######## block 1 ########
Figure 1. Met3 routing (block 1).
Scale: 1 px per µm. Cells faint in the background.
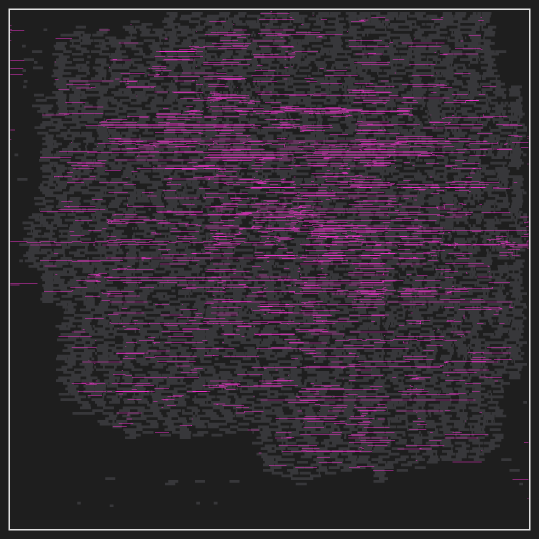

### src/rtl/neopixel_pkg.sv
// rtl/neopixel_pkg.sv - shared constants, state encoding and helpers for the NeoPixel frame buffer
//
// Purpose: pixel word layout (GRB), frame sequencer state encoding and the
//          latch-gap cycle computation used at elaboration.
// Ports:   none (package).
package neopixel_pkg;

   localparam int PIXEL_W = 24;
   localparam int G_LSB   = 16;
   localparam int R_LSB   = 8;
   localparam int B_LSB   = 0;

   typedef enum logic [1:0] {
      ST_IDLE   = 2'd0,
      ST_FETCH  = 2'd1,
      ST_STREAM = 2'd2,
      ST_LATCH  = 2'd3
   } np_state_e;

   // Latch gap in clock cycles; never less than one so the counter compare is well formed.
   function automatic int unsigned latch_cycles(input int unsigned clk_hz, input int unsigned us);
      int unsigned cyc;
      cyc = (clk_hz / 1000000) * us;
      return (cyc == 0) ? 1 : cyc;
   endfunction

   function automatic logic [PIXEL_W-1:0] pack_grb(input logic [7:0] g, input logic [7:0] r,
                                                    input logic [7:0] b);
      logic [PIXEL_W-1:0] w;
      w = '0;
      w[G_LSB +: 8] = g;
      w[R_LSB +: 8] = r;
      w[B_LSB +: 8] = b;
      return w;
   endfunction

endpackage

### src/rtl/neopixel_pixel_ram.sv
// rtl/neopixel_pixel_ram.sv - simple dual-port pixel RAM holding both frame banks
//
// Purpose: one write port, one synchronous read port, no reset (block RAM).
//          The bank bit is the address MSB, supplied by the caller.
// Ports:   i_clk                         clock
//          i_wr_en/i_wr_addr/i_wr_data   write port
//          i_rd_en/i_rd_addr             read request; o_rd_data updates next edge
//          o_rd_data                     read data, held while i_rd_en is low
module neopixel_pixel_ram #(
   parameter int AW    = 3,
   parameter int WIDTH = 24
) (
   input  logic             i_clk,
   input  logic             i_wr_en,
   input  logic [AW-1:0]    i_wr_addr,
   input  logic [WIDTH-1:0] i_wr_data,
   input  logic             i_rd_en,
   input  logic [AW-1:0]    i_rd_addr,
   output logic [WIDTH-1:0] o_rd_data
);

   logic [WIDTH-1:0] mem_q [2**AW];
   logic [WIDTH-1:0] rd_data_q;

   always_ff @(posedge i_clk) begin
      if (i_wr_en) begin
         mem_q[i_wr_addr] <= i_wr_data;
      end
      if (i_rd_en) begin
         rd_data_q <= mem_q[i_rd_addr];
      end
   end

   assign o_rd_data = rd_data_q;

endmodule

### src/rtl/neopixel_frame_buffer.sv
// rtl/neopixel_frame_buffer.sv - double-buffered pixel store and frame sequencer for a WS2812 chain
//
// Purpose: CPU writes the back bank; the front bank is streamed one pixel at a
//          time to the serializer, followed by the latch gap. Banks swap only
//          at a frame trigger so a displayed frame never tears.
// Ports:   i_clk, i_reset (async, active high)
//          i_wr_addr/i_wr_en/i_wr_data   back-bank write port
//          i_commit                      request a swap at the next frame trigger
//          i_start                       start one frame (AUTO_REFRESH=0 only)
//          o_px_valid/o_px_data/i_px_ready  pixel stream to serializer
//          i_tx_idle                     serializer line is idle/low
//          o_busy, o_commit_pending, o_front_bank, o_frame_done  status
module neopixel_frame_buffer
   import neopixel_pkg::*;
#(
   parameter int N_PIXELS     = 64,
   parameter int ADDR_W       = 8,
   parameter int CLK_HZ       = 27000000,
   parameter int LATCH_US     = 300,
   parameter int AUTO_REFRESH = 1
) (
   input  logic               i_clk,
   input  logic               i_reset,
   input  logic [ADDR_W-1:0]  i_wr_addr,
   input  logic               i_wr_en,
   input  logic [PIXEL_W-1:0] i_wr_data,
   input  logic               i_commit,
   input  logic               i_start,
   output logic               o_px_valid,
   output logic [PIXEL_W-1:0] o_px_data,
   input  logic               i_px_ready,
   input  logic               i_tx_idle,
   output logic               o_busy,
   output logic               o_commit_pending,
   output logic               o_front_bank,
   output logic               o_frame_done
);

   localparam int PIX_AW = (N_PIXELS > 1) ? $clog2(N_PIXELS) : 1;
   localparam int unsigned LATCH_CYC = latch_cycles(CLK_HZ, LATCH_US);
   localparam int CNT_W = (LATCH_CYC > 1) ? $clog2(LATCH_CYC) : 1;
   localparam logic [PIX_AW-1:0] LAST_IDX = PIX_AW'(N_PIXELS - 1);
   localparam logic [CNT_W-1:0]  LAST_CNT = CNT_W'(LATCH_CYC - 1);

   np_state_e          state_q;
   logic               front_q;
   logic               pending_q;
   logic [PIX_AW-1:0]  idx_q;
   logic [CNT_W-1:0]   cnt_q;
   logic               valid_q;
   logic               done_q;

   logic               wr_ok_d;
   logic               trigger_d;
   logic               swap_d;
   logic [PIXEL_W-1:0] rd_data;

   assign wr_ok_d   = i_wr_en && ({{(32-ADDR_W){1'b0}}, i_wr_addr} < 32'(N_PIXELS));
   assign trigger_d = (state_q == ST_IDLE) && ((AUTO_REFRESH != 0) || i_start);
   assign swap_d    = trigger_d && pending_q;

   // Writes always target the current back bank; a write coinciding with the
   // swap edge therefore lands in the bank that becomes front.
   neopixel_pixel_ram #(
      .AW    (PIX_AW + 1),
      .WIDTH (PIXEL_W)
   ) u_ram (
      .i_clk     (i_clk),
      .i_wr_en   (wr_ok_d),
      .i_wr_addr ({~front_q, i_wr_addr[PIX_AW-1:0]}),
      .i_wr_data (i_wr_data),
      .i_rd_en   (state_q == ST_FETCH),
      .i_rd_addr ({front_q, idx_q}),
      .o_rd_data (rd_data)
   );

   always_ff @(posedge i_clk or posedge i_reset) begin
      if (i_reset) begin
         state_q   <= ST_IDLE;
         front_q   <= 1'b0;
         pending_q <= 1'b0;
         idx_q     <= '0;
         cnt_q     <= '0;
         valid_q   <= 1'b0;
         done_q    <= 1'b0;
      end else begin
         done_q <= 1'b0;

         // A commit arriving on the swap edge is absorbed by that swap.
         if (swap_d) begin
            pending_q <= 1'b0;
         end else if (i_commit) begin
            pending_q <= 1'b1;
         end

         unique case (state_q)
            ST_IDLE: begin
               if (trigger_d) begin
                  front_q <= front_q ^ pending_q;
                  idx_q   <= '0;
                  state_q <= ST_FETCH;
               end
            end
            ST_FETCH: begin
               // RAM data is registered on this edge; valid rises alongside it.
               valid_q <= 1'b1;
               state_q <= ST_STREAM;
            end
            ST_STREAM: begin
               if (i_px_ready) begin
                  valid_q <= 1'b0;
                  if (idx_q == LAST_IDX) begin
                     cnt_q   <= '0;
                     state_q <= ST_LATCH;
                  end else begin
                     idx_q   <= idx_q + PIX_AW'(1);
                     state_q <= ST_FETCH;
                  end
               end
            end
            ST_LATCH: begin
               // The gap must be consecutive idle cycles; any activity restarts it.
               if (!i_tx_idle) begin
                  cnt_q <= '0;
               end else if (cnt_q == LAST_CNT) begin
                  cnt_q   <= '0;
                  done_q  <= 1'b1;
                  state_q <= ST_IDLE;
               end else begin
                  cnt_q <= cnt_q + CNT_W'(1);
               end
            end
            default: state_q <= ST_IDLE;
         endcase
      end
   end

   // RAM output is unreset, so the data bus is forced to zero whenever not valid.
   assign o_px_data        = valid_q ? rd_data : '0;
   assign o_px_valid       = valid_q;
   assign o_busy           = (state_q != ST_IDLE);
   assign o_commit_pending = pending_q;
   assign o_front_bank     = front_q;
   assign o_frame_done     = done_q;

endmodule

### config.mk
export PLATFORM = sky130hd
export DESIGN_NAME = neopixel_frame_buffer
export DESIGN_NICKNAME = d
export VERILOG_FILES = /design/src/rtl/neopixel_pkg.sv /design/src/rtl/neopixel_pixel_ram.sv /design/src/rtl/neopixel_frame_buffer.sv
export SDC_FILE = /design/constraint.sdc
export NUM_CORES = 2
export LEC_CHECK = 0
export CAP_MARGIN = 25
export CORE_MARGIN = 1.5
export CORE_UTILIZATION = 45
export DETAILED_ROUTE_END_ITERATION = 7
export DONT_BUFFER_PORTS = 1
export HOLD_SLACK_MARGIN = 0.02
export SYNTH_ARGS = -nofsm -noshare
export SYNTH_HDL_FRONTEND = slang
export SYNTH_SLANG_ARGS = --single-unit
### constraint.sdc
create_clock -name i_clk -period 5.39 [get_ports i_clk]
set_clock_uncertainty 0.1 [all_clocks]
set_input_delay 0.539 -clock i_clk [delete_from_list [all_inputs] [get_ports i_clk]]
set_output_delay 0.539 -clock i_clk [all_outputs]
set_load 0.1 [all_outputs]
######## block 2 ########
File: config.mk
export PLATFORM = sky130hd
export DESIGN_NAME = px_write_scheduler
export DESIGN_NICKNAME = d
export VERILOG_FILES = /design/src/rtl/px_write_scheduler.sv
export SDC_FILE = /design/constraint.sdc
export NUM_CORES = 1
export LEC_CHECK = 0
export ABC_AREA = 1
export CORE_MARGIN = 2
export CORE_UTILIZATION = 52
export DETAILED_ROUTE_END_ITERATION = 10
export HOLD_SLACK_MARGIN = 0.12
export PLACE_DENSITY = 0.82
export SKIP_CTS_REPAIR_TIMING = 1
export SLEW_MARGIN = 0
export SYNTH_ARGS = -nofsm -noshare
export SYNTH_HDL_FRONTEND = slang
export SYNTH_SLANG_ARGS = --single-unit
File: constraint.sdc
create_clock -name clk -period 4.1 [get_ports clk]
set_input_delay 0.615 -clock clk [delete_from_list [all_inputs] [get_ports clk]]
set_output_delay 0.615 -clock clk [all_outputs]
set_load 0.02 [all_outputs]
File: src/rtl/px_write_scheduler.sv
// Frame-buffer write-port scheduler: grants full-screen clears and horizontal-run draws,
// then expands the granted command into one registered pixel write per clock.
module px_write_scheduler #(
   parameter int AW    = 15,
   parameter int DW    = 3,
   parameter int SCR_W = 128,
   parameter int SCR_H = 96
) (
   input  logic            clk,
   input  logic            rst,
   input  logic            clr_req,
   input  logic [DW-1:0]   clr_color,
   output logic            clr_ack,
   input  logic [1:0]      run_req,
   input  logic [15:0]     run_x,
   input  logic [13:0]     run_y,
   input  logic [15:0]     run_len,
   input  logic [2*DW-1:0] run_color,
   output logic [1:0]      run_ack,
   output logic [AW-1:0]   mem_px_addr,
   output logic [DW-1:0]   mem_px_data,
   output logic            px_wr,
   output logic            busy,
   output logic            done
);

   localparam int               NPIX     = SCR_W * SCR_H;
   localparam int               CNT_W    = (NPIX > 1) ? $clog2(NPIX) : 1;
   localparam logic [CNT_W-1:0] LAST_PIX = CNT_W'(NPIX - 1);
   localparam logic [15:0]      SCR_W16  = 16'(SCR_W);
   localparam logic [15:0]      SCR_H16  = 16'(SCR_H);

   typedef enum logic [1:0] {
      IDLE,
      CLEAR,
      RUN
   } state_t;

   state_t           r_state,   w_state_nxt;
   logic [CNT_W-1:0] r_remain,  w_remain_nxt;
   logic             r_rr_ptr,  w_rr_nxt;
   logic [AW-1:0]    r_addr,    w_addr_nxt;
   logic [DW-1:0]    r_data,    w_data_nxt;
   logic             r_px_wr,   w_px_wr_nxt;
   logic             r_busy,    w_busy_nxt;
   logic             r_done,    w_done_nxt;
   logic             r_clr_ack, w_clr_ack_nxt;
   logic [1:0]       r_run_ack, w_run_ack_nxt;

   logic             w_run_sel;
   logic [7:0]       w_sel_x;
   logic [6:0]       w_sel_y;
   logic [7:0]       w_sel_len;
   logic [DW-1:0]    w_sel_color;
   logic             w_sel_vis;
   logic [15:0]      w_room;
   logic [15:0]      w_npix;
   logic [AW-1:0]    w_base;

   // With both requesting the pointer decides; otherwise the lone requester wins.
   assign w_run_sel   = (run_req == 2'b11) ? r_rr_ptr : run_req[1];
   assign w_sel_x     = w_run_sel ? run_x[15:8]            : run_x[7:0];
   assign w_sel_y     = w_run_sel ? run_y[13:7]            : run_y[6:0];
   assign w_sel_len   = w_run_sel ? run_len[15:8]          : run_len[7:0];
   assign w_sel_color = w_run_sel ? run_color[2*DW-1:DW]   : run_color[DW-1:0];

   // Column arithmetic is 16 bits wide so x near 255 can never alias back on screen.
   assign w_sel_vis = (16'(w_sel_x) < SCR_W16) && (16'(w_sel_y) < SCR_H16) &&
                      (w_sel_len != 8'd0);
   assign w_room    = SCR_W16 - 16'(w_sel_x);
   assign w_npix    = (16'(w_sel_len) < w_room) ? 16'(w_sel_len) : w_room;
   assign w_base    = AW'(w_sel_y) * AW'(SCR_W) + AW'(w_sel_x);

   // NOTE: every state register is written with <= so all flops update together at the edge.
   always_ff @(posedge clk or posedge rst) begin
      if (rst) begin
         r_state   <= IDLE;
         r_remain  <= '0;
         r_rr_ptr  <= 1'b0;
         r_addr    <= '0;
         r_data    <= '0;
         r_px_wr   <= 1'b0;
         r_busy    <= 1'b0;
         r_done    <= 1'b0;
         r_clr_ack <= 1'b0;
         r_run_ack <= 2'b00;
      end else begin
         r_state   <= w_state_nxt;
         r_remain  <= w_remain_nxt;
         r_rr_ptr  <= w_rr_nxt;
         r_addr    <= w_addr_nxt;
         r_data    <= w_data_nxt;
         r_px_wr   <= w_px_wr_nxt;
         r_busy    <= w_busy_nxt;
         r_done    <= w_done_nxt;
         r_clr_ack <= w_clr_ack_nxt;
         r_run_ack <= w_run_ack_nxt;
      end
   end

   // NOTE: each signal gets a default before the case so no path leaves it unassigned (no latch).
   always_comb begin
      w_state_nxt   = r_state;
      w_remain_nxt  = r_remain;
      w_rr_nxt      = r_rr_ptr;
      w_addr_nxt    = r_addr;
      w_data_nxt    = r_data;
      w_px_wr_nxt   = 1'b0;
      w_busy_nxt    = 1'b0;
      w_done_nxt    = 1'b0;
      w_clr_ack_nxt = 1'b0;
      w_run_ack_nxt = 2'b00;

      case (r_state)
         IDLE: begin
            if (clr_req) begin
               w_state_nxt   = CLEAR;
               w_clr_ack_nxt = 1'b1;
               w_busy_nxt    = 1'b1;
               w_px_wr_nxt   = 1'b1;
               w_addr_nxt    = '0;
               w_data_nxt    = clr_color;
               w_remain_nxt  = LAST_PIX;
            end else if (run_req != 2'b00) begin
               w_state_nxt   = RUN;
               w_busy_nxt    = 1'b1;
               w_rr_nxt      = ~w_run_sel;
               w_run_ack_nxt = w_run_sel ? 2'b10 : 2'b01;
               w_remain_nxt  = '0;
               // Off-screen or empty runs still spend one busy cycle, but write nothing.
               if (w_sel_vis) begin
                  w_px_wr_nxt  = 1'b1;
                  w_addr_nxt   = w_base;
                  w_data_nxt   = w_sel_color;
                  w_remain_nxt = CNT_W'(w_npix - 16'd1);
               end
            end
         end

         CLEAR, RUN: begin
            if (r_remain == '0) begin
               w_state_nxt = IDLE;
               w_done_nxt  = 1'b1;
            end else begin
               w_remain_nxt = r_remain - CNT_W'(1);
               w_addr_nxt   = r_addr + AW'(1);
               w_px_wr_nxt  = 1'b1;
               w_busy_nxt   = 1'b1;
            end
         end

         default: w_state_nxt = IDLE;
      endcase
   end

   assign clr_ack     = r_clr_ack;
   assign run_ack     = r_run_ack;
   assign mem_px_addr = r_addr;
   assign mem_px_data = r_data;
   assign px_wr       = r_px_wr;
   assign busy        = r_busy;
   assign done        = r_done;

endmodule

######## block 3 ########
$ cat src/rtl/state_seq_gen.sv
// 4-bit protocol state sequencer: walks the legal transition graph, counts loops back to 0
// and flags recovery from undefined encodings. Define STATE_SEQ_GEN_FORCE_EN for state injection.
module state_seq_gen #(
  parameter int         LOOP_W    = 8,
  parameter logic [7:0] LFSR_SEED = 8'hA5
) (
  input  logic              clk,
  input  logic              rst,
  input  logic              auto,
  input  logic [1:0]        sel,
  input  logic              force_vld,
  input  logic [3:0]        force_state,
  output logic [3:0]        state,
  output logic [LOOP_W-1:0] loop_cnt,
  output logic              dflt_hit
);

  localparam logic [7:0] SEED = (LFSR_SEED == 8'h00) ? 8'h01 : LFSR_SEED;

  typedef enum logic [3:0] {
    S0  = 4'd0,  S1  = 4'd1,  S2  = 4'd2,  S3  = 4'd3,
    S4  = 4'd4,  S5  = 4'd5,  S6  = 4'd6,  S7  = 4'd7,
    S8  = 4'd8,  S9  = 4'd9,  S10 = 4'd10, S11 = 4'd11,
    S12 = 4'd12, S13 = 4'd13, S14 = 4'd14, S15 = 4'd15
  } state_t;

  state_t     cur, nxt, state_d;
  logic [7:0] lfsr;
  logic [1:0] s;
  logic       forced, loop_close, recover;

`ifdef STATE_SEQ_GEN_FORCE_EN
  assign forced = force_vld;
`else
  assign forced = 1'b0;
  wire unused_force = ^{force_vld, force_state};
`endif

  assign s = auto ? lfsr[1:0] : sel;

  always_comb begin
    nxt     = S4;
    recover = 1'b0;
    case (cur)
      S0:  nxt = S1;
      S1:  nxt = s[0] ? S4 : S2;
      S2:  nxt = S3;
      S3:  nxt = s[0] ? S1 : S5;
      S4:  nxt = S5;
      S5:  nxt = s[0] ? S1 : S6;
      S6:  nxt = S7;
      S7:  nxt = s[0] ? S0 : S8;
      S8:  case (s)
             2'b00:   nxt = S2;
             2'b01:   nxt = S4;
             2'b10:   nxt = S9;
             default: nxt = S14;
           endcase
      S9:  nxt = S0;
      S14: nxt = S0;
      default: begin
        nxt     = S4;
        recover = 1'b1;
      end
    endcase
  end

  // Only 7, 9 and 14 lead to 0 in the graph, so a graph step into 0 is a completed loop.
  always_comb begin
    state_d    = forced ? state_t'(force_state) : nxt;
    loop_close = !forced && (nxt == S0);
  end

  always_ff @(posedge clk or posedge rst) begin
    if (rst) begin
      cur      <= S0;
      lfsr     <= SEED;
      loop_cnt <= '0;
      dflt_hit <= 1'b0;
    end else begin
      cur      <= state_d;
      dflt_hit <= recover && !forced;
      // Galois shift; a nonzero seed never decays to zero.
      if (auto)
        lfsr <= {1'b0, lfsr[7:1]} ^ (lfsr[0] ? 8'hB8 : 8'h00);
      if (loop_close && !(&loop_cnt))
        loop_cnt <= loop_cnt + LOOP_W'(1);
    end
  end

  assign state = cur;

endmodule

$ cat config.mk
export PLATFORM = sky130hd
export DESIGN_NAME = state_seq_gen
export DESIGN_NICKNAME = d
export VERILOG_FILES = /design/src/rtl/state_seq_gen.sv
export SDC_FILE = /design/constraint.sdc
export NUM_CORES = 1
export LEC_CHECK = 0
export ABC_CLOCK_PERIOD_IN_PS = 2980
export CAP_MARGIN = 40
export CORE_MARGIN = 2
export CORE_UTILIZATION = 26
export DETAILED_ROUTE_END_ITERATION = 6
export MAX_ROUTING_LAYER = met4
export PLACE_DENSITY = 0.57
export SKIP_CTS_REPAIR_TIMING = 1
export SLEW_MARGIN = 20
export SYNTH_ARGS = -nofsm -noshare
export SYNTH_HDL_FRONTEND = slang
export SYNTH_SLANG_ARGS = --single-unit
$ cat constraint.sdc
create_clock -name clk -period 2.98 [get_ports clk]
set_input_delay 0.447 -clock clk [delete_from_list [all_inputs] [get_ports clk]]
set_output_delay 0.447 -clock clk [all_outputs]
set_load 0.03 [all_outputs]
Figure 2. Cell classes on the final placement (block 1).
Scale: 1 px per µm.
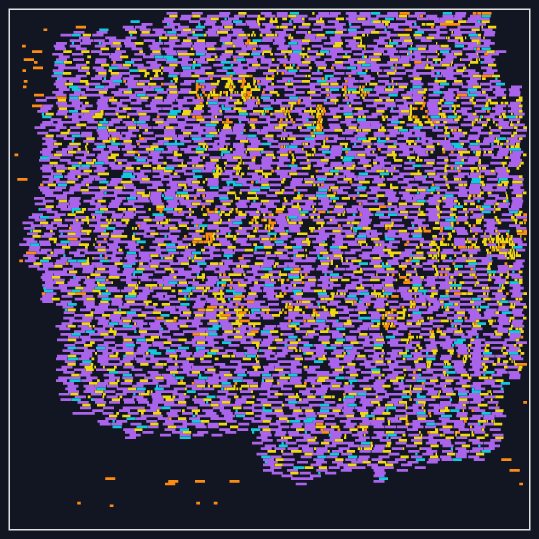
[orange] remaining buffers and delay cells | cells: 350 | share of their area: 2.8%
[yellow] remaining logic cells | cells: 2102 | share of their area: 19%
[purple] registers | cells: 3121 | share of their area: 71%
[cyan] clock drivers and dummy loads | cells: 557 | share of their area: 7.5%
final design utilization: 51.50%
flop share of the area: 68.63%

About Figure 1:
nets with wire on the layer: 660
wire length on this layer: 29.4 mm
share of all routed wire: 9.0%
main direction: horizontal
longest straight run: 331 µm

==> flow_summary.toml, block 1 <==
# physical design summary
[status]
status = "finished clean"

[global_routing]
first_global_vias = 58466
grt-ovfl-total = 0
grt_max_degree = 129

[clock_tree]
cts_htree_levels = 5
cts_root_buffer = "clkbuf_16"
cts_tree = "done"
numClockSinks = 3121

[power_and_ir_drop]
combPwrFrac_pct = 24.5
pg_comb_mw = 15.8
clockPowerShare_pct = 33.1

[synth]
ys_area_um2 = 119800
syn_area_um2 = 119800
synthTopLogicFamily = "multiplexers"

[worst_setup_path]
regToRegSetupSlack_ps = 1200

[sta]
rsz0062_at_grt = "no"
fin_crit_sh_pct = 77.71

[detailed_routing]
via_count = 59658

[floorplanning]
io_pins = 68
block 1: worst max-delay path, cell delays in order (launching register included):
cell      delay [ps]
dfrtp_4          860
buf_12           260
buf_12           340
mux4_2           570
a22oi_1          270
a21oi_1          250
nor4bb_1         770
buf_4            270
a22oi_1           70
block 1: cell type report:
cell class / count / area [µm²]
Inverter: 7 / 28.78
Fill cell: 20647 / 128400
Tap cell: 3533 / 4420
Clock inverter: 144 / 1207
Clock buffer: 413 / 8676
Sequential cell: 3121 / 93610
Multi-Input combinational cell: 2095 / 24790
Antenna cell: 15 / 37.54
Timing Repair Buffer: 350 / 3635
Figure 3. Cells by drive strength (block 3).
Scale: 6 px per µm.
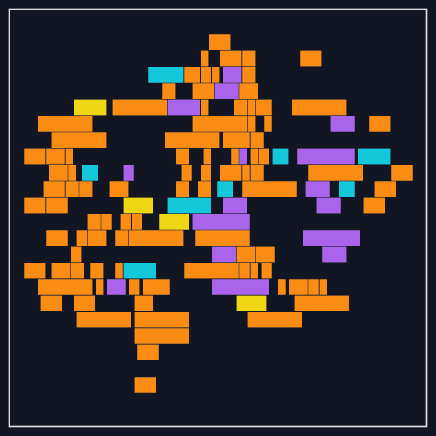
[cyan] x3 and x4 | cells: 8 | share: 6.5% | most used: buf_4
[purple] x2 | cells: 16 | share: 13% | most used: mux2_2
[orange] x1 and smaller | cells: 95 | share: 77%
[yellow] x6 and larger | cells: 4 | share: 3.3% | most used: clkbuf_8
fin area: 1406 µm²
post-route setup slack: 253.7 ps
Non-clk bufs: 22
Layout area overhead: 26.86%

==> flow_summary.toml, block 3 <==
# physical design summary
[status]
status = "finished clean"

[worst_setup_path]
worstPathCellList = "clkdlybuf4s50_1, mux2_2, ha_1, nor4bb_1, o21ai_0, o221ai_2, a21oi_4, buf_4, nand4_1, xnor2_1"
crit_end = "loop_cnt[5]$_DFFE_PP0P_"
slowest_stage = "clkdlybuf4s50_1"
r2r_cells = 10
r2r_end = "loop_cnt[5]$_DFFE_PP0P_"
required_ps = 3130

[synth]
syn_nets = 114
synthTopLogicFamily = "AND-OR/OR-AND gates"
xor_share_pct = 6.321
enable_flop_cells = 0
syn_inst = 102

[detailed_routing]
vias_per_cell = 4.723
totalWireLength_um = 2133

[global_routing]
antenna_found_initial = 0

[sta]
rsz0062_at_grt = "no"
finalSetupViolCount = 0
hold_ws_ps = 354.3

[placement]
gp_congestion = 0.7712

[layout]
antennaDiodeCount = 0

[clock_tree]
path_clk_slew_ps = 80
block 3: cell type report:
cell class	instances	area share, %
Multi-Input combinational cell	71	37.90
Tap cell	50	4.448
Sequential cell	21	37.72
Clock buffer	3	2.936
Inverter	5	1.335
Timing Repair Buffer	22	15.30
Clock inverter	1	0.3559
block 3: cell families (layout without fill, tap and decap cells):
family	after synthesis	count (layout)
and+or+nand+nor	31	31
AOI/OAI and AO/OA	21	21
DFF	21	21
buffers and inverters	10	31
xor gates and xnor gates	8	8
muxes	8	8
adders and majority gates	3	3
Figure 4. Cells by drive strength (block 2).
Scale: 4 px per µm.
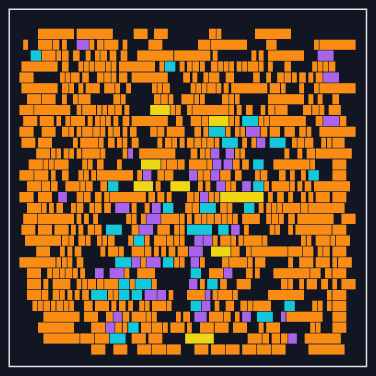
[purple] x2 | cells: 43 | share: 6.5% | most used: nand2_2
[yellow] x6 and larger | cells: 8 | share: 1.2% | most used: clkbuf_8
[orange] x1 and smaller | cells: 583 | share: 88% | most used: nand2_1
[cyan] x3 and x4 | cells: 31 | share: 4.7% | most used: buf_4

Figure 5. Cell classes on the final placement (block 2).
Scale: 6 px per µm.
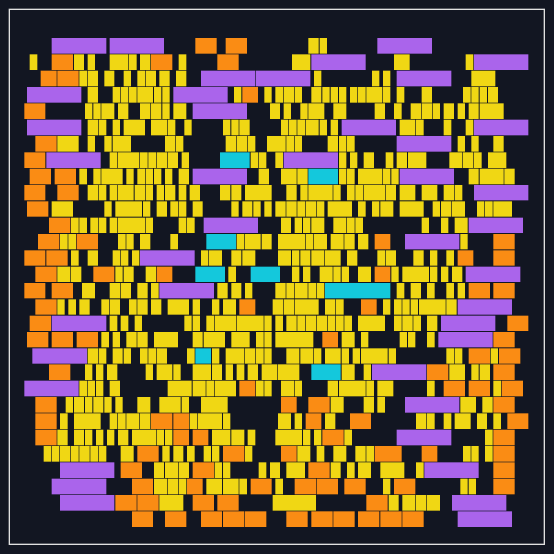
[purple] registers | cells: 41 | share of their area: 22%
[yellow] remaining logic cells | cells: 515 | share of their area: 56%
[cyan] clock drivers and dummy loads | cells: 8 | share of their area: 2.5%
[orange] remaining buffers and delay cells | cells: 101 | share of their area: 20%
fin area: 4890 µm²
flop share of the area: 20.98%

==> flow_summary.toml, block 2 <==
# physical design summary
[detailed_routing]
route.met2.wl_um = 4921
wl_met3_um = 531
vias_per_cell = 5.198
ant_nets = 0

[power_and_ir_drop]
clockPowerShare_pct = 11.7
ir_worst_vdd_uv = 338.7
seq_power_share_pct = 24.3
powerDensity_nw_per_um2 = 619.6

[synth]
syn_nets = 644
ys_seq_share_pct = 27.35
synth_top_flop_cell = "dfrtp_1"
synth-async-reset-ratio_pct = 100.0
muxShareOfSynthArea_pct = 0.5337
synth_top_area_share_pct = 27.35
syn_area_per_cell_um2 = 6.569

[floorplanning]
die-area_um2 = 7909
io_pins = 84
fp.dieH_um = 88.94

[layout]
buffers_excl_clock = 101
layout.area.top_class = "logic gates"

[worst_setup_path]
crit_family = "simple AND/OR/NAND/NOR gates"
crit_start = "run_req[0]"
startpoint_type = "primary input"
crit_end = "r_remain[6]$_DFFE_PP0P_"

[clock_tree]
path_clk_slew_ps = 90

[status]
status = "finished clean"

[global_routing]
antenna_found_initial = 0
gr-usage-met2_pct = 47.76
grtUsageMet1_pct = 31.47

[sta]
rsz0062_at_grt = "no"
fin_crit_sh_pct = 91.27

[run]
drv_cap = 0
block 2: flip-flops by register name, indices dropped and copies added (netlist names):
register and flops:
busy 1, clr_ack 1, done 1, mem_px_addr 15, mem_px_data 3, px_wr 1, r_remain 14, r_rr_ptr 1
r_state 2, run_ack 2
block 2: worst reg2reg max path, delay by kind of cell, from the launching register on:
kind,cells,cell delay (ps)
DFF,1,400
buffers and inverters,1,70
adders and majority gates,2,490
AOI/OAI and AO/OA,2,280
xor gates and xnor gates,1,290
and+or+nand+nor,19,1720

==> notes/layouts.md <==
Pictures saved along the way, in no particular order.

Placement view.
panel A
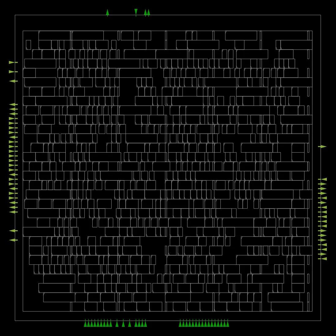
panel B
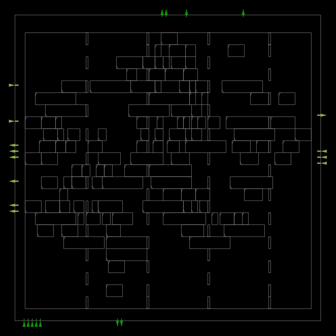
panel C
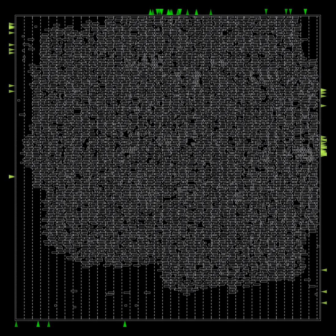
Of these, highest utilization: panel A
Block 3 is panel B.
Block 1 is panel C.
Block 2 is panel A.


######## block 4 ########
[config.mk]
export PLATFORM = sky130hd
export DESIGN_NAME = ntt_host_sequencer
export DESIGN_NICKNAME = d
export VERILOG_FILES = /design/src/rtl/ntt_host_sequencer.sv
export SDC_FILE = /design/constraint.sdc
export NUM_CORES = 1
export LEC_CHECK = 0
export CAP_MARGIN = 25
export CORE_ASPECT_RATIO = 0.75
export CORE_MARGIN = 5
export CORE_UTILIZATION = 49
export DETAILED_ROUTE_END_ITERATION = 12
export PLACE_DENSITY = 0.91
export SLEW_MARGIN = 30
export SYNTH_ARGS = -nofsm -noshare
export SYNTH_HDL_FRONTEND = slang
export SYNTH_SLANG_ARGS = --single-unit
export TNS_END_PERCENT = 30
[constraint.sdc]
create_clock -name clk -period 2.6 [get_ports clk]
set_input_delay 0.26 -clock clk [delete_from_list [all_inputs] [get_ports clk]]
set_output_delay 0.26 -clock clk [all_outputs]
set_load 0.005 [all_outputs]
[src/rtl/ntt_host_sequencer.sv]
// Host-side sequencer for the NTT core: streams twiddles/params and coefficients from a
// 1-cycle-latency source RAM, pulses start, waits for done and unloads RING_SIZE results.
module ntt_host_sequencer #(
  parameter int DATA_SIZE_ARB = 16,
  parameter int RING_SIZE     = 1024,
  parameter int PE_NUMBER     = 8,
  parameter int GAP_CYC       = 5,
  parameter int TIMEOUT       = 65535
) (
  input  logic                         clk,
  input  logic                         reset,
  input  logic                         cmd_start,
  input  logic                         cmd_skip_w,
  input  logic                         cmd_abort,
  output logic                         src_rd,
  output logic [11:0]                  src_addr,
  input  logic [DATA_SIZE_ARB-1:0]     src_data,
  output logic                         ntt_load_w,
  output logic                         ntt_load_data,
  output logic                         ntt_start,
  output logic [DATA_SIZE_ARB-1:0]     ntt_din,
  input  logic                         ntt_done,
  input  logic [DATA_SIZE_ARB-1:0]     ntt_dout,
  output logic                         out_valid,
  output logic [DATA_SIZE_ARB-1:0]     out_data,
  output logic [$clog2(RING_SIZE)-1:0] out_idx,
  output logic                         busy,
  output logic                         seq_done,
  output logic                         tw_loaded,
  output logic                         err_timeout
);
  localparam int LOGR     = $clog2(RING_SIZE);
  localparam int LOGP     = $clog2(PE_NUMBER);
  localparam int W_WORDS  = ((1 << (LOGR - LOGP)) - 1 + LOGP) * PE_NUMBER;
  localparam int TW_WORDS = 2 * W_WORDS + 2;
  localparam int M1       = (TW_WORDS > RING_SIZE) ? TW_WORDS : RING_SIZE;
  localparam int CMAX     = (M1 > TIMEOUT) ? M1 : TIMEOUT;
  localparam int CW       = $clog2(CMAX + 1);

  localparam logic [CW-1:0] TW_LAST   = CW'(TW_WORDS - 1);
  localparam logic [CW-1:0] D_LAST    = CW'(RING_SIZE - 1);
  localparam logic [CW-1:0] GAP1_LAST = CW'(GAP_CYC);
  localparam logic [CW-1:0] GAP2_LAST = CW'(GAP_CYC + 1);
  localparam logic [CW-1:0] TO_LAST   = CW'(TIMEOUT - 1);
  localparam logic [11:0]   D_BASE    = 12'(TW_WORDS);

  typedef enum logic [3:0] {
    IDLE, W_PULSE, W_STREAM, GAP1, D_PULSE, D_STREAM, GAP2, S_PULSE, S_GAP, WAIT_DONE, UNLOAD
  } state_t;

  state_t        state;
  logic [CW-1:0] cnt;
  logic          rd_d;

  assign busy = (state != IDLE);

  // Reads lead ntt_din by two cycles (RAM latency + din register). The *_PULSE states
  // issue the first read; the load pulse shows up one cycle later, right before word 0.
  // GAP1 lasts GAP_CYC+1 read-free cycles and GAP2 GAP_CYC+2 so that ntt_din sees
  // exactly GAP_CYC zero cycles between the last word and the next pulse.
  always_ff @(posedge clk or negedge reset) begin
    if (!reset) begin
      state         <= IDLE;
      cnt           <= '0;
      rd_d          <= 1'b0;
      src_rd        <= 1'b0;
      src_addr      <= '0;
      ntt_load_w    <= 1'b0;
      ntt_load_data <= 1'b0;
      ntt_start     <= 1'b0;
      ntt_din       <= '0;
      out_valid     <= 1'b0;
      out_data      <= '0;
      out_idx       <= '0;
      seq_done      <= 1'b0;
      tw_loaded     <= 1'b0;
      err_timeout   <= 1'b0;
    end else begin
      ntt_load_w    <= 1'b0;
      ntt_load_data <= 1'b0;
      ntt_start     <= 1'b0;
      out_valid     <= 1'b0;
      seq_done      <= 1'b0;
      rd_d          <= src_rd;
      ntt_din       <= rd_d ? src_data : '0;
      if (cmd_abort) begin
        state    <= IDLE;
        cnt      <= '0;
        rd_d     <= 1'b0;
        src_rd   <= 1'b0;
        src_addr <= '0;
        ntt_din  <= '0;
        out_data <= '0;
        out_idx  <= '0;
        // A partial twiddle load leaves the core's twiddle memory inconsistent.
        if (state == W_STREAM) tw_loaded <= 1'b0;
      end else begin
        case (state)
          IDLE: begin
            if (cmd_start) begin
              err_timeout <= 1'b0;
              src_rd      <= 1'b1;
              cnt         <= '0;
              if (cmd_skip_w && tw_loaded) begin
                state    <= D_PULSE;
                src_addr <= D_BASE;
              end else begin
                state    <= W_PULSE;
                src_addr <= '0;
              end
            end
          end
          W_PULSE: begin
            ntt_load_w <= 1'b1;
            src_addr   <= src_addr + 12'd1;
            cnt        <= cnt + CW'(1);
            state      <= W_STREAM;
          end
          W_STREAM: begin
            if (cnt == TW_LAST) begin
              src_rd    <= 1'b0;
              src_addr  <= '0;
              cnt       <= '0;
              tw_loaded <= 1'b1;
              state     <= GAP1;
            end else begin
              src_addr <= src_addr + 12'd1;
              cnt      <= cnt + CW'(1);
            end
          end
          GAP1: begin
            if (cnt == GAP1_LAST) begin
              cnt      <= '0;
              src_rd   <= 1'b1;
              src_addr <= D_BASE;
              state    <= D_PULSE;
            end else begin
              cnt <= cnt + CW'(1);
            end
          end
          D_PULSE: begin
            ntt_load_data <= 1'b1;
            src_addr      <= src_addr + 12'd1;
            cnt           <= cnt + CW'(1);
            state         <= D_STREAM;
          end
          D_STREAM: begin
            if (cnt == D_LAST) begin
              src_rd   <= 1'b0;
              src_addr <= '0;
              cnt      <= '0;
              state    <= GAP2;
            end else begin
              src_addr <= src_addr + 12'd1;
              cnt      <= cnt + CW'(1);
            end
          end
          GAP2: begin
            if (cnt == GAP2_LAST) begin
              cnt       <= '0;
              ntt_start <= 1'b1;
              state     <= S_PULSE;
            end else begin
              cnt <= cnt + CW'(1);
            end
          end
          S_PULSE: state <= S_GAP;
          S_GAP: begin
            cnt   <= '0;
            state <= WAIT_DONE;
          end
          WAIT_DONE: begin
            if (ntt_done) begin
              cnt   <= '0;
              state <= UNLOAD;
            end else if (cnt == TO_LAST) begin
              err_timeout <= 1'b1;
              cnt         <= '0;
              state       <= IDLE;
            end else begin
              cnt <= cnt + CW'(1);
            end
          end
          UNLOAD: begin
            out_valid <= 1'b1;
            out_data  <= ntt_dout;
            out_idx   <= cnt[LOGR-1:0];
            if (cnt == D_LAST) begin
              seq_done <= 1'b1;
              cnt      <= '0;
              state    <= IDLE;
            end else begin
              cnt <= cnt + CW'(1);
            end
          end
          default: state <= IDLE;
        endcase
      end
    end
  end
endmodule

######## block 5 ########
==> src/rtl/shift_rows_pipe.sv <==
// Registered AES ShiftRows / InvShiftRows stage for Nb = 4, 6 or 8 columns,
// with the mode carried per beat and a small output FIFO for backpressure.
module shift_rows_pipe #(
    parameter  int NB    = 4,
    parameter  int DEPTH = 2,
    localparam int W     = 32 * NB
) (
    input  logic         clk,
    input  logic         rst_n,
    input  logic         in_valid,
    output logic         in_ready,
    input  logic [0:W-1] in_state,
    input  logic         in_inv,
    output logic         out_valid,
    input  logic         out_ready,
    output logic [0:W-1] out_state
);

    localparam int AW    = (DEPTH > 1) ? $clog2(DEPTH) : 1;
    localparam int CNT_W = AW + 1;

    generate
        if (!(NB == 4 || NB == 6 || NB == 8)) begin : g_bad_nb
            $error("shift_rows_pipe: NB must be 4, 6 or 8");
        end
        if (DEPTH < 2 || (DEPTH & (DEPTH - 1)) != 0) begin : g_bad_depth
            $error("shift_rows_pipe: DEPTH must be a power of two >= 2");
        end
    endgenerate

    // Rijndael row offsets; the 8-column block uses 0,1,3,4.
    function automatic int row_off(input int r);
        if (r == 0) return 0;
        if (r == 1) return 1;
        if (r == 2) return (NB == 8) ? 3 : 2;
        return (NB == 8) ? 4 : 3;
    endfunction

    logic [0:W-1]       shifted;
    logic [0:W-1]       mem_q [DEPTH];
    logic [AW-1:0]      wr_ptr_q, wr_ptr_d;
    logic [AW-1:0]      rd_ptr_q, rd_ptr_d;
    logic [CNT_W-1:0]   count_q, count_d;
    logic               init_done_q;
    logic               push, pop;

    // NOTE: every variable driven in always_comb gets a default first so no latch is inferred.
    always_comb begin
        shifted = '0;
        for (int r = 0; r < 4; r++) begin
            for (int c = 0; c < NB; c++) begin
                if (in_inv)
                    shifted[8*(r*NB + c) +: 8] =
                        in_state[8*(r*NB + ((c - row_off(r) + NB) % NB)) +: 8];
                else
                    shifted[8*(r*NB + c) +: 8] =
                        in_state[8*(r*NB + ((c + row_off(r)) % NB)) +: 8];
            end
        end
    end

    // in_ready depends only on registers, never combinationally on out_ready.
    assign in_ready  = init_done_q && (count_q < CNT_W'(DEPTH));
    assign out_valid = (count_q != '0);
    assign out_state = mem_q[rd_ptr_q];
    assign push      = in_valid & in_ready;
    assign pop       = out_valid & out_ready;

    always_comb begin
        wr_ptr_d = wr_ptr_q;
        rd_ptr_d = rd_ptr_q;
        count_d  = count_q;
        if (push) wr_ptr_d = wr_ptr_q + AW'(1);
        if (pop)  rd_ptr_d = rd_ptr_q + AW'(1);
        case ({push, pop})
            2'b10:   count_d = count_q + CNT_W'(1);
            2'b01:   count_d = count_q - CNT_W'(1);
            default: count_d = count_q;
        endcase
    end

    // NOTE: sequential state uses non-blocking assignments so all registers update together.
    always_ff @(posedge clk or negedge rst_n) begin
        if (!rst_n) begin
            wr_ptr_q    <= '0;
            rd_ptr_q    <= '0;
            count_q     <= '0;
            init_done_q <= 1'b0;
        end else begin
            wr_ptr_q    <= wr_ptr_d;
            rd_ptr_q    <= rd_ptr_d;
            count_q     <= count_d;
            init_done_q <= 1'b1;
        end
    end

    // NOTE: the storage is reset on purpose so out_state reads zero after reset.
    always_ff @(posedge clk or negedge rst_n) begin
        if (!rst_n) begin
            for (int i = 0; i < DEPTH; i++) mem_q[i] <= '0;
        end else if (push) begin
            mem_q[wr_ptr_q] <= shifted;
        end
    end

endmodule

==> config.mk <==
export PLATFORM = sky130hd
export DESIGN_NAME = shift_rows_pipe
export DESIGN_NICKNAME = d
export VERILOG_FILES = /design/src/rtl/shift_rows_pipe.sv
export SDC_FILE = /design/constraint.sdc
export NUM_CORES = 1
export LEC_CHECK = 0
export CORE_MARGIN = 2
export CORE_UTILIZATION = 40
export CTS_CLUSTER_DIAMETER = 50
export DETAILED_ROUTE_END_ITERATION = 8
export HOLD_SLACK_MARGIN = 0.08
export PLACE_DENSITY = 0.75
export SETUP_SLACK_MARGIN = 0.2
export SYNTH_ARGS = -nofsm -noshare
export SYNTH_HDL_FRONTEND = slang
export SYNTH_SLANG_ARGS = --single-unit
==> constraint.sdc <==
create_clock -name clk -period 2.74 [get_ports clk]
set_input_delay 0.548 -clock clk [delete_from_list [all_inputs] [get_ports clk]]
set_output_delay 0.548 -clock clk [all_outputs]
set_load 0.02 [all_outputs]

==> notes/layouts.md <==
Pictures saved along the way, in no particular order.

Placement view.
picture 1
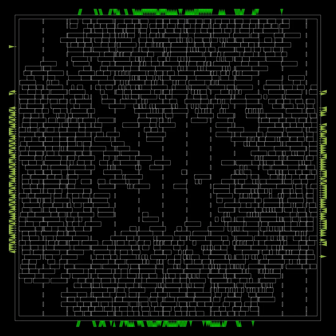
picture 2
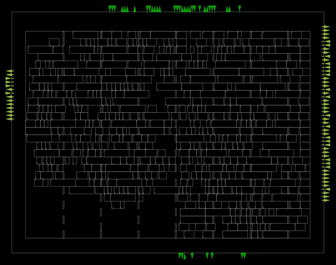
Block 4 is picture 2.
Block 5 is picture 1.

Figure 6. Met3 routing (block 5).
Scale: 1.5 px per µm. Cells faint in the background.
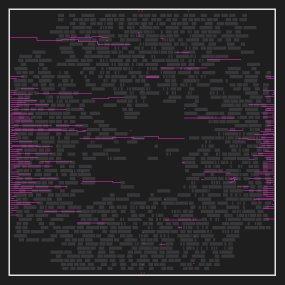
wire length on this layer: 1760 µm
longest straight run: 43.2 µm
share of all routed wire: 6.1%
main direction: horizontal
nets with wire on the layer: 150
met3 Usage GRT: 4.673%
total number of vias: 7886

==> flow_summary.toml, block 5 <==
# physical design summary
[worst_setup_path]
setup.worst_path.end_class = "output pin"
regToRegSetupSlack_ps = 920
startpoint_type = "flip-flop"
rr_startpoint = "count_q[1]$_DFFE_PN0P_"

[floorplanning]
die_w_um = 176.4
io_pins = 263
n_tap_cell = 390

[layout]
nNonClkInverters = 0
nClkBuffers = 49
clock_area_share_pct = 6.992
instances_no_fill = 1595
seq_share_pct = 39.52

[power_and_ir_drop]
maxPowerGroup = "combinational cells"
pg_comb_mw = 10.0
seq_power_share_pct = 31.7
combPwrFrac_pct = 47.3

[status]
status = "finished clean"

[global_routing]
antenna_found_initial = 0
grtUsageMet1_pct = 23.11
grt_pass1_wl_um = 45370

[detailed_routing]
top_layer = "met4"
m1WireLength_um = 11980
route.met2.wl_um = 14290

[sta]
fmax_ghz = 0.4095
max_slew_margin_pct = 62.64

[synth]
ys_ff = 261
syn_area_um2 = 11890
ys_warn_count = 0

[min_path]
worst_hold_path_type = "flip-flop to flip-flop"

[clock_tree]
cts_root_buffer = "clkbuf_16"
## block 5: state kept, by name, summed over array words and instances, names as in the netlist
| register | flops |
|---|---|
| count_q | 2 |
| wr_ptr_q | 1 |
| init_done_q | 1 |
| mem_q | 256 |
| rd_ptr_q | 1 |
## block 5: Yosys cell counts, types with 2 or more instances
library cell	count	area share, %
dfrtp_1	261	55
mux2_2	210	20
nand2_1	65	2.1
nor2_1	65	2.1
a21oi_1	64	2.7
mux2i_1	64	5.4
o21ai_0	64	2.7
mux2_4	46	5.8
buf_2	37	1.6
buf_6	19	1.8
clkbuf_1	6	0.19
xnor2_1	3	0.22
xor2_1	2	0.15
Figure 7. Met3 routing (block 4).
Scale: 2 px per µm. Cells faint in the background.
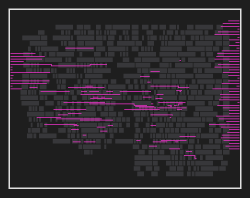
wire length on this layer: 968 µm
share of all routed wire: 8.7%
longest straight run: 22.5 µm

Figure 8. Sequential cells colored by netlist name (block 4).
Scale: 3 px per µm. Other sequential cells in the stronger gray, the rest of the logic in the fainter gray.
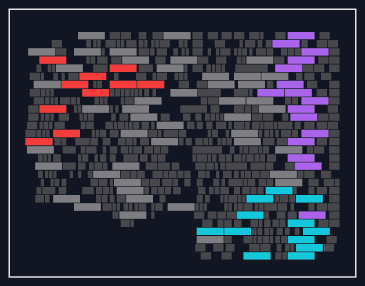
[purple] ntt_din | placed flops: 16
[cyan] src_addr | placed flops: 12 | where: lower right
[red] out_idx | placed flops: 10
not colored: 45
final design utilization: 69.55%
flop share of the area: 37.39%
Storage cell area: 2077 µm²
Seq group: 1.51 mW

==> flow_summary.toml, block 4 <==
# physical design summary
[status]
status = "finished clean"

[worst_setup_path]
worstPathCellList = "buf_4, nor2_1, and2_1, a21oi_1, and2_1, a21o_1, mux2_2"
worstPathMaxFanout = 12
r2r_cells = 7
startpoint_type = "flip-flop"
slowest_stage = "dfrtp_1"
crit_top_cell = "and2_1"
path_buffers = 1
setup.worst_path.end_class = "flip-flop"
crit_type = "flip-flop to flip-flop"

[synth]
syn_area_um2 = 4054
fa_ha_area_share_pct = 1.235
yosys-stat-cells = 445
syn_inst = 445
ys_warn_count = 0
syn_area_per_cell_um2 = 9.110
simple_gate_area_share_pct = 26.30

[floorplanning]
io_pins = 101
die_w_um = 115.0

[layout]
instances_no_fill = 670
lay_top_cells = "clkdlybuf4s50_1, nand2_1, dfrtp_1"
buffers_excl_clock = 134
drive_gt1_share_pct = 11.33
fillers = 580
nClkBuffers = 9
ff_count = 83

[placement]
gp_congestion = 0.8992
portBuffers = 100

[power_and_ir_drop]
clockPowerShare_pct = 25.5
powerDensity_nw_per_um2 = 680.3
p_leak_nw = 2.322
seq_power_share_pct = 40.0
switching_share_pct = 35.47

[global_routing]
antenna_found_initial = 0
first_global_vias = 3643
grt_use_met3_pct = 5.537

[run]
drv_cap = 0

[clock_tree]
numClockSinks = 83
cts_htree_levels = 3
post-cts-setup-buffers = 0
cts_root_buffer = "clkbuf_8"
post_cts_resized = 0
postCtsHoldBufs = 1

[sta]
fmax_ghz = 0.3933
block 4: metrics by stage:
step           hold slack (ps)  instance area (µm²)  setup slack [ps]  TNS, ps
4_1_cts                  293.7                 5528             55.29        0
5_1_grt                  312.9                 5555            -56.59   -94.52
2_1_floorplan           -35.59                 4054             219.1        0
3_3_place_gp             491.5                 5314             160.9        0
6_report                 304.9                 5555             57.72        0
3_5_place_dp             351.0                 5318             85.09        0
block 4: layer usage:
layer  share of wire (%)  vias to the layer above
met4                 1.0                        0
met1                  42                     1823
met5                   0                        -
li1                    -                     1778
met2                  48                      182
met3                 8.7                       19

######## block 6 ########
`config.mk`:
```
export PLATFORM = sky130hd
export DESIGN_NAME = windower
export DESIGN_NICKNAME = d
export VERILOG_FILES = /design/src/rtl/windower_pkg.sv /design/src/rtl/window_shift_reg.sv /design/src/rtl/windower.sv
export SDC_FILE = /design/constraint.sdc
export NUM_CORES = 1
export LEC_CHECK = 0
export ABC_AREA = 0
export CAP_MARGIN = 20
export CORE_MARGIN = 10
export CORE_UTILIZATION = 32
export DETAILED_ROUTE_END_ITERATION = 6
export GPL_ROUTABILITY_DRIVEN = 0
export HOLD_SLACK_MARGIN = 0.15
export SKIP_CTS_REPAIR_TIMING = 1
export SYNTH_ARGS = -nofsm -noshare
export SYNTH_HDL_FRONTEND = slang
export SYNTH_HIERARCHICAL = 1
export SYNTH_SLANG_ARGS = --single-unit
```
`constraint.sdc`:
```
create_clock -name clk -period 1.8 [get_ports clk]
set_input_delay 0.45 -clock clk [delete_from_list [all_inputs] [get_ports clk]]
set_output_delay 0.45 -clock clk [all_outputs]
set_load 0.05 [all_outputs]
```
`src/rtl/windower_pkg.sv`:
```
// Shared types and helpers for the 1-D sliding-window generator.
package windower_pkg;

    typedef enum logic {MODE_PAIR, MODE_PAD3} mode_e;

    function automatic int img_size(input int log2_size);
        return 1 << log2_size;
    endfunction

endpackage

```
`src/rtl/window_shift_reg.sv`:
```
// History of the most recent accepted samples; tap[0] is the newest.
module window_shift_reg #(
    parameter int DEPTH = 1,
    parameter int W     = 10
) (
    input  logic         clk,
    input  logic         rst,
    input  logic         shift,
    input  logic [W-1:0] din,
    output logic [W-1:0] tap [DEPTH-1:0]
);

    always_ff @(posedge clk or negedge rst) begin
        if (!rst) begin
            for (int i = 0; i < DEPTH; i++) tap[i] <= '0;
        end else if (shift) begin
            tap[0] <= din;
            for (int i = 1; i < DEPTH; i++) tap[i] <= tap[i-1];
        end
    end

endmodule

```
`src/rtl/windower.sv`:
```
// Sliding-window generator: pairs (WS=2,S=2) or zero-padded triples (WS=3,S=1,P=1).
module windower
    import windower_pkg::*;
#(
    parameter int WINDOW_SIZE   = 2,
    parameter int NO_CH         = 10,
    parameter int LOG2_IMG_SIZE = 10,
    parameter int STRIDE        = 2,
    parameter int ZERO_PADDING  = 0
) (
    input  logic             clk,
    input  logic             rst,
    input  logic             vld_in,
    input  logic [NO_CH-1:0] data_in,
    output logic             vld_out,
    output logic [NO_CH-1:0] data_out [WINDOW_SIZE-1:0]
);

    localparam int    IMG_SIZE = img_size(LOG2_IMG_SIZE);
    localparam mode_e MODE     = (WINDOW_SIZE == 3) ? MODE_PAD3 : MODE_PAIR;
    localparam int    TAPS     = WINDOW_SIZE - 1;
    localparam logic [LOG2_IMG_SIZE-1:0] LAST_POS = LOG2_IMG_SIZE'(IMG_SIZE - 1);

    if (!((WINDOW_SIZE == 3 && STRIDE == 1 && ZERO_PADDING == 1) ||
          (WINDOW_SIZE == 2 && STRIDE == 2 && ZERO_PADDING == 0))) begin : g_bad_cfg
        $error("windower: unsupported WINDOW_SIZE/STRIDE/ZERO_PADDING combination");
    end

    logic [LOG2_IMG_SIZE-1:0] pos;
    logic                     last;
    logic [NO_CH-1:0]         tap     [TAPS-1:0];
    logic                     fire;
    logic [NO_CH-1:0]         win_nxt [WINDOW_SIZE-1:0];

    assign last = (pos == LAST_POS);

    always_ff @(posedge clk or negedge rst) begin
        if (!rst)        pos <= '0;
        else if (vld_in) pos <= last ? '0 : pos + LOG2_IMG_SIZE'(1);
    end

    window_shift_reg #(.DEPTH(TAPS), .W(NO_CH)) u_taps (
        .clk   (clk),
        .rst   (rst),
        .shift (vld_in),
        .din   (data_in),
        .tap   (tap)
    );

    if (MODE == MODE_PAD3) begin : g_pad3
        // Right-edge window is emitted one cycle late, after the image's last sample is in the taps.
        logic pend;

        always_ff @(posedge clk or negedge rst) begin
            if (!rst) pend <= 1'b0;
            else      pend <= vld_in && last;
        end

        always_comb begin
            fire = 1'b0;
            for (int i = 0; i < WINDOW_SIZE; i++) win_nxt[i] = '0;
            if (pend) begin
                fire       = 1'b1;
                win_nxt[1] = tap[0];
                win_nxt[2] = tap[1];
            end else if (vld_in && pos != '0) begin
                // pos==1: the oldest tap belongs to the previous image, so pad it
                fire       = 1'b1;
                win_nxt[0] = data_in;
                win_nxt[1] = tap[0];
                win_nxt[2] = (pos == LOG2_IMG_SIZE'(1)) ? '0 : tap[1];
            end
        end
    end else begin : g_pair
        always_comb begin
            fire       = vld_in && pos[0];
            win_nxt[0] = data_in;
            win_nxt[1] = tap[0];
        end
    end

    always_ff @(posedge clk or negedge rst) begin
        if (!rst) begin
            vld_out <= 1'b0;
            for (int i = 0; i < WINDOW_SIZE; i++) data_out[i] <= '0;
        end else begin
            vld_out <= fire;
            if (fire) begin
                for (int i = 0; i < WINDOW_SIZE; i++) data_out[i] <= win_nxt[i];
            end
        end
    end

endmodule

```
######## block 7 ########
==> config.mk <==
export PLATFORM = sky130hd
export DESIGN_NAME = tl_sequence_monitor
export DESIGN_NICKNAME = d
export VERILOG_FILES = /design/src/rtl/tl_pkg.sv /design/src/rtl/tl_sync.sv /design/src/rtl/tl_sequence_monitor.sv
export SDC_FILE = /design/constraint.sdc
export NUM_CORES = 1
export LEC_CHECK = 0
export CORE_UTILIZATION = 54
export DETAILED_ROUTE_END_ITERATION = 6
export PLACE_DENSITY_LB_ADDON = 0.2
export SKIP_CTS_REPAIR_TIMING = 1
export SYNTH_ARGS = -nofsm -noshare
export SYNTH_HDL_FRONTEND = slang
export SYNTH_SLANG_ARGS = --single-unit
==> constraint.sdc <==
create_clock -name clk -period 2.5 [get_ports clk]
set_input_delay 0.375 -clock clk [delete_from_list [all_inputs] [get_ports clk]]
set_output_delay 0.375 -clock clk [all_outputs]
set_load 0.03 [all_outputs]
==> src/rtl/tl_pkg.sv <==
// Shared definitions for the traffic-light controller and its sequence monitor.
// Holds phase encodings, light-bus codes, fault codes, FSM states and
// default dwell constants, plus small decode/ring helpers.
package tl_pkg;

  // Phase encodings, shared with the light controller
  localparam logic [2:0] PH_OFF    = 3'd0;
  localparam logic [2:0] PH_RED    = 3'd1;
  localparam logic [2:0] PH_RY     = 3'd2;
  localparam logic [2:0] PH_GREEN  = 3'd3;
  localparam logic [2:0] PH_YELLOW = 3'd4;

  // Light bus codes {red, yellow, green}
  localparam logic [2:0] CODE_OFF    = 3'b000;
  localparam logic [2:0] CODE_RED    = 3'b100;
  localparam logic [2:0] CODE_RY     = 3'b110;
  localparam logic [2:0] CODE_GREEN  = 3'b001;
  localparam logic [2:0] CODE_YELLOW = 3'b010;

  // Default dwell times in ticks
  localparam int unsigned DEF_RED_TICKS   = 32;
  localparam int unsigned DEF_RY_TICKS    = 3;
  localparam int unsigned DEF_GREEN_TICKS = 20;
  localparam int unsigned DEF_Y_TICKS     = 3;
  localparam int unsigned DEF_TOL         = 1;

  typedef enum logic [2:0] {
    ERR_NONE    = 3'd0,
    ERR_ILLEGAL = 3'd1,
    ERR_ORDER   = 3'd2,
    ERR_SHORT   = 3'd3,
    ERR_LONG    = 3'd4
  } err_code_t;

  typedef enum logic [1:0] {
    ST_WAIT_RED = 2'd0,
    ST_TRACK    = 2'd1,
    ST_FAULT    = 2'd2
  } mon_state_t;

  typedef struct packed {
    logic       legal;
    logic [2:0] ph;
  } decoded_t;

  // Map a light-bus code to a phase; 011, 101 and 111 are illegal
  function automatic decoded_t decode_code(input logic [2:0] code);
    decoded_t d;
    d.legal = 1'b1;
    d.ph    = PH_OFF;
    case (code)
      CODE_OFF:    d.ph = PH_OFF;
      CODE_RED:    d.ph = PH_RED;
      CODE_RY:     d.ph = PH_RY;
      CODE_GREEN:  d.ph = PH_GREEN;
      CODE_YELLOW: d.ph = PH_YELLOW;
      default:     d.legal = 1'b0;
    endcase
    return d;
  endfunction

  // Legal successor in the RED->RY->GREEN->YELLOW->RED ring
  function automatic logic [2:0] next_phase(input logic [2:0] ph);
    case (ph)
      PH_RED:    return PH_RY;
      PH_RY:     return PH_GREEN;
      PH_GREEN:  return PH_YELLOW;
      PH_YELLOW: return PH_RED;
      default:   return PH_OFF;
    endcase
  endfunction

endpackage

==> src/rtl/tl_sync.sv <==
// Multi-bit flop synchronizer, STAGES deep, asynchronous active-low reset.
// Ports:
//   clk, rst_n : clock and async active-low reset
//   d          : asynchronous input bus
//   q          : synchronized output bus
module tl_sync #(
  parameter int unsigned WIDTH  = 3,
  parameter int unsigned STAGES = 2
) (
  input  logic             clk,
  input  logic             rst_n,
  input  logic [WIDTH-1:0] d,
  output logic [WIDTH-1:0] q
);

  logic [WIDTH-1:0] stg [STAGES];

  always_ff @(posedge clk or negedge rst_n) begin
    if (!rst_n) begin
      for (int unsigned i = 0; i < STAGES; i++) stg[i] <= '0;
    end else begin
      stg[0] <= d;
      for (int unsigned i = 1; i < STAGES; i++) stg[i] <= stg[i-1];
    end
  end

  assign q = stg[STAGES-1];

endmodule

==> src/rtl/tl_sequence_monitor.sv <==
// Receive-side checker for the traffic-light bus {red, yellow, green}.
// Synchronizes the lights, decodes them on each tick, checks phase order and
// per-phase dwell, counts completed YELLOW->RED cycles and latches the first
// fault until err_clr.
// Ports:
//   clk, rst_n  : clock, async active-low reset
//   tick        : one-clk step strobe; all checks happen on tick=1
//   light_in    : {red, yellow, green}, asynchronous
//   err_clr     : synchronous clear of sticky error state
//   phase       : tracked phase (0 OFF,1 RED,2 RY,3 GREEN,4 YELLOW)
//   locked      : FSM is tracking
//   seq_err     : sticky illegal-code / order fault
//   dwell_err   : sticky short / long dwell fault
//   err_code    : first fault (0 none,1 illegal,2 order,3 short,4 long)
//   cycle_count : completed cycles, saturating
//   dwell       : ticks in current phase, saturating
module tl_sequence_monitor
  import tl_pkg::*;
#(
  parameter int unsigned SYNC_STAGES = 2,
  parameter int unsigned RED_TICKS   = DEF_RED_TICKS,
  parameter int unsigned RY_TICKS    = DEF_RY_TICKS,
  parameter int unsigned GREEN_TICKS = DEF_GREEN_TICKS,
  parameter int unsigned Y_TICKS     = DEF_Y_TICKS,
  parameter int unsigned TOL         = DEF_TOL
) (
  input  logic       clk,
  input  logic       rst_n,
  input  logic       tick,
  input  logic [2:0] light_in,
  input  logic       err_clr,
  output logic [2:0] phase,
  output logic       locked,
  output logic       seq_err,
  output logic       dwell_err,
  output logic [2:0] err_code,
  output logic [7:0] cycle_count,
  output logic [7:0] dwell
);

  localparam logic [7:0] RED_MIN   = 8'(RED_TICKS - TOL);
  localparam logic [7:0] RED_MAX   = 8'(RED_TICKS + TOL);
  localparam logic [7:0] RY_MIN    = 8'(RY_TICKS - TOL);
  localparam logic [7:0] RY_MAX    = 8'(RY_TICKS + TOL);
  localparam logic [7:0] GREEN_MIN = 8'(GREEN_TICKS - TOL);
  localparam logic [7:0] GREEN_MAX = 8'(GREEN_TICKS + TOL);
  localparam logic [7:0] Y_MIN     = 8'(Y_TICKS - TOL);
  localparam logic [7:0] Y_MAX     = 8'(Y_TICKS + TOL);

  logic [2:0] light_s;

  tl_sync #(.WIDTH(3), .STAGES(SYNC_STAGES)) u_sync (
    .clk   (clk),
    .rst_n (rst_n),
    .d     (light_in),
    .q     (light_s)
  );

  mon_state_t state_q, state_n;
  logic [2:0] phase_q, phase_n;
  logic [7:0] dwell_q, dwell_n;
  logic [7:0] cyc_q, cyc_n;
  logic       seq_q, seq_n;
  logic       dwl_q, dwl_n;
  err_code_t  code_q, code_n;

  decoded_t   dec;
  logic [2:0] succ;
  logic [7:0] min_l, max_l;
  logic       is_short;
  logic       set_seq, set_dwl;
  err_code_t  fault, code_base;

  always_comb begin
    min_l = '0;
    max_l = '1;
    case (phase_q)
      PH_RED:    begin min_l = RED_MIN;   max_l = RED_MAX;   end
      PH_RY:     begin min_l = RY_MIN;    max_l = RY_MAX;    end
      PH_GREEN:  begin min_l = GREEN_MIN; max_l = GREEN_MAX; end
      PH_YELLOW: begin min_l = Y_MIN;     max_l = Y_MAX;     end
      default:   ;
    endcase
  end

  always_comb begin
    dec      = decode_code(light_s);
    succ     = next_phase(phase_q);
    is_short = (dwell_q < min_l);
    state_n  = state_q;
    phase_n  = phase_q;
    dwell_n  = dwell_q;
    cyc_n    = cyc_q;
    set_seq  = 1'b0;
    set_dwl  = 1'b0;
    fault    = ERR_NONE;

    if (tick) begin
      case (state_q)
        ST_WAIT_RED: begin
          if (dec.legal && dec.ph == PH_RED) begin
            state_n = ST_TRACK;
            phase_n = PH_RED;
            dwell_n = 8'd1;
          end
        end
        ST_TRACK: begin
          // Exit checks (illegal, order, successor) also run the short-dwell
          // check; the more severe fault is assigned last so it wins err_code.
          if (!dec.legal) begin
            set_seq = 1'b1;
            set_dwl = is_short;
            fault   = ERR_ILLEGAL;
            state_n = ST_FAULT;
          end else if (dec.ph == phase_q) begin
            if (dwell_q != 8'hFF) dwell_n = dwell_q + 8'd1;
            // dwell_q == max happens once per visit since max < 255
            if (dwell_q == max_l) begin
              set_dwl = 1'b1;
              fault   = ERR_LONG;
            end
          end else if (dec.ph == PH_OFF) begin
            state_n = ST_WAIT_RED;
            phase_n = PH_OFF;
            dwell_n = '0;
          end else if (dec.ph == succ) begin
            if (is_short) begin
              set_dwl = 1'b1;
              fault   = ERR_SHORT;
            end
            phase_n = succ;
            dwell_n = 8'd1;
            if (succ == PH_RED && cyc_q != 8'hFF) cyc_n = cyc_q + 8'd1;
          end else begin
            set_seq = 1'b1;
            set_dwl = is_short;
            fault   = ERR_ORDER;
            state_n = ST_FAULT;
          end
        end
        default: ;
      endcase
    end

    // A fault can only arise from TRACK, so leaving FAULT never collides with one
    if (err_clr && state_q == ST_FAULT) begin
      state_n = ST_WAIT_RED;
      phase_n = PH_OFF;
      dwell_n = '0;
    end

    // Clear first, then let a same-cycle fault re-set flags and code
    seq_n     = (seq_q & ~err_clr) | set_seq;
    dwl_n     = (dwl_q & ~err_clr) | set_dwl;
    code_base = err_clr ? ERR_NONE : code_q;
    code_n    = (code_base == ERR_NONE) ? fault : code_base;
  end

  always_ff @(posedge clk or negedge rst_n) begin
    if (!rst_n) begin
      state_q <= ST_WAIT_RED;
      phase_q <= PH_OFF;
      dwell_q <= '0;
      cyc_q   <= '0;
      seq_q   <= 1'b0;
      dwl_q   <= 1'b0;
      code_q  <= ERR_NONE;
    end else begin
      state_q <= state_n;
      phase_q <= phase_n;
      dwell_q <= dwell_n;
      cyc_q   <= cyc_n;
      seq_q   <= seq_n;
      dwl_q   <= dwl_n;
      code_q  <= code_n;
    end
  end

  assign phase       = phase_q;
  assign locked      = (state_q == ST_TRACK);
  assign seq_err     = seq_q;
  assign dwell_err   = dwl_q;
  assign err_code    = code_q;
  assign cycle_count = cyc_q;
  assign dwell       = dwell_q;

endmodule

Figure 9. Cells by drive strength (block 7).
Scale: 6 px per µm.
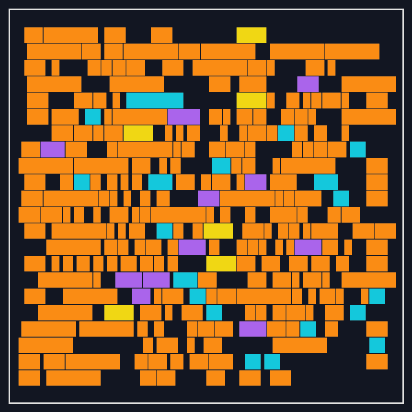
[cyan] x3 and x4 | cells: 19 | share: 6.9% | most used: buf_4
[yellow] x6 and larger | cells: 6 | share: 2.2% | most used: clkbuf_8
[orange] x1 and smaller | cells: 239 | share: 87% | most used: dfrtp_1
[purple] x2 | cells: 11 | share: 4.0% | most used: nor3_2

Figure 10. Met3 routing (block 7).
Scale: 4 px per µm. Cells faint in the background.
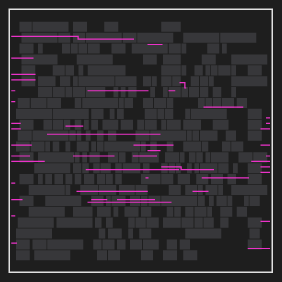
main direction: horizontal
nets with wire on the layer: 38
share of all routed wire: 5.7%
total number of vias: 1955
total wire length: 5115 µm
met3 Usage GRT: 6.076%

==> flow_summary.toml, block 7 <==
# physical design summary
[power_and_ir_drop]
maxPowerGroup = "combinational cells"
p_leak_nw = 1.103
ir_worst_vdd_uv = 547.0

[status]
status = "finished clean"

[layout]
final_nets = 287

[floorplanning]
initCoreUtil_pct = 57.56
die_w_um = 65.41

[detailed_routing]
wire_per_inst_um = 15.84
wl_met3_um = 293

[global_routing]
antenna_found_initial = 0

[synth]
fa_ha_area_share_pct = 3.458
aoi_share_pct = 20.86
yosys-stat-cells = 236

[worst_setup_path]
required_ps = 2720
crit_type = "flip-flop to flip-flop"

[sta]
finalSetupTns_ps = 0
## block 7: synth_stat cells (all sizes together), types with 3 or more instances
cell type / instances
inv: 16
dfrtp: 32
a21oi: 11
nand3: 9
nand4b: 3
and3: 6
xnor2: 11
ha: 6
nand2: 14
nand4: 5
a311oi: 3
xor2: 3
nor2: 16
o21ai: 12
or3b: 3
buf: 10
mux2i: 3
o22ai: 6
nor2b: 4
or2: 3
nor3: 17
clkbuf: 3
nor3b: 3
Figure 11. Cells by drive strength (block 6).
Scale: 4 px per µm.
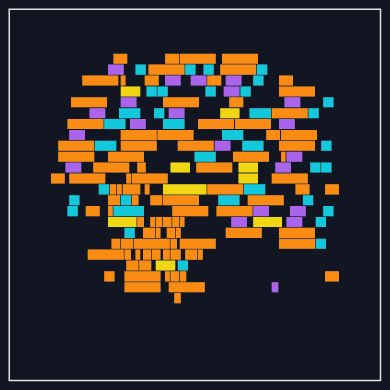
[purple] x2 | cells: 21 | share: 13% | most used: mux2_2
[cyan] x3 and x4 | cells: 36 | share: 23% | most used: buf_4
[orange] x1 and smaller | cells: 93 | share: 58% | most used: dfrtp_1
[yellow] x6 and larger | cells: 9 | share: 5.7% | most used: clkbuf_8

Figure 12. Cell classes on the final placement (block 6).
Scale: 4 px per µm.
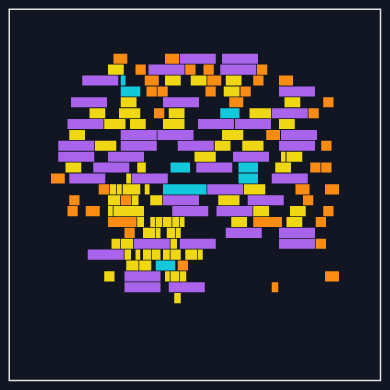
[cyan] clock drivers and dummy loads | cells: 8 | share of their area: 5.5%
[yellow] remaining logic cells | cells: 70 | share of their area: 29%
[purple] registers | cells: 41 | share of their area: 48%
[orange] remaining buffers and delay cells | cells: 40 | share of their area: 17%

==> flow_summary.toml, block 6 <==
# physical design summary
[placement]
hpwl_um = 2451
placed_cell_area_um2 = 2081

[worst_setup_path]
critical_path_arrival_ps = 1720

[detailed_routing]
ant_nets = 0
wl_met3_um = 259
top_layer = "met4"
totalWireLength_um = 3326
first_pass_iters = 4

[status]
status = "finished clean"

[sta]
worst_slack_ps = 244.6
hold_violations = 0
tightestPinTransition_ps = 425.9

[global_routing]
grt_use_met3_pct = 2.825
antenna_found_initial = 0

[floorplanning]
initCoreUtil_pct = 32.88

[power_and_ir_drop]
maxPowerGroup = "sequential cells"
p_leak_nw = 1.011

[layout]
syn_to_final_growth_pct = 31.45

[synth]
syn_area_um2 = 1679
muxShareOfSynthArea_pct = 22.35
==> block 6: registers in the layout, indices dropped and copies added (netlist names) <==
name	flops
data_out	20
pos	10
u_taps/tap	10
vld_out	1
==> block 6: layout make-up <==
cell class,instances,area share (%)
repair buffers,40,15.99
well taps,70,3.968
clock inverters,1,1.361
flip-flops and latches,41,46.49
multi-input cells,66,27.61
inverters,4,0.6803
clock buffers,7,3.912
==> block 6: critical path, delay by kind of cell <==
family	cells	cell delay [ps]
simple gates	3	490
buf+inv	2	780

==> screenshots <==
Placement view.
(a)
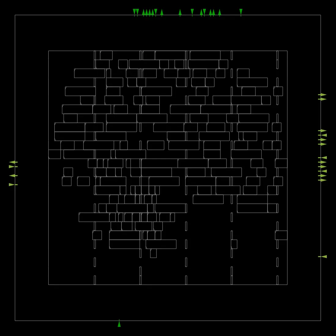
(b)
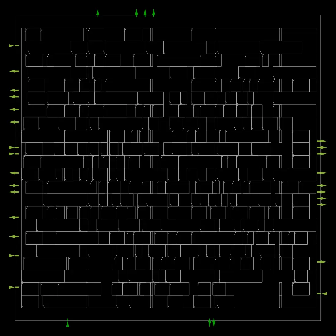
- most cells: (b)
- most sequential cells: (a)
block 7: (b)
block 6: (a)


######## block 8 ########
Figure 13. Cells by drive strength (block 8).
Scale: 3 px per µm.
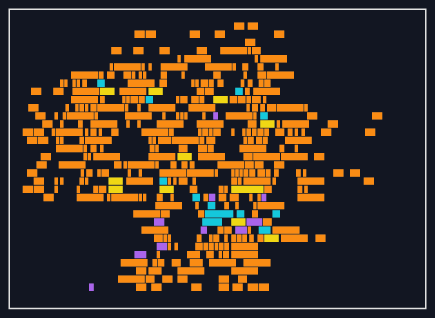

**config.mk**
```make
export PLATFORM = sky130hd
export DESIGN_NAME = reg_dump_streamer
export DESIGN_NICKNAME = d
export VERILOG_FILES = /design/src/rtl/reg_dump_pkg.sv /design/src/rtl/reg_dump_ser.sv /design/src/rtl/reg_dump_streamer.sv
export SDC_FILE = /design/constraint.sdc
export NUM_CORES = 1
export LEC_CHECK = 0
export CAP_MARGIN = 5
export CORE_ASPECT_RATIO = 0.7
export CORE_MARGIN = 4
export CORE_UTILIZATION = 25
export CTS_BUF_LIST = sky130_fd_sc_hd__clkbuf_4 sky130_fd_sc_hd__clkbuf_8
export CTS_CLUSTER_SIZE = 20
export DETAILED_ROUTE_END_ITERATION = 10
export SETUP_SLACK_MARGIN = 0.05
export SLEW_MARGIN = 20
export SYNTH_ARGS = -nofsm -noshare
export SYNTH_HDL_FRONTEND = slang
export SYNTH_SLANG_ARGS = --single-unit
```
**constraint.sdc**
```tcl
create_clock -name clk -period 3.6 [get_ports clk]
set_clock_uncertainty 0.1 [all_clocks]
set_input_delay 0.72 -clock clk [delete_from_list [all_inputs] [get_ports clk]]
set_output_delay 0.72 -clock clk [all_outputs]
set_load 0.05 [all_outputs]
```
**src/rtl/reg_dump_pkg.sv**
```systemverilog
// reg_dump_pkg
// Shared definitions for the register dump streamer: FSM state encoding,
// default frame header byte, bytes per register, index/counter widths and
// the checksum accumulation helper.
package reg_dump_pkg;

  localparam logic [7:0]  SYNC_BYTE_DEF = 8'hA5;
  localparam int unsigned BYTES_PER_REG = 32'd4;
  localparam int unsigned IDX_W         = 32'd5;
  localparam int unsigned BYTE_CNT_W    = 32'd2;

  typedef enum logic [2:0] {
    IDLE = 3'd0,
    HDR  = 3'd1,
    SEL  = 3'd2,
    CAP  = 3'd3,
    BYTE = 3'd4,
    CSUM = 3'd5,
    DONE = 3'd6
  } state_e;

  // One step of the frame checksum: running XOR of register bytes.
  function automatic logic [7:0] csum_step(input logic [7:0] acc, input logic [7:0] b);
    return acc ^ b;
  endfunction

endpackage

```
**src/rtl/reg_dump_ser.sv**
```systemverilog
// reg_dump_ser
// 32-to-8 serializer for one captured register word, with a byte counter
// and the running XOR checksum over every register byte sent.
// Ports:
//   clk, rstn   - clock, asynchronous active-low reset
//   clr         - clear checksum (frame start)
//   load        - capture load_data into the shift register, clear byte count
//   load_data   - 32-bit register word
//   shift_en    - current byte accepted: shift left 8, fold byte into checksum
//   next_byte   - byte that becomes current after the next shift
//   last_byte   - current byte is the last byte of this register
//   csum_next   - checksum including the current byte
module reg_dump_ser
  import reg_dump_pkg::*;
(
  input  logic        clk,
  input  logic        rstn,
  input  logic        clr,
  input  logic        load,
  input  logic [31:0] load_data,
  input  logic        shift_en,
  output logic [7:0]  next_byte,
  output logic        last_byte,
  output logic [7:0]  csum_next
);

  localparam logic [BYTE_CNT_W-1:0] CNT_ZERO = {BYTE_CNT_W{1'b0}};
  localparam logic [BYTE_CNT_W-1:0] CNT_ONE  = BYTE_CNT_W'(1'b1);
  localparam logic [BYTE_CNT_W-1:0] CNT_LAST = BYTE_CNT_W'(BYTES_PER_REG - 32'd1);

  logic [31:0]           shift_r;
  logic [BYTE_CNT_W-1:0] cnt_r;
  logic [7:0]            csum_r;

  // Shift register and byte counter: load on capture, advance on each accepted byte.
  always_ff @(posedge clk or negedge rstn) begin
    if (!rstn) begin
      shift_r <= 32'd0;
      cnt_r   <= CNT_ZERO;
    end else if (load) begin
      shift_r <= load_data;
      cnt_r   <= CNT_ZERO;
    end else if (shift_en) begin
      shift_r <= {shift_r[23:0], 8'd0};
      cnt_r   <= cnt_r + CNT_ONE;
    end else begin
      shift_r <= shift_r;
      cnt_r   <= cnt_r;
    end
  end

  // Running checksum: cleared at frame start, folds in each accepted register byte.
  always_ff @(posedge clk or negedge rstn) begin
    if (!rstn) begin
      csum_r <= 8'd0;
    end else if (clr) begin
      csum_r <= 8'd0;
    end else if (shift_en) begin
      csum_r <= csum_step(csum_r, shift_r[31:24]);
    end else begin
      csum_r <= csum_r;
    end
  end

  assign next_byte = shift_r[23:16];
  assign last_byte = (cnt_r == CNT_LAST);
  assign csum_next = csum_step(csum_r, shift_r[31:24]);

endmodule

```
**src/rtl/reg_dump_streamer.sv**
```systemverilog
// reg_dump_streamer
// Streams a dump frame of CPU registers as bytes over a valid/ready link:
// SYNC_BYTE, then 4 bytes per register (MSB first, registers ascending),
// then the XOR checksum of all register bytes.
// Ports:
//   clk, rstn  - clock (rising edge), asynchronous active-low reset
//   start      - request a frame, sampled only in IDLE
//   reg_sel    - register index to the debug read port
//   reg_data   - register value for reg_sel (combinational return)
//   out_data   - stream byte; out_valid - byte valid; out_ready - sink ready
//   busy       - frame in progress (any state but IDLE)
//   done       - one-cycle pulse at frame end
// All stream/status outputs come straight from flops; their next values are
// computed from the next state so they line up with the state they describe.
module reg_dump_streamer
  import reg_dump_pkg::*;
#(
  parameter int unsigned NUM_REGS  = 32,
  parameter logic [7:0]  SYNC_BYTE = SYNC_BYTE_DEF
) (
  input  logic        clk,
  input  logic        rstn,
  input  logic        start,
  output logic [4:0]  reg_sel,
  input  logic [31:0] reg_data,
  output logic [7:0]  out_data,
  output logic        out_valid,
  input  logic        out_ready,
  output logic        busy,
  output logic        done
);

  localparam logic [IDX_W-1:0] IDX_ZERO = {IDX_W{1'b0}};
  localparam logic [IDX_W-1:0] IDX_ONE  = IDX_W'(1'b1);
  localparam logic [IDX_W-1:0] IDX_LAST = IDX_W'(NUM_REGS - 32'd1);

  state_e           state_r;
  state_e           state_nxt_s;
  logic [IDX_W-1:0] idx_r;
  logic [IDX_W-1:0] idx_nxt_s;
  logic [7:0]       out_data_r;
  logic [7:0]       data_nxt_s;
  logic             out_valid_r;
  logic             valid_nxt_s;
  logic             busy_r;
  logic             done_r;

  logic             xfer_s;
  logic             ser_clr_s;
  logic             ser_load_s;
  logic             ser_shift_s;
  logic [7:0]       next_byte_s;
  logic             last_byte_s;
  logic [7:0]       csum_next_s;

  assign xfer_s = out_valid_r & out_ready;

  reg_dump_ser u_ser (
    .clk       (clk),
    .rstn      (rstn),
    .clr       (ser_clr_s),
    .load      (ser_load_s),
    .load_data (reg_data),
    .shift_en  (ser_shift_s),
    .next_byte (next_byte_s),
    .last_byte (last_byte_s),
    .csum_next (csum_next_s)
  );

  // Next-state, next index and next registered stream byte/valid.
  // out_valid only falls on a transfer, so a stalled byte stays put.
  always_comb begin
    state_nxt_s = state_r;
    idx_nxt_s   = idx_r;
    data_nxt_s  = out_data_r;
    valid_nxt_s = 1'b0;
    ser_clr_s   = 1'b0;
    ser_load_s  = 1'b0;
    ser_shift_s = 1'b0;
    case (state_r)
      IDLE: begin
        if (start) begin
          state_nxt_s = HDR;
          data_nxt_s  = SYNC_BYTE;
          valid_nxt_s = 1'b1;
          ser_clr_s   = 1'b1;
        end else begin
          state_nxt_s = IDLE;
        end
      end
      HDR: begin
        if (xfer_s) begin
          state_nxt_s = SEL;
          idx_nxt_s   = IDX_ZERO;
        end else begin
          valid_nxt_s = 1'b1;
        end
      end
      SEL: begin
        // reg_sel has been stable for a cycle; capture next.
        state_nxt_s = CAP;
      end
      CAP: begin
        state_nxt_s = BYTE;
        ser_load_s  = 1'b1;
        data_nxt_s  = reg_data[31:24];
        valid_nxt_s = 1'b1;
      end
      BYTE: begin
        if (xfer_s) begin
          ser_shift_s = 1'b1;
          if (!last_byte_s) begin
            data_nxt_s  = next_byte_s;
            valid_nxt_s = 1'b1;
          end else if (idx_r == IDX_LAST) begin
            state_nxt_s = CSUM;
            data_nxt_s  = csum_next_s;
            valid_nxt_s = 1'b1;
          end else begin
            state_nxt_s = SEL;
            idx_nxt_s   = idx_r + IDX_ONE;
          end
        end else begin
          valid_nxt_s = 1'b1;
        end
      end
      CSUM: begin
        if (xfer_s) begin
          state_nxt_s = DONE;
        end else begin
          valid_nxt_s = 1'b1;
        end
      end
      DONE: begin
        state_nxt_s = IDLE;
      end
      default: begin
        state_nxt_s = IDLE;
      end
    endcase
  end

  // FSM state, register index and registered outputs.
  always_ff @(posedge clk or negedge rstn) begin
    if (!rstn) begin
      state_r     <= IDLE;
      idx_r       <= IDX_ZERO;
      out_data_r  <= 8'd0;
      out_valid_r <= 1'b0;
      busy_r      <= 1'b0;
      done_r      <= 1'b0;
    end else begin
      state_r     <= state_nxt_s;
      idx_r       <= idx_nxt_s;
      out_data_r  <= data_nxt_s;
      out_valid_r <= valid_nxt_s;
      busy_r      <= (state_nxt_s != IDLE);
      done_r      <= (state_nxt_s == DONE);
    end
  end

  assign reg_sel   = idx_r;
  assign out_data  = out_data_r;
  assign out_valid = out_valid_r;
  assign busy      = busy_r;
  assign done      = done_r;

endmodule
```
######## block 9 ########
`src/rtl/fir_sample_feeder_if.sv`:
```
// fir_sample_feeder_if: sample-source and FIRfilter-side signals of the sample feeder
interface fir_sample_feeder_if #(
    parameter int WIDTH  = 16,
    parameter int LENGHT = 100,
    parameter int DEPTH  = 8
);
    localparam int OUTPUT_WIDTH = $clog2(LENGHT) + 2 * WIDTH;
    localparam int CW           = $clog2(DEPTH) + 1;

    logic [WIDTH-1:0]        s_data;
    logic                    s_valid;
    logic                    s_ready;
    logic [WIDTH-1:0]        fir_input;
    logic                    fir_input_valid;
    logic                    fir_ready_for_input;
    logic [OUTPUT_WIDTH-1:0] fir_output;
    logic                    fir_output_valid;
    logic [OUTPUT_WIDTH-1:0] r_data;
    logic                    r_valid;
    logic [CW-1:0]           fill_level;
    logic                    busy;
    logic                    timeout_err;

    modport master (
        input  s_data, s_valid, fir_ready_for_input, fir_output, fir_output_valid,
        output s_ready, fir_input, fir_input_valid, r_data, r_valid, fill_level, busy, timeout_err
    );

    modport slave (
        output s_data, s_valid, fir_ready_for_input, fir_output, fir_output_valid,
        input  s_ready, fir_input, fir_input_valid, r_data, r_valid, fill_level, busy, timeout_err
    );
endinterface

```
`src/rtl/fir_sample_feeder.sv`:
```
// fir_sample_feeder: FIFO-buffered, one-in-flight sample feeder for FIRfilter with result watchdog
module fir_sample_feeder #(
    parameter int WIDTH   = 16,
    parameter int LENGHT  = 100,
    parameter int DEPTH   = 8,
    parameter int TIMEOUT = 512
) (
    input logic                  clk,
    input logic                  rst,
    fir_sample_feeder_if.master  bus
);
    localparam int OUTPUT_WIDTH = $clog2(LENGHT) + 2 * WIDTH;
    localparam int AW           = $clog2(DEPTH);
    localparam int CW           = AW + 1;
    localparam int TW           = $clog2(TIMEOUT);
    localparam logic [1:0] IDLE = 2'd0;
    localparam logic [1:0] SEND = 2'd1;
    localparam logic [1:0] WAIT = 2'd2;

    logic [WIDTH-1:0]        r_mem [DEPTH];
    logic [AW-1:0]           r_wr_ptr;
    logic [AW-1:0]           r_rd_ptr;
    logic [CW-1:0]           r_count;
    logic                    r_avail;
    logic [1:0]              r_state;
    logic [TW-1:0]           r_timer;
    logic [WIDTH-1:0]        r_fir_input;
    logic                    r_fir_input_valid;
    logic [OUTPUT_WIDTH-1:0] r_result;
    logic                    r_result_valid;
    logic                    r_timeout_err;
    logic                    w_push;
    logic                    w_pop;
    logic                    w_expire;

    // r_avail is the one-cycle-late view of occupancy, so a fresh write reaches the FSM a cycle later
    assign w_push   = bus.s_valid && bus.s_ready;
    assign w_pop    = (r_state == IDLE) && r_avail && (r_count != '0);
    assign w_expire = r_timer == TW'(TIMEOUT - 1);

    assign bus.s_ready         = r_count < CW'(DEPTH);
    assign bus.fill_level      = r_count;
    assign bus.busy            = (r_state != IDLE) || (r_count != '0);
    assign bus.fir_input       = r_fir_input;
    assign bus.fir_input_valid = r_fir_input_valid;
    assign bus.r_data          = r_result;
    assign bus.r_valid         = r_result_valid;
    assign bus.timeout_err     = r_timeout_err;

    // Sample storage; contents need no reset because the pointers define validity
    always_ff @(posedge clk) begin
        if (w_push) r_mem[r_wr_ptr] <= bus.s_data;
    end

    // FIFO pointers, occupancy and the delayed not-empty flag
    always_ff @(posedge clk or negedge rst) begin
        if (!rst) begin
            r_wr_ptr <= '0;
            r_rd_ptr <= '0;
            r_count  <= '0;
            r_avail  <= 1'b0;
        end else begin
            if (w_push) r_wr_ptr <= r_wr_ptr + 1'b1;
            if (w_pop) r_rd_ptr <= r_rd_ptr + 1'b1;
            r_count <= r_count + CW'(w_push) - CW'(w_pop);
            r_avail <= r_count != '0;
        end
    end

    // Sequencer: IDLE pops a sample, SEND holds the handshake, WAIT collects the result or times out
    always_ff @(posedge clk or negedge rst) begin
        if (!rst) begin
            r_state           <= IDLE;
            r_timer           <= '0;
            r_fir_input       <= '0;
            r_fir_input_valid <= 1'b0;
            r_result          <= '0;
            r_result_valid    <= 1'b0;
            r_timeout_err     <= 1'b0;
        end else begin
            r_result_valid <= 1'b0;
            case (r_state)
                IDLE: if (w_pop) begin
                    r_fir_input       <= r_mem[r_rd_ptr];
                    r_fir_input_valid <= 1'b1;
                    r_state           <= SEND;
                end
                SEND: if (bus.fir_ready_for_input) begin
                    r_fir_input_valid <= 1'b0;
                    r_timer           <= '0;
                    r_state           <= WAIT;
                end
                WAIT: begin
                    r_timer <= r_timer + 1'b1;
                    if (bus.fir_output_valid) begin
                        r_result       <= bus.fir_output;
                        r_result_valid <= 1'b1;
                        r_state        <= IDLE;
                    end else if (w_expire) begin
                        r_timeout_err <= 1'b1;
                        r_state       <= IDLE;
                    end
                end
                default: r_state <= IDLE;
            endcase
        end
    end
endmodule

```
`src/flat_wrapper.sv`:
```
// flat-port wrapper written by rule: the top's interface ports become plain ports
module fir_sample_feeder_flat 
#(
    parameter int WIDTH   = 16,
    parameter int LENGHT  = 100,
    parameter int DEPTH   = 8,
    parameter int TIMEOUT = 512
)
  (clk, rst, bus_s_data, bus_s_valid, bus_fir_ready_for_input, bus_fir_output, bus_fir_output_valid, bus_s_ready, bus_fir_input, bus_fir_input_valid, bus_r_data, bus_r_valid, bus_fill_level, bus_busy, bus_timeout_err);
  fir_sample_feeder_if #(.WIDTH(WIDTH), .LENGHT(LENGHT), .DEPTH(DEPTH)) bus_i ();
  input logic clk;
  input logic rst;
  input wire logic [$bits(bus_i.s_data)-1:0] bus_s_data;
  input wire logic [$bits(bus_i.s_valid)-1:0] bus_s_valid;
  input wire logic [$bits(bus_i.fir_ready_for_input)-1:0] bus_fir_ready_for_input;
  input wire logic [$bits(bus_i.fir_output)-1:0] bus_fir_output;
  input wire logic [$bits(bus_i.fir_output_valid)-1:0] bus_fir_output_valid;
  output wire logic [$bits(bus_i.s_ready)-1:0] bus_s_ready;
  output wire logic [$bits(bus_i.fir_input)-1:0] bus_fir_input;
  output wire logic [$bits(bus_i.fir_input_valid)-1:0] bus_fir_input_valid;
  output wire logic [$bits(bus_i.r_data)-1:0] bus_r_data;
  output wire logic [$bits(bus_i.r_valid)-1:0] bus_r_valid;
  output wire logic [$bits(bus_i.fill_level)-1:0] bus_fill_level;
  output wire logic [$bits(bus_i.busy)-1:0] bus_busy;
  output wire logic [$bits(bus_i.timeout_err)-1:0] bus_timeout_err;
  assign bus_i.s_data = bus_s_data;
  assign bus_i.s_valid = bus_s_valid;
  assign bus_i.fir_ready_for_input = bus_fir_ready_for_input;
  assign bus_i.fir_output = bus_fir_output;
  assign bus_i.fir_output_valid = bus_fir_output_valid;
  assign bus_s_ready = bus_i.s_ready;
  assign bus_fir_input = bus_i.fir_input;
  assign bus_fir_input_valid = bus_i.fir_input_valid;
  assign bus_r_data = bus_i.r_data;
  assign bus_r_valid = bus_i.r_valid;
  assign bus_fill_level = bus_i.fill_level;
  assign bus_busy = bus_i.busy;
  assign bus_timeout_err = bus_i.timeout_err;
  fir_sample_feeder #(.WIDTH(WIDTH), .LENGHT(LENGHT), .DEPTH(DEPTH), .TIMEOUT(TIMEOUT)) u_core (.clk(clk), .rst(rst), .bus(bus_i));
endmodule
```
`config.mk`:
```
export PLATFORM = sky130hd
export DESIGN_NAME = fir_sample_feeder_flat
export DESIGN_NICKNAME = d
export VERILOG_FILES = /design/src/rtl/fir_sample_feeder_if.sv /design/src/rtl/fir_sample_feeder.sv /design/src/flat_wrapper.sv
export SDC_FILE = /design/constraint.sdc
export NUM_CORES = 1
export LEC_CHECK = 0
export CAP_MARGIN = 20
export CORE_ASPECT_RATIO = 1.4
export CORE_MARGIN = 2
export CORE_UTILIZATION = 60
export DETAILED_ROUTE_END_ITERATION = 10
export DONT_BUFFER_PORTS = 1
export PLACE_DENSITY = 0.76
export SLEW_MARGIN = 10
export SYNTH_ARGS = -nofsm -noshare
export SYNTH_HDL_FRONTEND = slang
export SYNTH_SLANG_ARGS = --single-unit
```
`constraint.sdc`:
```
create_clock -name clk -period 4.5 [get_ports clk]
set_input_delay 0.45 -clock clk [delete_from_list [all_inputs] [get_ports clk]]
set_output_delay 0.45 -clock clk [all_outputs]
set_load 0.1 [all_outputs]
```
######## block 10 ########
<file path="config.mk">
export PLATFORM = sky130hd
export DESIGN_NAME = spi_target_flat
export DESIGN_NICKNAME = d
export VERILOG_FILES = /design/src/rtl/spi_target_if.sv /design/src/rtl/spi_target.sv /design/src/flat_wrapper.sv
export SDC_FILE = /design/constraint.sdc
export NUM_CORES = 1
export LEC_CHECK = 0
export CELL_PAD_IN_SITES_DETAIL_PLACEMENT = 1
export CELL_PAD_IN_SITES_GLOBAL_PLACEMENT = 1
export CORE_MARGIN = 4
export CORE_UTILIZATION = 40
export CTS_CLUSTER_SIZE = 25
export DETAILED_ROUTE_END_ITERATION = 6
export PLACE_DENSITY = 0.71
export RECOVER_POWER = 25
export SLEW_MARGIN = 10
export SYNTH_ARGS = -nofsm -noshare
export SYNTH_HDL_FRONTEND = slang
export SYNTH_SLANG_ARGS = --single-unit
</file>
<file path="constraint.sdc">
create_clock -name clk -period 1.5 [get_ports clk]
set_input_delay 0.3 -clock clk [delete_from_list [all_inputs] [get_ports clk]]
set_output_delay 0.3 -clock clk [all_outputs]
set_load 0.01 [all_outputs]
</file>
<file path="src/rtl/spi_target_if.sv">
// Pin-side and byte-side signals of the SPI mode-0 target front end.
// The TX signals exist only when SPI_CIPO_EN is defined.
interface spi_target_if;
    logic       spi_sck_i;
    logic       spi_copi_i;
    logic       spi_cs_i;
    logic [7:0] rx_byte_o;
    logic       rx_valid_o;
    logic       rx_first_o;
    logic       cs_start_o;
    logic       cs_end_o;
`ifdef SPI_CIPO_EN
    logic [7:0] tx_byte_i;
    logic       tx_ready_o;
    logic       spi_cipo_o;

    modport master (
        output spi_sck_i, spi_copi_i, spi_cs_i, tx_byte_i,
        input  rx_byte_o, rx_valid_o, rx_first_o, cs_start_o, cs_end_o,
               tx_ready_o, spi_cipo_o
    );

    modport slave (
        input  spi_sck_i, spi_copi_i, spi_cs_i, tx_byte_i,
        output rx_byte_o, rx_valid_o, rx_first_o, cs_start_o, cs_end_o,
               tx_ready_o, spi_cipo_o
    );
`else
    modport master (
        output spi_sck_i, spi_copi_i, spi_cs_i,
        input  rx_byte_o, rx_valid_o, rx_first_o, cs_start_o, cs_end_o
    );

    modport slave (
        input  spi_sck_i, spi_copi_i, spi_cs_i,
        output rx_byte_o, rx_valid_o, rx_first_o, cs_start_o, cs_end_o
    );
`endif
endinterface

</file>
<file path="src/rtl/spi_target.sv">
// SPI mode-0 target: synchronises SCK/COPI/CS into clk, frames whole bytes, strobes bytes and CS edges.
// Optional SPI_CIPO_EN macro adds a TX shifter driving spi_cipo_o.
module spi_target #(
    parameter int SYNC_STAGES = 2,
    parameter bit MSB_FIRST   = 1'b1
) (
    input  logic        clk,
    input  logic        reset,
    spi_target_if.slave bus
);

    if (SYNC_STAGES < 2 || SYNC_STAGES > 4) begin : g_bad_sync_stages
        $error("spi_target: SYNC_STAGES must be in 2..4");
    end

    typedef enum logic {IDLE, ACTIVE} state_t;

    logic [SYNC_STAGES-1:0] sck_sync;
    logic [SYNC_STAGES-1:0] copi_sync;
    logic [SYNC_STAGES-1:0] cs_sync;
    logic                   sck_q;
    logic                   cs_q;

    logic sck_s;
    logic copi_s;
    logic cs_s;
    logic sck_rise;
    logic cs_fall;
    logic cs_rise;

    // NOTE: CS resets to its idle level (1) so leaving reset never looks like a select.
    always_ff @(posedge clk or posedge reset) begin
        if (reset) begin
            sck_sync  <= '0;
            copi_sync <= '0;
            cs_sync   <= '1;
            sck_q     <= 1'b0;
            cs_q      <= 1'b1;
        end else begin
            // NOTE: non-blocking so every stage samples its predecessor's old value in the same edge.
            sck_sync  <= {sck_sync[SYNC_STAGES-2:0], bus.spi_sck_i};
            copi_sync <= {copi_sync[SYNC_STAGES-2:0], bus.spi_copi_i};
            cs_sync   <= {cs_sync[SYNC_STAGES-2:0], bus.spi_cs_i};
            sck_q     <= sck_sync[SYNC_STAGES-1];
            cs_q      <= cs_sync[SYNC_STAGES-1];
        end
    end

    assign sck_s    = sck_sync[SYNC_STAGES-1];
    assign copi_s   = copi_sync[SYNC_STAGES-1];
    assign cs_s     = cs_sync[SYNC_STAGES-1];
    assign sck_rise = sck_s & ~sck_q;
    assign cs_fall  = ~cs_s & cs_q;
    assign cs_rise  = cs_s & ~cs_q;

    state_t     state;
    logic [2:0] bit_cnt;
    logic [7:0] rx_shift;
    logic [7:0] rx_next;
    logic       first_flag;
    logic [7:0] rx_byte;
    logic       rx_valid;
    logic       rx_first;
    logic       cs_start;
    logic       cs_end;

    assign rx_next = MSB_FIRST ? {rx_shift[6:0], copi_s} : {copi_s, rx_shift[7:1]};

`ifdef SPI_CIPO_EN
    logic       sck_fall;
    logic [7:0] tx_shift;
    logic       tx_reload;
    logic       tx_ready;

    assign sck_fall = ~sck_s & sck_q;
`endif

    always_ff @(posedge clk or posedge reset) begin
        if (reset) begin
            state      <= IDLE;
            bit_cnt    <= 3'd0;
            rx_shift   <= 8'h00;
            first_flag <= 1'b0;
            rx_byte    <= 8'h00;
            rx_valid   <= 1'b0;
            rx_first   <= 1'b0;
            cs_start   <= 1'b0;
            cs_end     <= 1'b0;
`ifdef SPI_CIPO_EN
            tx_shift   <= 8'h00;
            tx_reload  <= 1'b0;
            tx_ready   <= 1'b0;
`endif
        end else begin
            rx_valid <= 1'b0;
            rx_first <= 1'b0;
            cs_start <= 1'b0;
            cs_end   <= 1'b0;
`ifdef SPI_CIPO_EN
            tx_ready <= 1'b0;
`endif
            case (state)
                IDLE: begin
                    // SCK edges are ignored here, including one coinciding with the CS fall.
                    if (cs_fall) begin
                        state      <= ACTIVE;
                        cs_start   <= 1'b1;
                        bit_cnt    <= 3'd0;
                        first_flag <= 1'b1;
`ifdef SPI_CIPO_EN
                        tx_shift   <= bus.tx_byte_i;
                        tx_reload  <= 1'b0;
                        tx_ready   <= 1'b1;
`endif
                    end
                end
                ACTIVE: begin
                    // CS deassert takes priority over a coincident SCK edge; partial bytes are dropped.
                    if (cs_rise) begin
                        state   <= IDLE;
                        cs_end  <= 1'b1;
                        bit_cnt <= 3'd0;
`ifdef SPI_CIPO_EN
                        tx_shift  <= 8'h00;
                        tx_reload <= 1'b0;
`endif
                    end else if (sck_rise) begin
                        rx_shift <= rx_next;
                        bit_cnt  <= bit_cnt + 3'd1;
                        if (bit_cnt == 3'd7) begin
                            rx_byte    <= rx_next;
                            rx_valid   <= 1'b1;
                            rx_first   <= first_flag;
                            first_flag <= 1'b0;
`ifdef SPI_CIPO_EN
                            tx_reload  <= 1'b1;
`endif
                        end
                    end
`ifdef SPI_CIPO_EN
                    else if (sck_fall) begin
                        if (tx_reload) begin
                            tx_shift  <= bus.tx_byte_i;
                            tx_reload <= 1'b0;
                            tx_ready  <= 1'b1;
                        end else if (MSB_FIRST) begin
                            tx_shift <= {tx_shift[6:0], 1'b0};
                        end else begin
                            tx_shift <= {1'b0, tx_shift[7:1]};
                        end
                    end
`endif
                end
                default: state <= IDLE;
            endcase
        end
    end

    assign bus.rx_byte_o  = rx_byte;
    assign bus.rx_valid_o = rx_valid;
    assign bus.rx_first_o = rx_first;
    assign bus.cs_start_o = cs_start;
    assign bus.cs_end_o   = cs_end;
`ifdef SPI_CIPO_EN
    assign bus.tx_ready_o = tx_ready;
    assign bus.spi_cipo_o = MSB_FIRST ? tx_shift[7] : tx_shift[0];
`endif

endmodule

</file>
<file path="src/flat_wrapper.sv">
// flat-port wrapper written by rule: the top's interface ports become plain ports
module spi_target_flat 
#(
    parameter int SYNC_STAGES = 2,
    parameter bit MSB_FIRST   = 1'b1
)
  (clk, reset, bus_spi_sck_i, bus_spi_copi_i, bus_spi_cs_i, bus_rx_byte_o, bus_rx_valid_o, bus_rx_first_o, bus_cs_start_o, bus_cs_end_o);
  spi_target_if bus_i ();
  input  logic clk;
  input  logic reset;
  input wire logic [$bits(bus_i.spi_sck_i)-1:0] bus_spi_sck_i;
  input wire logic [$bits(bus_i.spi_copi_i)-1:0] bus_spi_copi_i;
  input wire logic [$bits(bus_i.spi_cs_i)-1:0] bus_spi_cs_i;
  output wire logic [$bits(bus_i.rx_byte_o)-1:0] bus_rx_byte_o;
  output wire logic [$bits(bus_i.rx_valid_o)-1:0] bus_rx_valid_o;
  output wire logic [$bits(bus_i.rx_first_o)-1:0] bus_rx_first_o;
  output wire logic [$bits(bus_i.cs_start_o)-1:0] bus_cs_start_o;
  output wire logic [$bits(bus_i.cs_end_o)-1:0] bus_cs_end_o;
  assign bus_i.spi_sck_i = bus_spi_sck_i;
  assign bus_i.spi_copi_i = bus_spi_copi_i;
  assign bus_i.spi_cs_i = bus_spi_cs_i;
  assign bus_rx_byte_o = bus_i.rx_byte_o;
  assign bus_rx_valid_o = bus_i.rx_valid_o;
  assign bus_rx_first_o = bus_i.rx_first_o;
  assign bus_cs_start_o = bus_i.cs_start_o;
  assign bus_cs_end_o = bus_i.cs_end_o;
  spi_target #(.SYNC_STAGES(SYNC_STAGES), .MSB_FIRST(MSB_FIRST)) u_core (.clk(clk), .reset(reset), .bus(bus_i));
endmodule
</file>
######## block 11 ########
`config.mk`:
```
export PLATFORM = sky130hd
export DESIGN_NAME = hazard_unit
export DESIGN_NICKNAME = d
export VERILOG_FILES = /design/src/rtl/hazard_unit.sv
export SDC_FILE = /design/constraint.sdc
export NUM_CORES = 1
export LEC_CHECK = 0
export CAP_MARGIN = 10
export CORE_MARGIN = 2
export CORE_UTILIZATION = 35
export CTS_BUF_LIST = sky130_fd_sc_hd__clkbuf_4
export DETAILED_ROUTE_END_ITERATION = 12
export PLACE_DENSITY = 0.73
export SLEW_MARGIN = 20
export SYNTH_ARGS = -nofsm -noshare
export SYNTH_HDL_FRONTEND = slang
export SYNTH_SLANG_ARGS = --single-unit
```
`constraint.sdc`:
```
create_clock -name clk -period 4.3 [get_ports clk]
set_input_delay 0.86 -clock clk [delete_from_list [all_inputs] [get_ports clk]]
set_output_delay 0.86 -clock clk [all_outputs]
set_load 0.005 [all_outputs]
```
`src/rtl/hazard_unit.sv`:
```
// -----------------------------------------------------------------------------
// hazard_unit
//
// Front-end pipeline control. It decodes the instruction sitting in IF/ID and
// compares it against the load in ID/EX. From that it drives the PC and IF/ID
// write enables and the IF/ID flush and ID/EX bubble controls. It also keeps a
// saturating count of the cycles lost to stalls and flushes.
//
// Precedence, highest first:
//   reset > memBusy (freeze) > taken branch (flush) > load-use (stall)
//
// Ports
//   clk            in   rising-edge clock
//   reset          in   synchronous, active-high
//   instruccionID  in   [31:0] instruction leaving IF/ID
//   idExMemRead    in   instruction in ID/EX is a load
//   idExRt         in   [4:0] destination register of the ID/EX load
//   branchTakenEX  in   one-cycle pulse: branch resolved taken in EX
//   memBusy        in   data memory not ready, front end must hold
//   pcEnable       out  PC write enable
//   ifIdEnable     out  IF/ID write enable
//   ifIdFlush      out  IF/ID loads a NOP
//   idExBubble     out  ID/EX loads a bubble
//   lostCycles     out  [CNT_WIDTH-1:0] saturating stall/flush cycle count
// -----------------------------------------------------------------------------
module hazard_unit #(
    parameter int CNT_WIDTH = 16
) (
    input  logic                 clk,
    input  logic                 reset,
    input  logic [31:0]          instruccionID,
    input  logic                 idExMemRead,
    input  logic [4:0]           idExRt,
    input  logic                 branchTakenEX,
    input  logic                 memBusy,
    output logic                 pcEnable,
    output logic                 ifIdEnable,
    output logic                 ifIdFlush,
    output logic                 idExBubble,
    output logic [CNT_WIDTH-1:0] lostCycles
);

    typedef enum logic [1:0] {
        RUN        = 2'd0,
        LOAD_STALL = 2'd1,
        MEM_WAIT   = 2'd2
    } state_e;

    state_e               state_q, state_d;
    logic                 branch_pending_q, branch_pending_d;
    logic [CNT_WIDTH-1:0] lost_cycles_q, lost_cycles_d;

    // ------------------------------------------------------------------
    // Decode of the ID-stage instruction
    // ------------------------------------------------------------------
    logic [5:0] opcode;
    logic [4:0] rs;
    logic [4:0] rt;
    logic       uses_rt;
    logic       load_use;
    logic       branch_now;
    logic       stall_now;
    logic       unused_imm;

    assign opcode = instruccionID[31:26];
    assign rs     = instruccionID[25:21];
    assign rt     = instruccionID[20:16];

    // The low half (rd/shamt/funct/immediate) never names a source register.
    assign unused_imm = ^instruccionID[15:0];

    // rt is only a source for R-type, beq, bne and sw. For loads and I-type
    // ALU ops it is a destination, so a match there is not a hazard.
    assign uses_rt = (opcode == 6'h00) || (opcode == 6'h04) ||
                     (opcode == 6'h05) || (opcode == 6'h2B);

    // $0 is hardwired, so a load "to" $0 never produces a value to wait for.
    assign load_use = idExMemRead && (idExRt != 5'd0) &&
                      ((idExRt == rs) || (uses_rt && (idExRt == rt)));

    // A taken branch seen while memory was busy is held until it can apply.
    assign branch_now = branchTakenEX || branch_pending_q;

    // LOAD_STALL masks load-use for one cycle. By then the load has moved on
    // to EX, and ID/EX holds the bubble we just inserted. Without the mask
    // the same dependent instruction would be stalled twice.
    assign stall_now = load_use && (state_q != LOAD_STALL);

    // ------------------------------------------------------------------
    // State register
    // ------------------------------------------------------------------
    // NOTE: sequential state uses non-blocking assignments so every register
    // samples the pre-edge values of the others, independent of block order.
    always_ff @(posedge clk) begin
        if (reset) begin
            state_q          <= RUN;
            branch_pending_q <= 1'b0;
            lost_cycles_q    <= '0;
        end else begin
            state_q          <= state_d;
            branch_pending_q <= branch_pending_d;
            lost_cycles_q    <= lost_cycles_d;
        end
    end

    // ------------------------------------------------------------------
    // Next-state logic
    // ------------------------------------------------------------------
    // NOTE: each combinational output gets a default on entry, so no path
    // through the block leaves it unassigned and no latch is inferred.
    always_comb begin
        state_d          = RUN;
        branch_pending_d = branch_pending_q;
        if (memBusy) begin
            state_d = MEM_WAIT;
            if (branchTakenEX) begin
                branch_pending_d = 1'b1;
            end
        end else if (branch_now) begin
            state_d          = RUN;
            branch_pending_d = 1'b0;
        end else if (stall_now) begin
            state_d = LOAD_STALL;
        end
    end

    // ------------------------------------------------------------------
    // Output logic (zero-cycle latency from the hazard inputs)
    // ------------------------------------------------------------------
    always_comb begin
        pcEnable   = 1'b1;
        ifIdEnable = 1'b1;
        ifIdFlush  = 1'b0;
        idExBubble = 1'b0;
        if (reset) begin
            ifIdFlush  = 1'b1;
            idExBubble = 1'b1;
        end else if (memBusy) begin
            // Freeze the front end. No bubble: ID/EX is held by the same
            // memory stall further down the pipe.
            pcEnable   = 1'b0;
            ifIdEnable = 1'b0;
        end else if (branch_now) begin
            // Kill the IF and ID instructions. Any load-use on the ID
            // instruction is moot because that instruction is discarded.
            ifIdFlush  = 1'b1;
            idExBubble = 1'b1;
        end else if (stall_now) begin
            pcEnable   = 1'b0;
            ifIdEnable = 1'b0;
            idExBubble = 1'b1;
        end
    end

    // ------------------------------------------------------------------
    // Lost-cycle counter: a cycle is lost when the PC is held or IF/ID is
    // flushed. The counter sticks at all-ones. Reset clears it in the
    // register block above.
    // ------------------------------------------------------------------
    always_comb begin
        lost_cycles_d = lost_cycles_q;
        if ((!pcEnable || ifIdFlush) && (lost_cycles_q != '1)) begin
            lost_cycles_d = lost_cycles_q + CNT_WIDTH'(1);
        end
    end

    assign lostCycles = lost_cycles_q;

endmodule

```
Figure 14. Placement view (block 10).
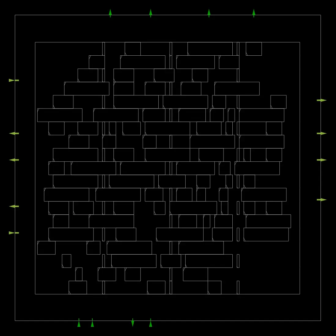
final design utilization: 52.68%
final non-filler cell total: 131
Fill cells: 281
flop share of the area: 54.45%

==> flow_summary.toml, block 10 <==
# physical design summary
[global_routing]
gr-usage-met2_pct = 21.97
grt.busiest_layer = "met2"
grt-ovfl-total = 0
antenna_found_initial = 0
grt_use_met3_pct = 3.957

[worst_setup_path]
path_buffers = 0
crit_end = "u_core.rx_shift[0]$_DFFE_PP0P_"
setup.worst_path.end_class = "flip-flop"
crit_start = "u_core.cs_q$_DFF_PP1_"

[detailed_routing]
top_layer = "met4"
drc = 0

[clock_tree]
cts_made_buffers = 5
postCtsHoldBufs = 0
cts_root_buffer = "clkbuf_4"
path_clk_slew_ps = 90

[layout]
drive_gt1_share_pct = 37.00
sh_comb_area_pct = 26.50
ff_count = 32

[min_path]
worst_hold_path_type = "flip-flop to flip-flop"
whs_endpoint = "u_core.copi_sync[1]$_DFF_PP0_"

[floorplanning]
rows = 19
die_w_um = 62.71
n_tap_cell = 31

[sta]
drv_slew = 0
finalCriticalPeriod_ps = 1435
rsz0062_at_grt = "no"
hold_violations = 0

[synth]
enable_flop_cells = 0
yosys-stat-cells = 73
fa_ha_area_share_pct = 2.926
syn_nets = 80
most_common_cell = "dfrtp_1"
syn_inst = 73
ys_seq_share_pct = 67.19
muxShareOfSynthArea_pct = 14.11

[run]
warning_count = 26

[placement]
hpwl_um = 1401

[status]
status = "finished clean"
block 10: per-stage QoR:
stage	instances	utilization [%]	area, µm²	setup slack (ps)
detailed placement	120	50.09	1405	17.10
global route	131	52.68	1478	22.00
CTS	131	52.63	1476	17.56
floorplan	73	-	1197	128.8
finish	131	52.68	1478	65.12
global placement	120	50.09	1405	38.10
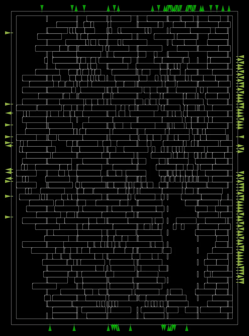
Figure 15: block 9, placement view.
flop share of the area: 63.24%
well tap count: 185

Figure 16. Cells by drive strength (block 9).
Scale: 2 px per µm.
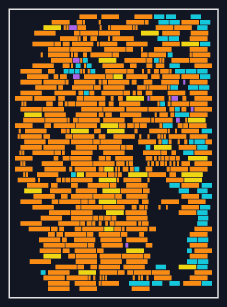
[cyan] x3 and x4 | cells: 62 | share: 11% | most used: mux2_4
[orange] x1 and smaller | cells: 446 | share: 82% | most used: edfxtp_1
[purple] x2 | cells: 9 | share: 1.7%
[yellow] x6 and larger | cells: 28 | share: 5.1% | most used: clkbuf_16
Non-clk bufs: 19
fin area: 9250 µm²
post-route setup slack: 1377 ps

==> flow_summary.toml, block 9 <==
# physical design summary
[status]
status = "finished clean"

[synth]
muxShareOfSynthArea_pct = 15.20
synth_top_area_share_pct = 46.10
syn_area_um2 = 8338

[worst_setup_path]
r2r_cells = 11
crit_top_cell = "ha_1"
cp.depth = 11

[sta]
worst_clock_skew_ps = 8.713
max_slew_margin_pct = 34.04

[floorplanning]
io_pins = 124
fp.dieH_um = 143.5

[placement]
pre_cts_slack_ps = 1387
portBuffers = 0
gp_congestion = 0.7829

[layout]
post-route-util_pct = 67.42
block 9: layer usage:
layer / GRT usage (%) / share of wire (%) / wire [µm] / vias up
met1: 25.86 / 40 / 6209 / 2136
met5: 0 / 0 / 0 / -
met2: 35.13 / 51 / 7841 / 160
met3: 5.170 / 6.6 / 1026 / 30
li1: - / - / - / 1929
met4: 7.183 / 2.5 / 386 / 0
Figure 17. Met3 routing (block 11).
Scale: 4 px per µm. Cells faint in the background.
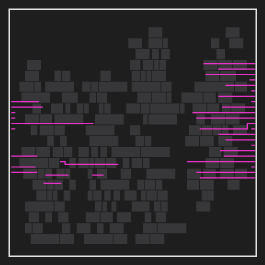
longest straight run: 20.2 µm
nets with wire on the layer: 34
wire length on this layer: 266 µm
main direction: horizontal

Figure 18. Cell classes on the final placement (block 11).
Scale: 8 px per µm.
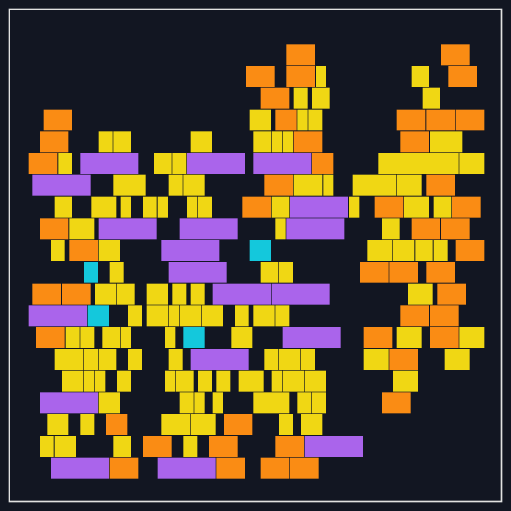
[purple] registers | cells: 19 | share of their area: 24%
[orange] remaining buffers and delay cells | cells: 48 | share of their area: 29%
[yellow] remaining logic cells | cells: 112 | share of their area: 45%
[cyan] clock drivers and dummy loads | cells: 4 | share of their area: 1.7%
site row count: 20
flop share of the area: 22.86%
final design utilization: 53.63%

==> flow_summary.toml, block 11 <==
# physical design summary
[sta]
fin_crit_sh_pct = 95.34
tightestPinTransition_ps = 627.4
fmax_ghz = 0.2439
finalSetupViolCount = 0
worst_slack_ps = 200.5

[clock_tree]
cts_made_buffers = 3
post-cts-setup-buffers = 0
cts_root_buffer = "clkbuf_4"

[worst_setup_path]
critical_path_arrival_ps = 3240
startpoint_type = "primary input"
rr_startpoint = "lostCycles[0]$_SDFFE_PP0P_"
cpPeakStageDelay_ps = 570
crit_end = "ifIdEnable"

[global_routing]
grt.busiest_layer = "met2"
grtUsageMet1_pct = 17.78

[synth]
enable_flop_cells = 0
syn_inst = 139
ys_types = 37

[placement]
dp_cells = 223
placed_cell_area_um2 = 1637

[layout]
nNonClkInverters = 3
layout.area.top_class = "logic gates"
clock_area_share_pct = 1.654
instances_no_fill = 227

[detailed_routing]
route.met2.wl_um = 1611

[status]
status = "finished clean"

[min_path]
worst_hold_path_type = "flip-flop to flip-flop"

[floorplanning]
core_area_um2 = 3103
==> block 11: synth_stat cells, drive strengths merged (2+ instances only) <==
library cell / instances / area, µm²
a21oi: 15 / 75.07
xnor2: 8 / 70.07
or4: 11 / 86.33
buf: 3 / 23.77
nand4: 4 / 25.02
nand2: 9 / 33.78
xor2: 2 / 17.52
inv: 3 / 11.26
dfxtp: 19 / 380.4
clkbuf: 5 / 18.77
or3b: 2 / 17.52
o21ai: 5 / 25.02
nor2: 7 / 26.28
or3: 4 / 25.02
nand3: 7 / 35.03
o31ai: 9 / 67.56
nor2b: 5 / 31.28
nor3: 8 / 45.04
Figure 19. Cell classes on the final placement (block 8).
Scale: 3 px per µm.
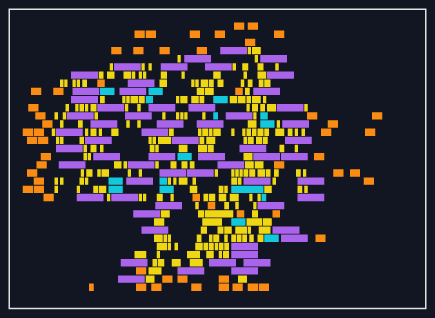
[cyan] clock drivers and dummy loads | cells: 16 | share of their area: 5.6%
[orange] remaining buffers and delay cells | cells: 57 | share of their area: 15%
[yellow] remaining logic cells | cells: 235 | share of their area: 37%
[purple] registers | cells: 61 | share of their area: 42%

Notes on Figure 13 above:
[orange] x1 and smaller | cells: 336 | share: 91% | most used: nand2_1
[cyan] x3 and x4 | cells: 12 | share: 3.3% | most used: buf_4
[yellow] x6 and larger | cells: 11 | share: 3.0% | most used: clkbuf_8
[purple] x2 | cells: 10 | share: 2.7%

==> flow_summary.toml, block 8 <==
# physical design summary
[status]
status = "finished clean"

[worst_setup_path]
crit_type = "primary input to flip-flop"
setup.worst_path.end_class = "flip-flop"
worstPathMaxFanout = 33

[layout]
regArea_um2 = 1526
nClkBuffers = 12
post-route-util_pct = 32.59
layout.nonclk_buf_share_pct = 14.51

[floorplanning]
fp.dieH_um = 99.22
rows = 33
die-area_um2 = 13720

[detailed_routing]
route.met2.wl_um = 3129
wire_per_inst_um = 14.29

[placement]
placed_cell_area_um2 = 3595

[synth]
syn_area_um2 = 2972
yosys-stat-cells = 318

[run]
warning_count = 27

[clock_tree]
path_clk_slew_ps = 60
## block 8: worst max-delay path: stages
cell	delay [ps]
clkdlybuf4s50_1	500
and2_0	400
nand2_2	470
o21ai_0	330
a22o_1	170
## block 8: cells by family (layout without fill, tap and decap cells)
| family | after synthesis | in the layout | share of synthesized area [%] |
|---|---|---|---|
| mux | 2 | 2 | 0.7578 |
| compound gates | 68 | 68 | 15.75 |
| fa+ha+maj | 4 | 4 | 1.684 |
| xor+xnor | 9 | 9 | 2.653 |
| simple gates | 149 | 149 | 23.24 |
| flops | 61 | 61 | 51.37 |
| buf+inv | 25 | 76 | 4.548 |


==> layout pictures side by side <==
Cells by drive strength.
image #1
Scale: 6 px per µm.
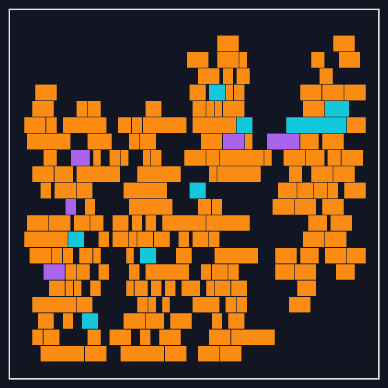
image #2
Scale: 2 px per µm.
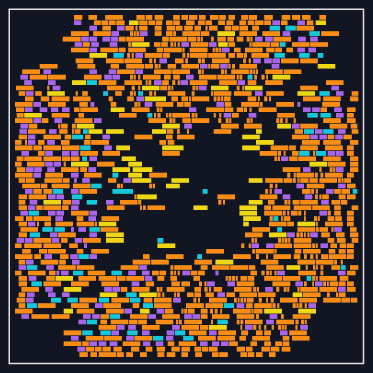
image #3
Scale: 3 px per µm.
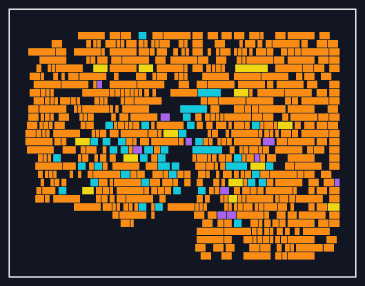
image #4
Scale: 6 px per µm.
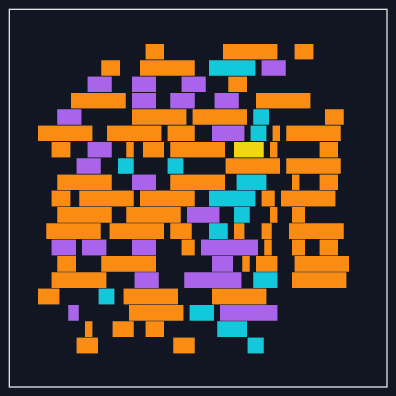
| from | picture |
|---|---|
| block 10 | image #4 |
| block 4 | image #3 |
| block 11 | image #1 |
| block 5 | image #2 |
- most cells: image #2
- largest die: image #2

Key to image #3:
[yellow] x6 and larger | cells: 13 | share: 2.3% | most used: clkbuf_8
[orange] x1 and smaller | cells: 501 | share: 89% | most used: clkdlybuf4s50_1
[cyan] x3 and x4 | cells: 41 | share: 7.3% | most used: buf_4
[purple] x2 | cells: 10 | share: 1.8% | most used: a31o_2


==> layout pictures side by side <==
Sequential cells colored by netlist name.
shot_01.png
Scale: 2 px per µm. Other sequential cells in the stronger gray, the rest of the logic in the fainter gray.
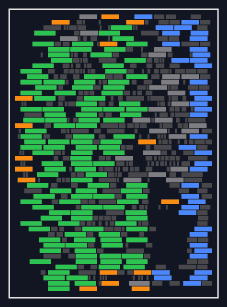
shot_02.png
Scale: 1 px per µm. Other sequential cells in the stronger gray, the rest of the logic in the fainter gray.
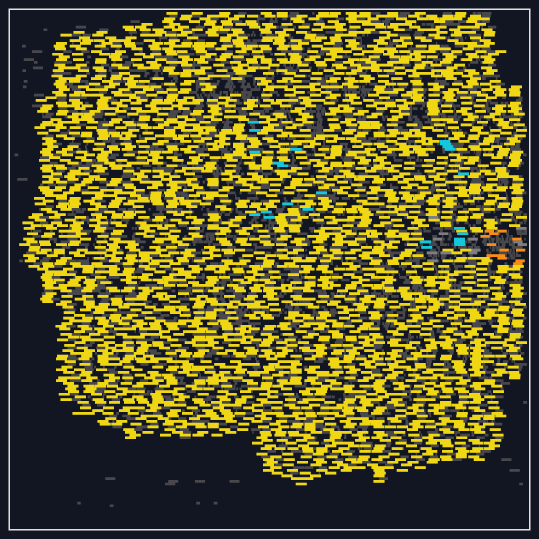
shot_03.png
Scale: 6 px per µm. Other sequential cells in the stronger gray, the rest of the logic in the fainter gray.
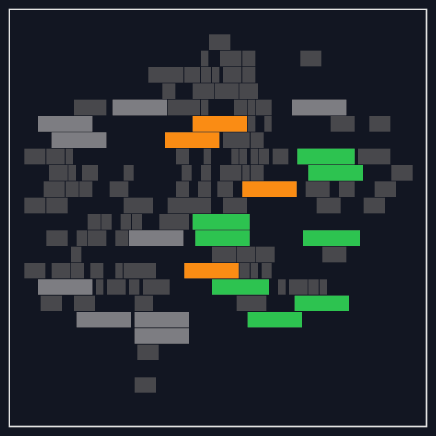
shot_04.png
Scale: 4 px per µm. Other sequential cells in the stronger gray, the rest of the logic in the fainter gray.
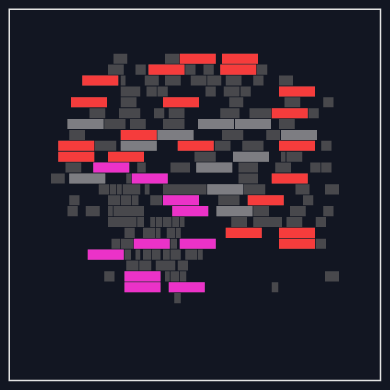
shot_05.png
Scale: 4 px per µm. Other sequential cells in the stronger gray, the rest of the logic in the fainter gray.
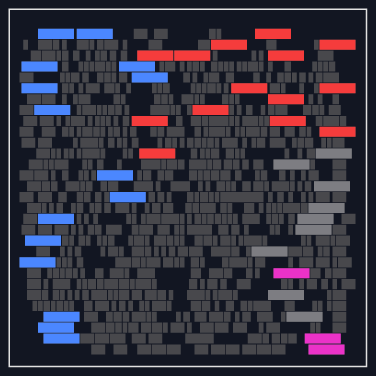
shot_06.png
Scale: 2 px per µm. Other sequential cells in the stronger gray, the rest of the logic in the fainter gray.
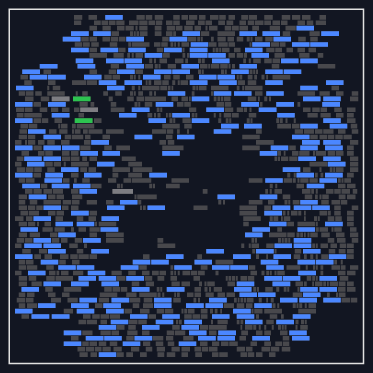
block 6: shot_04.png
block 5: shot_06.png
block 9: shot_01.png
block 2: shot_05.png
block 3: shot_03.png
block 1: shot_02.png
The one with the fewest cells is shot_03.png.

Key to shot_06.png:
[green] count_q | placed flops: 2
[blue] mem_q | placed flops: 256 | where: spread over the die

Power is estimated from default activity; no workload was simulated.
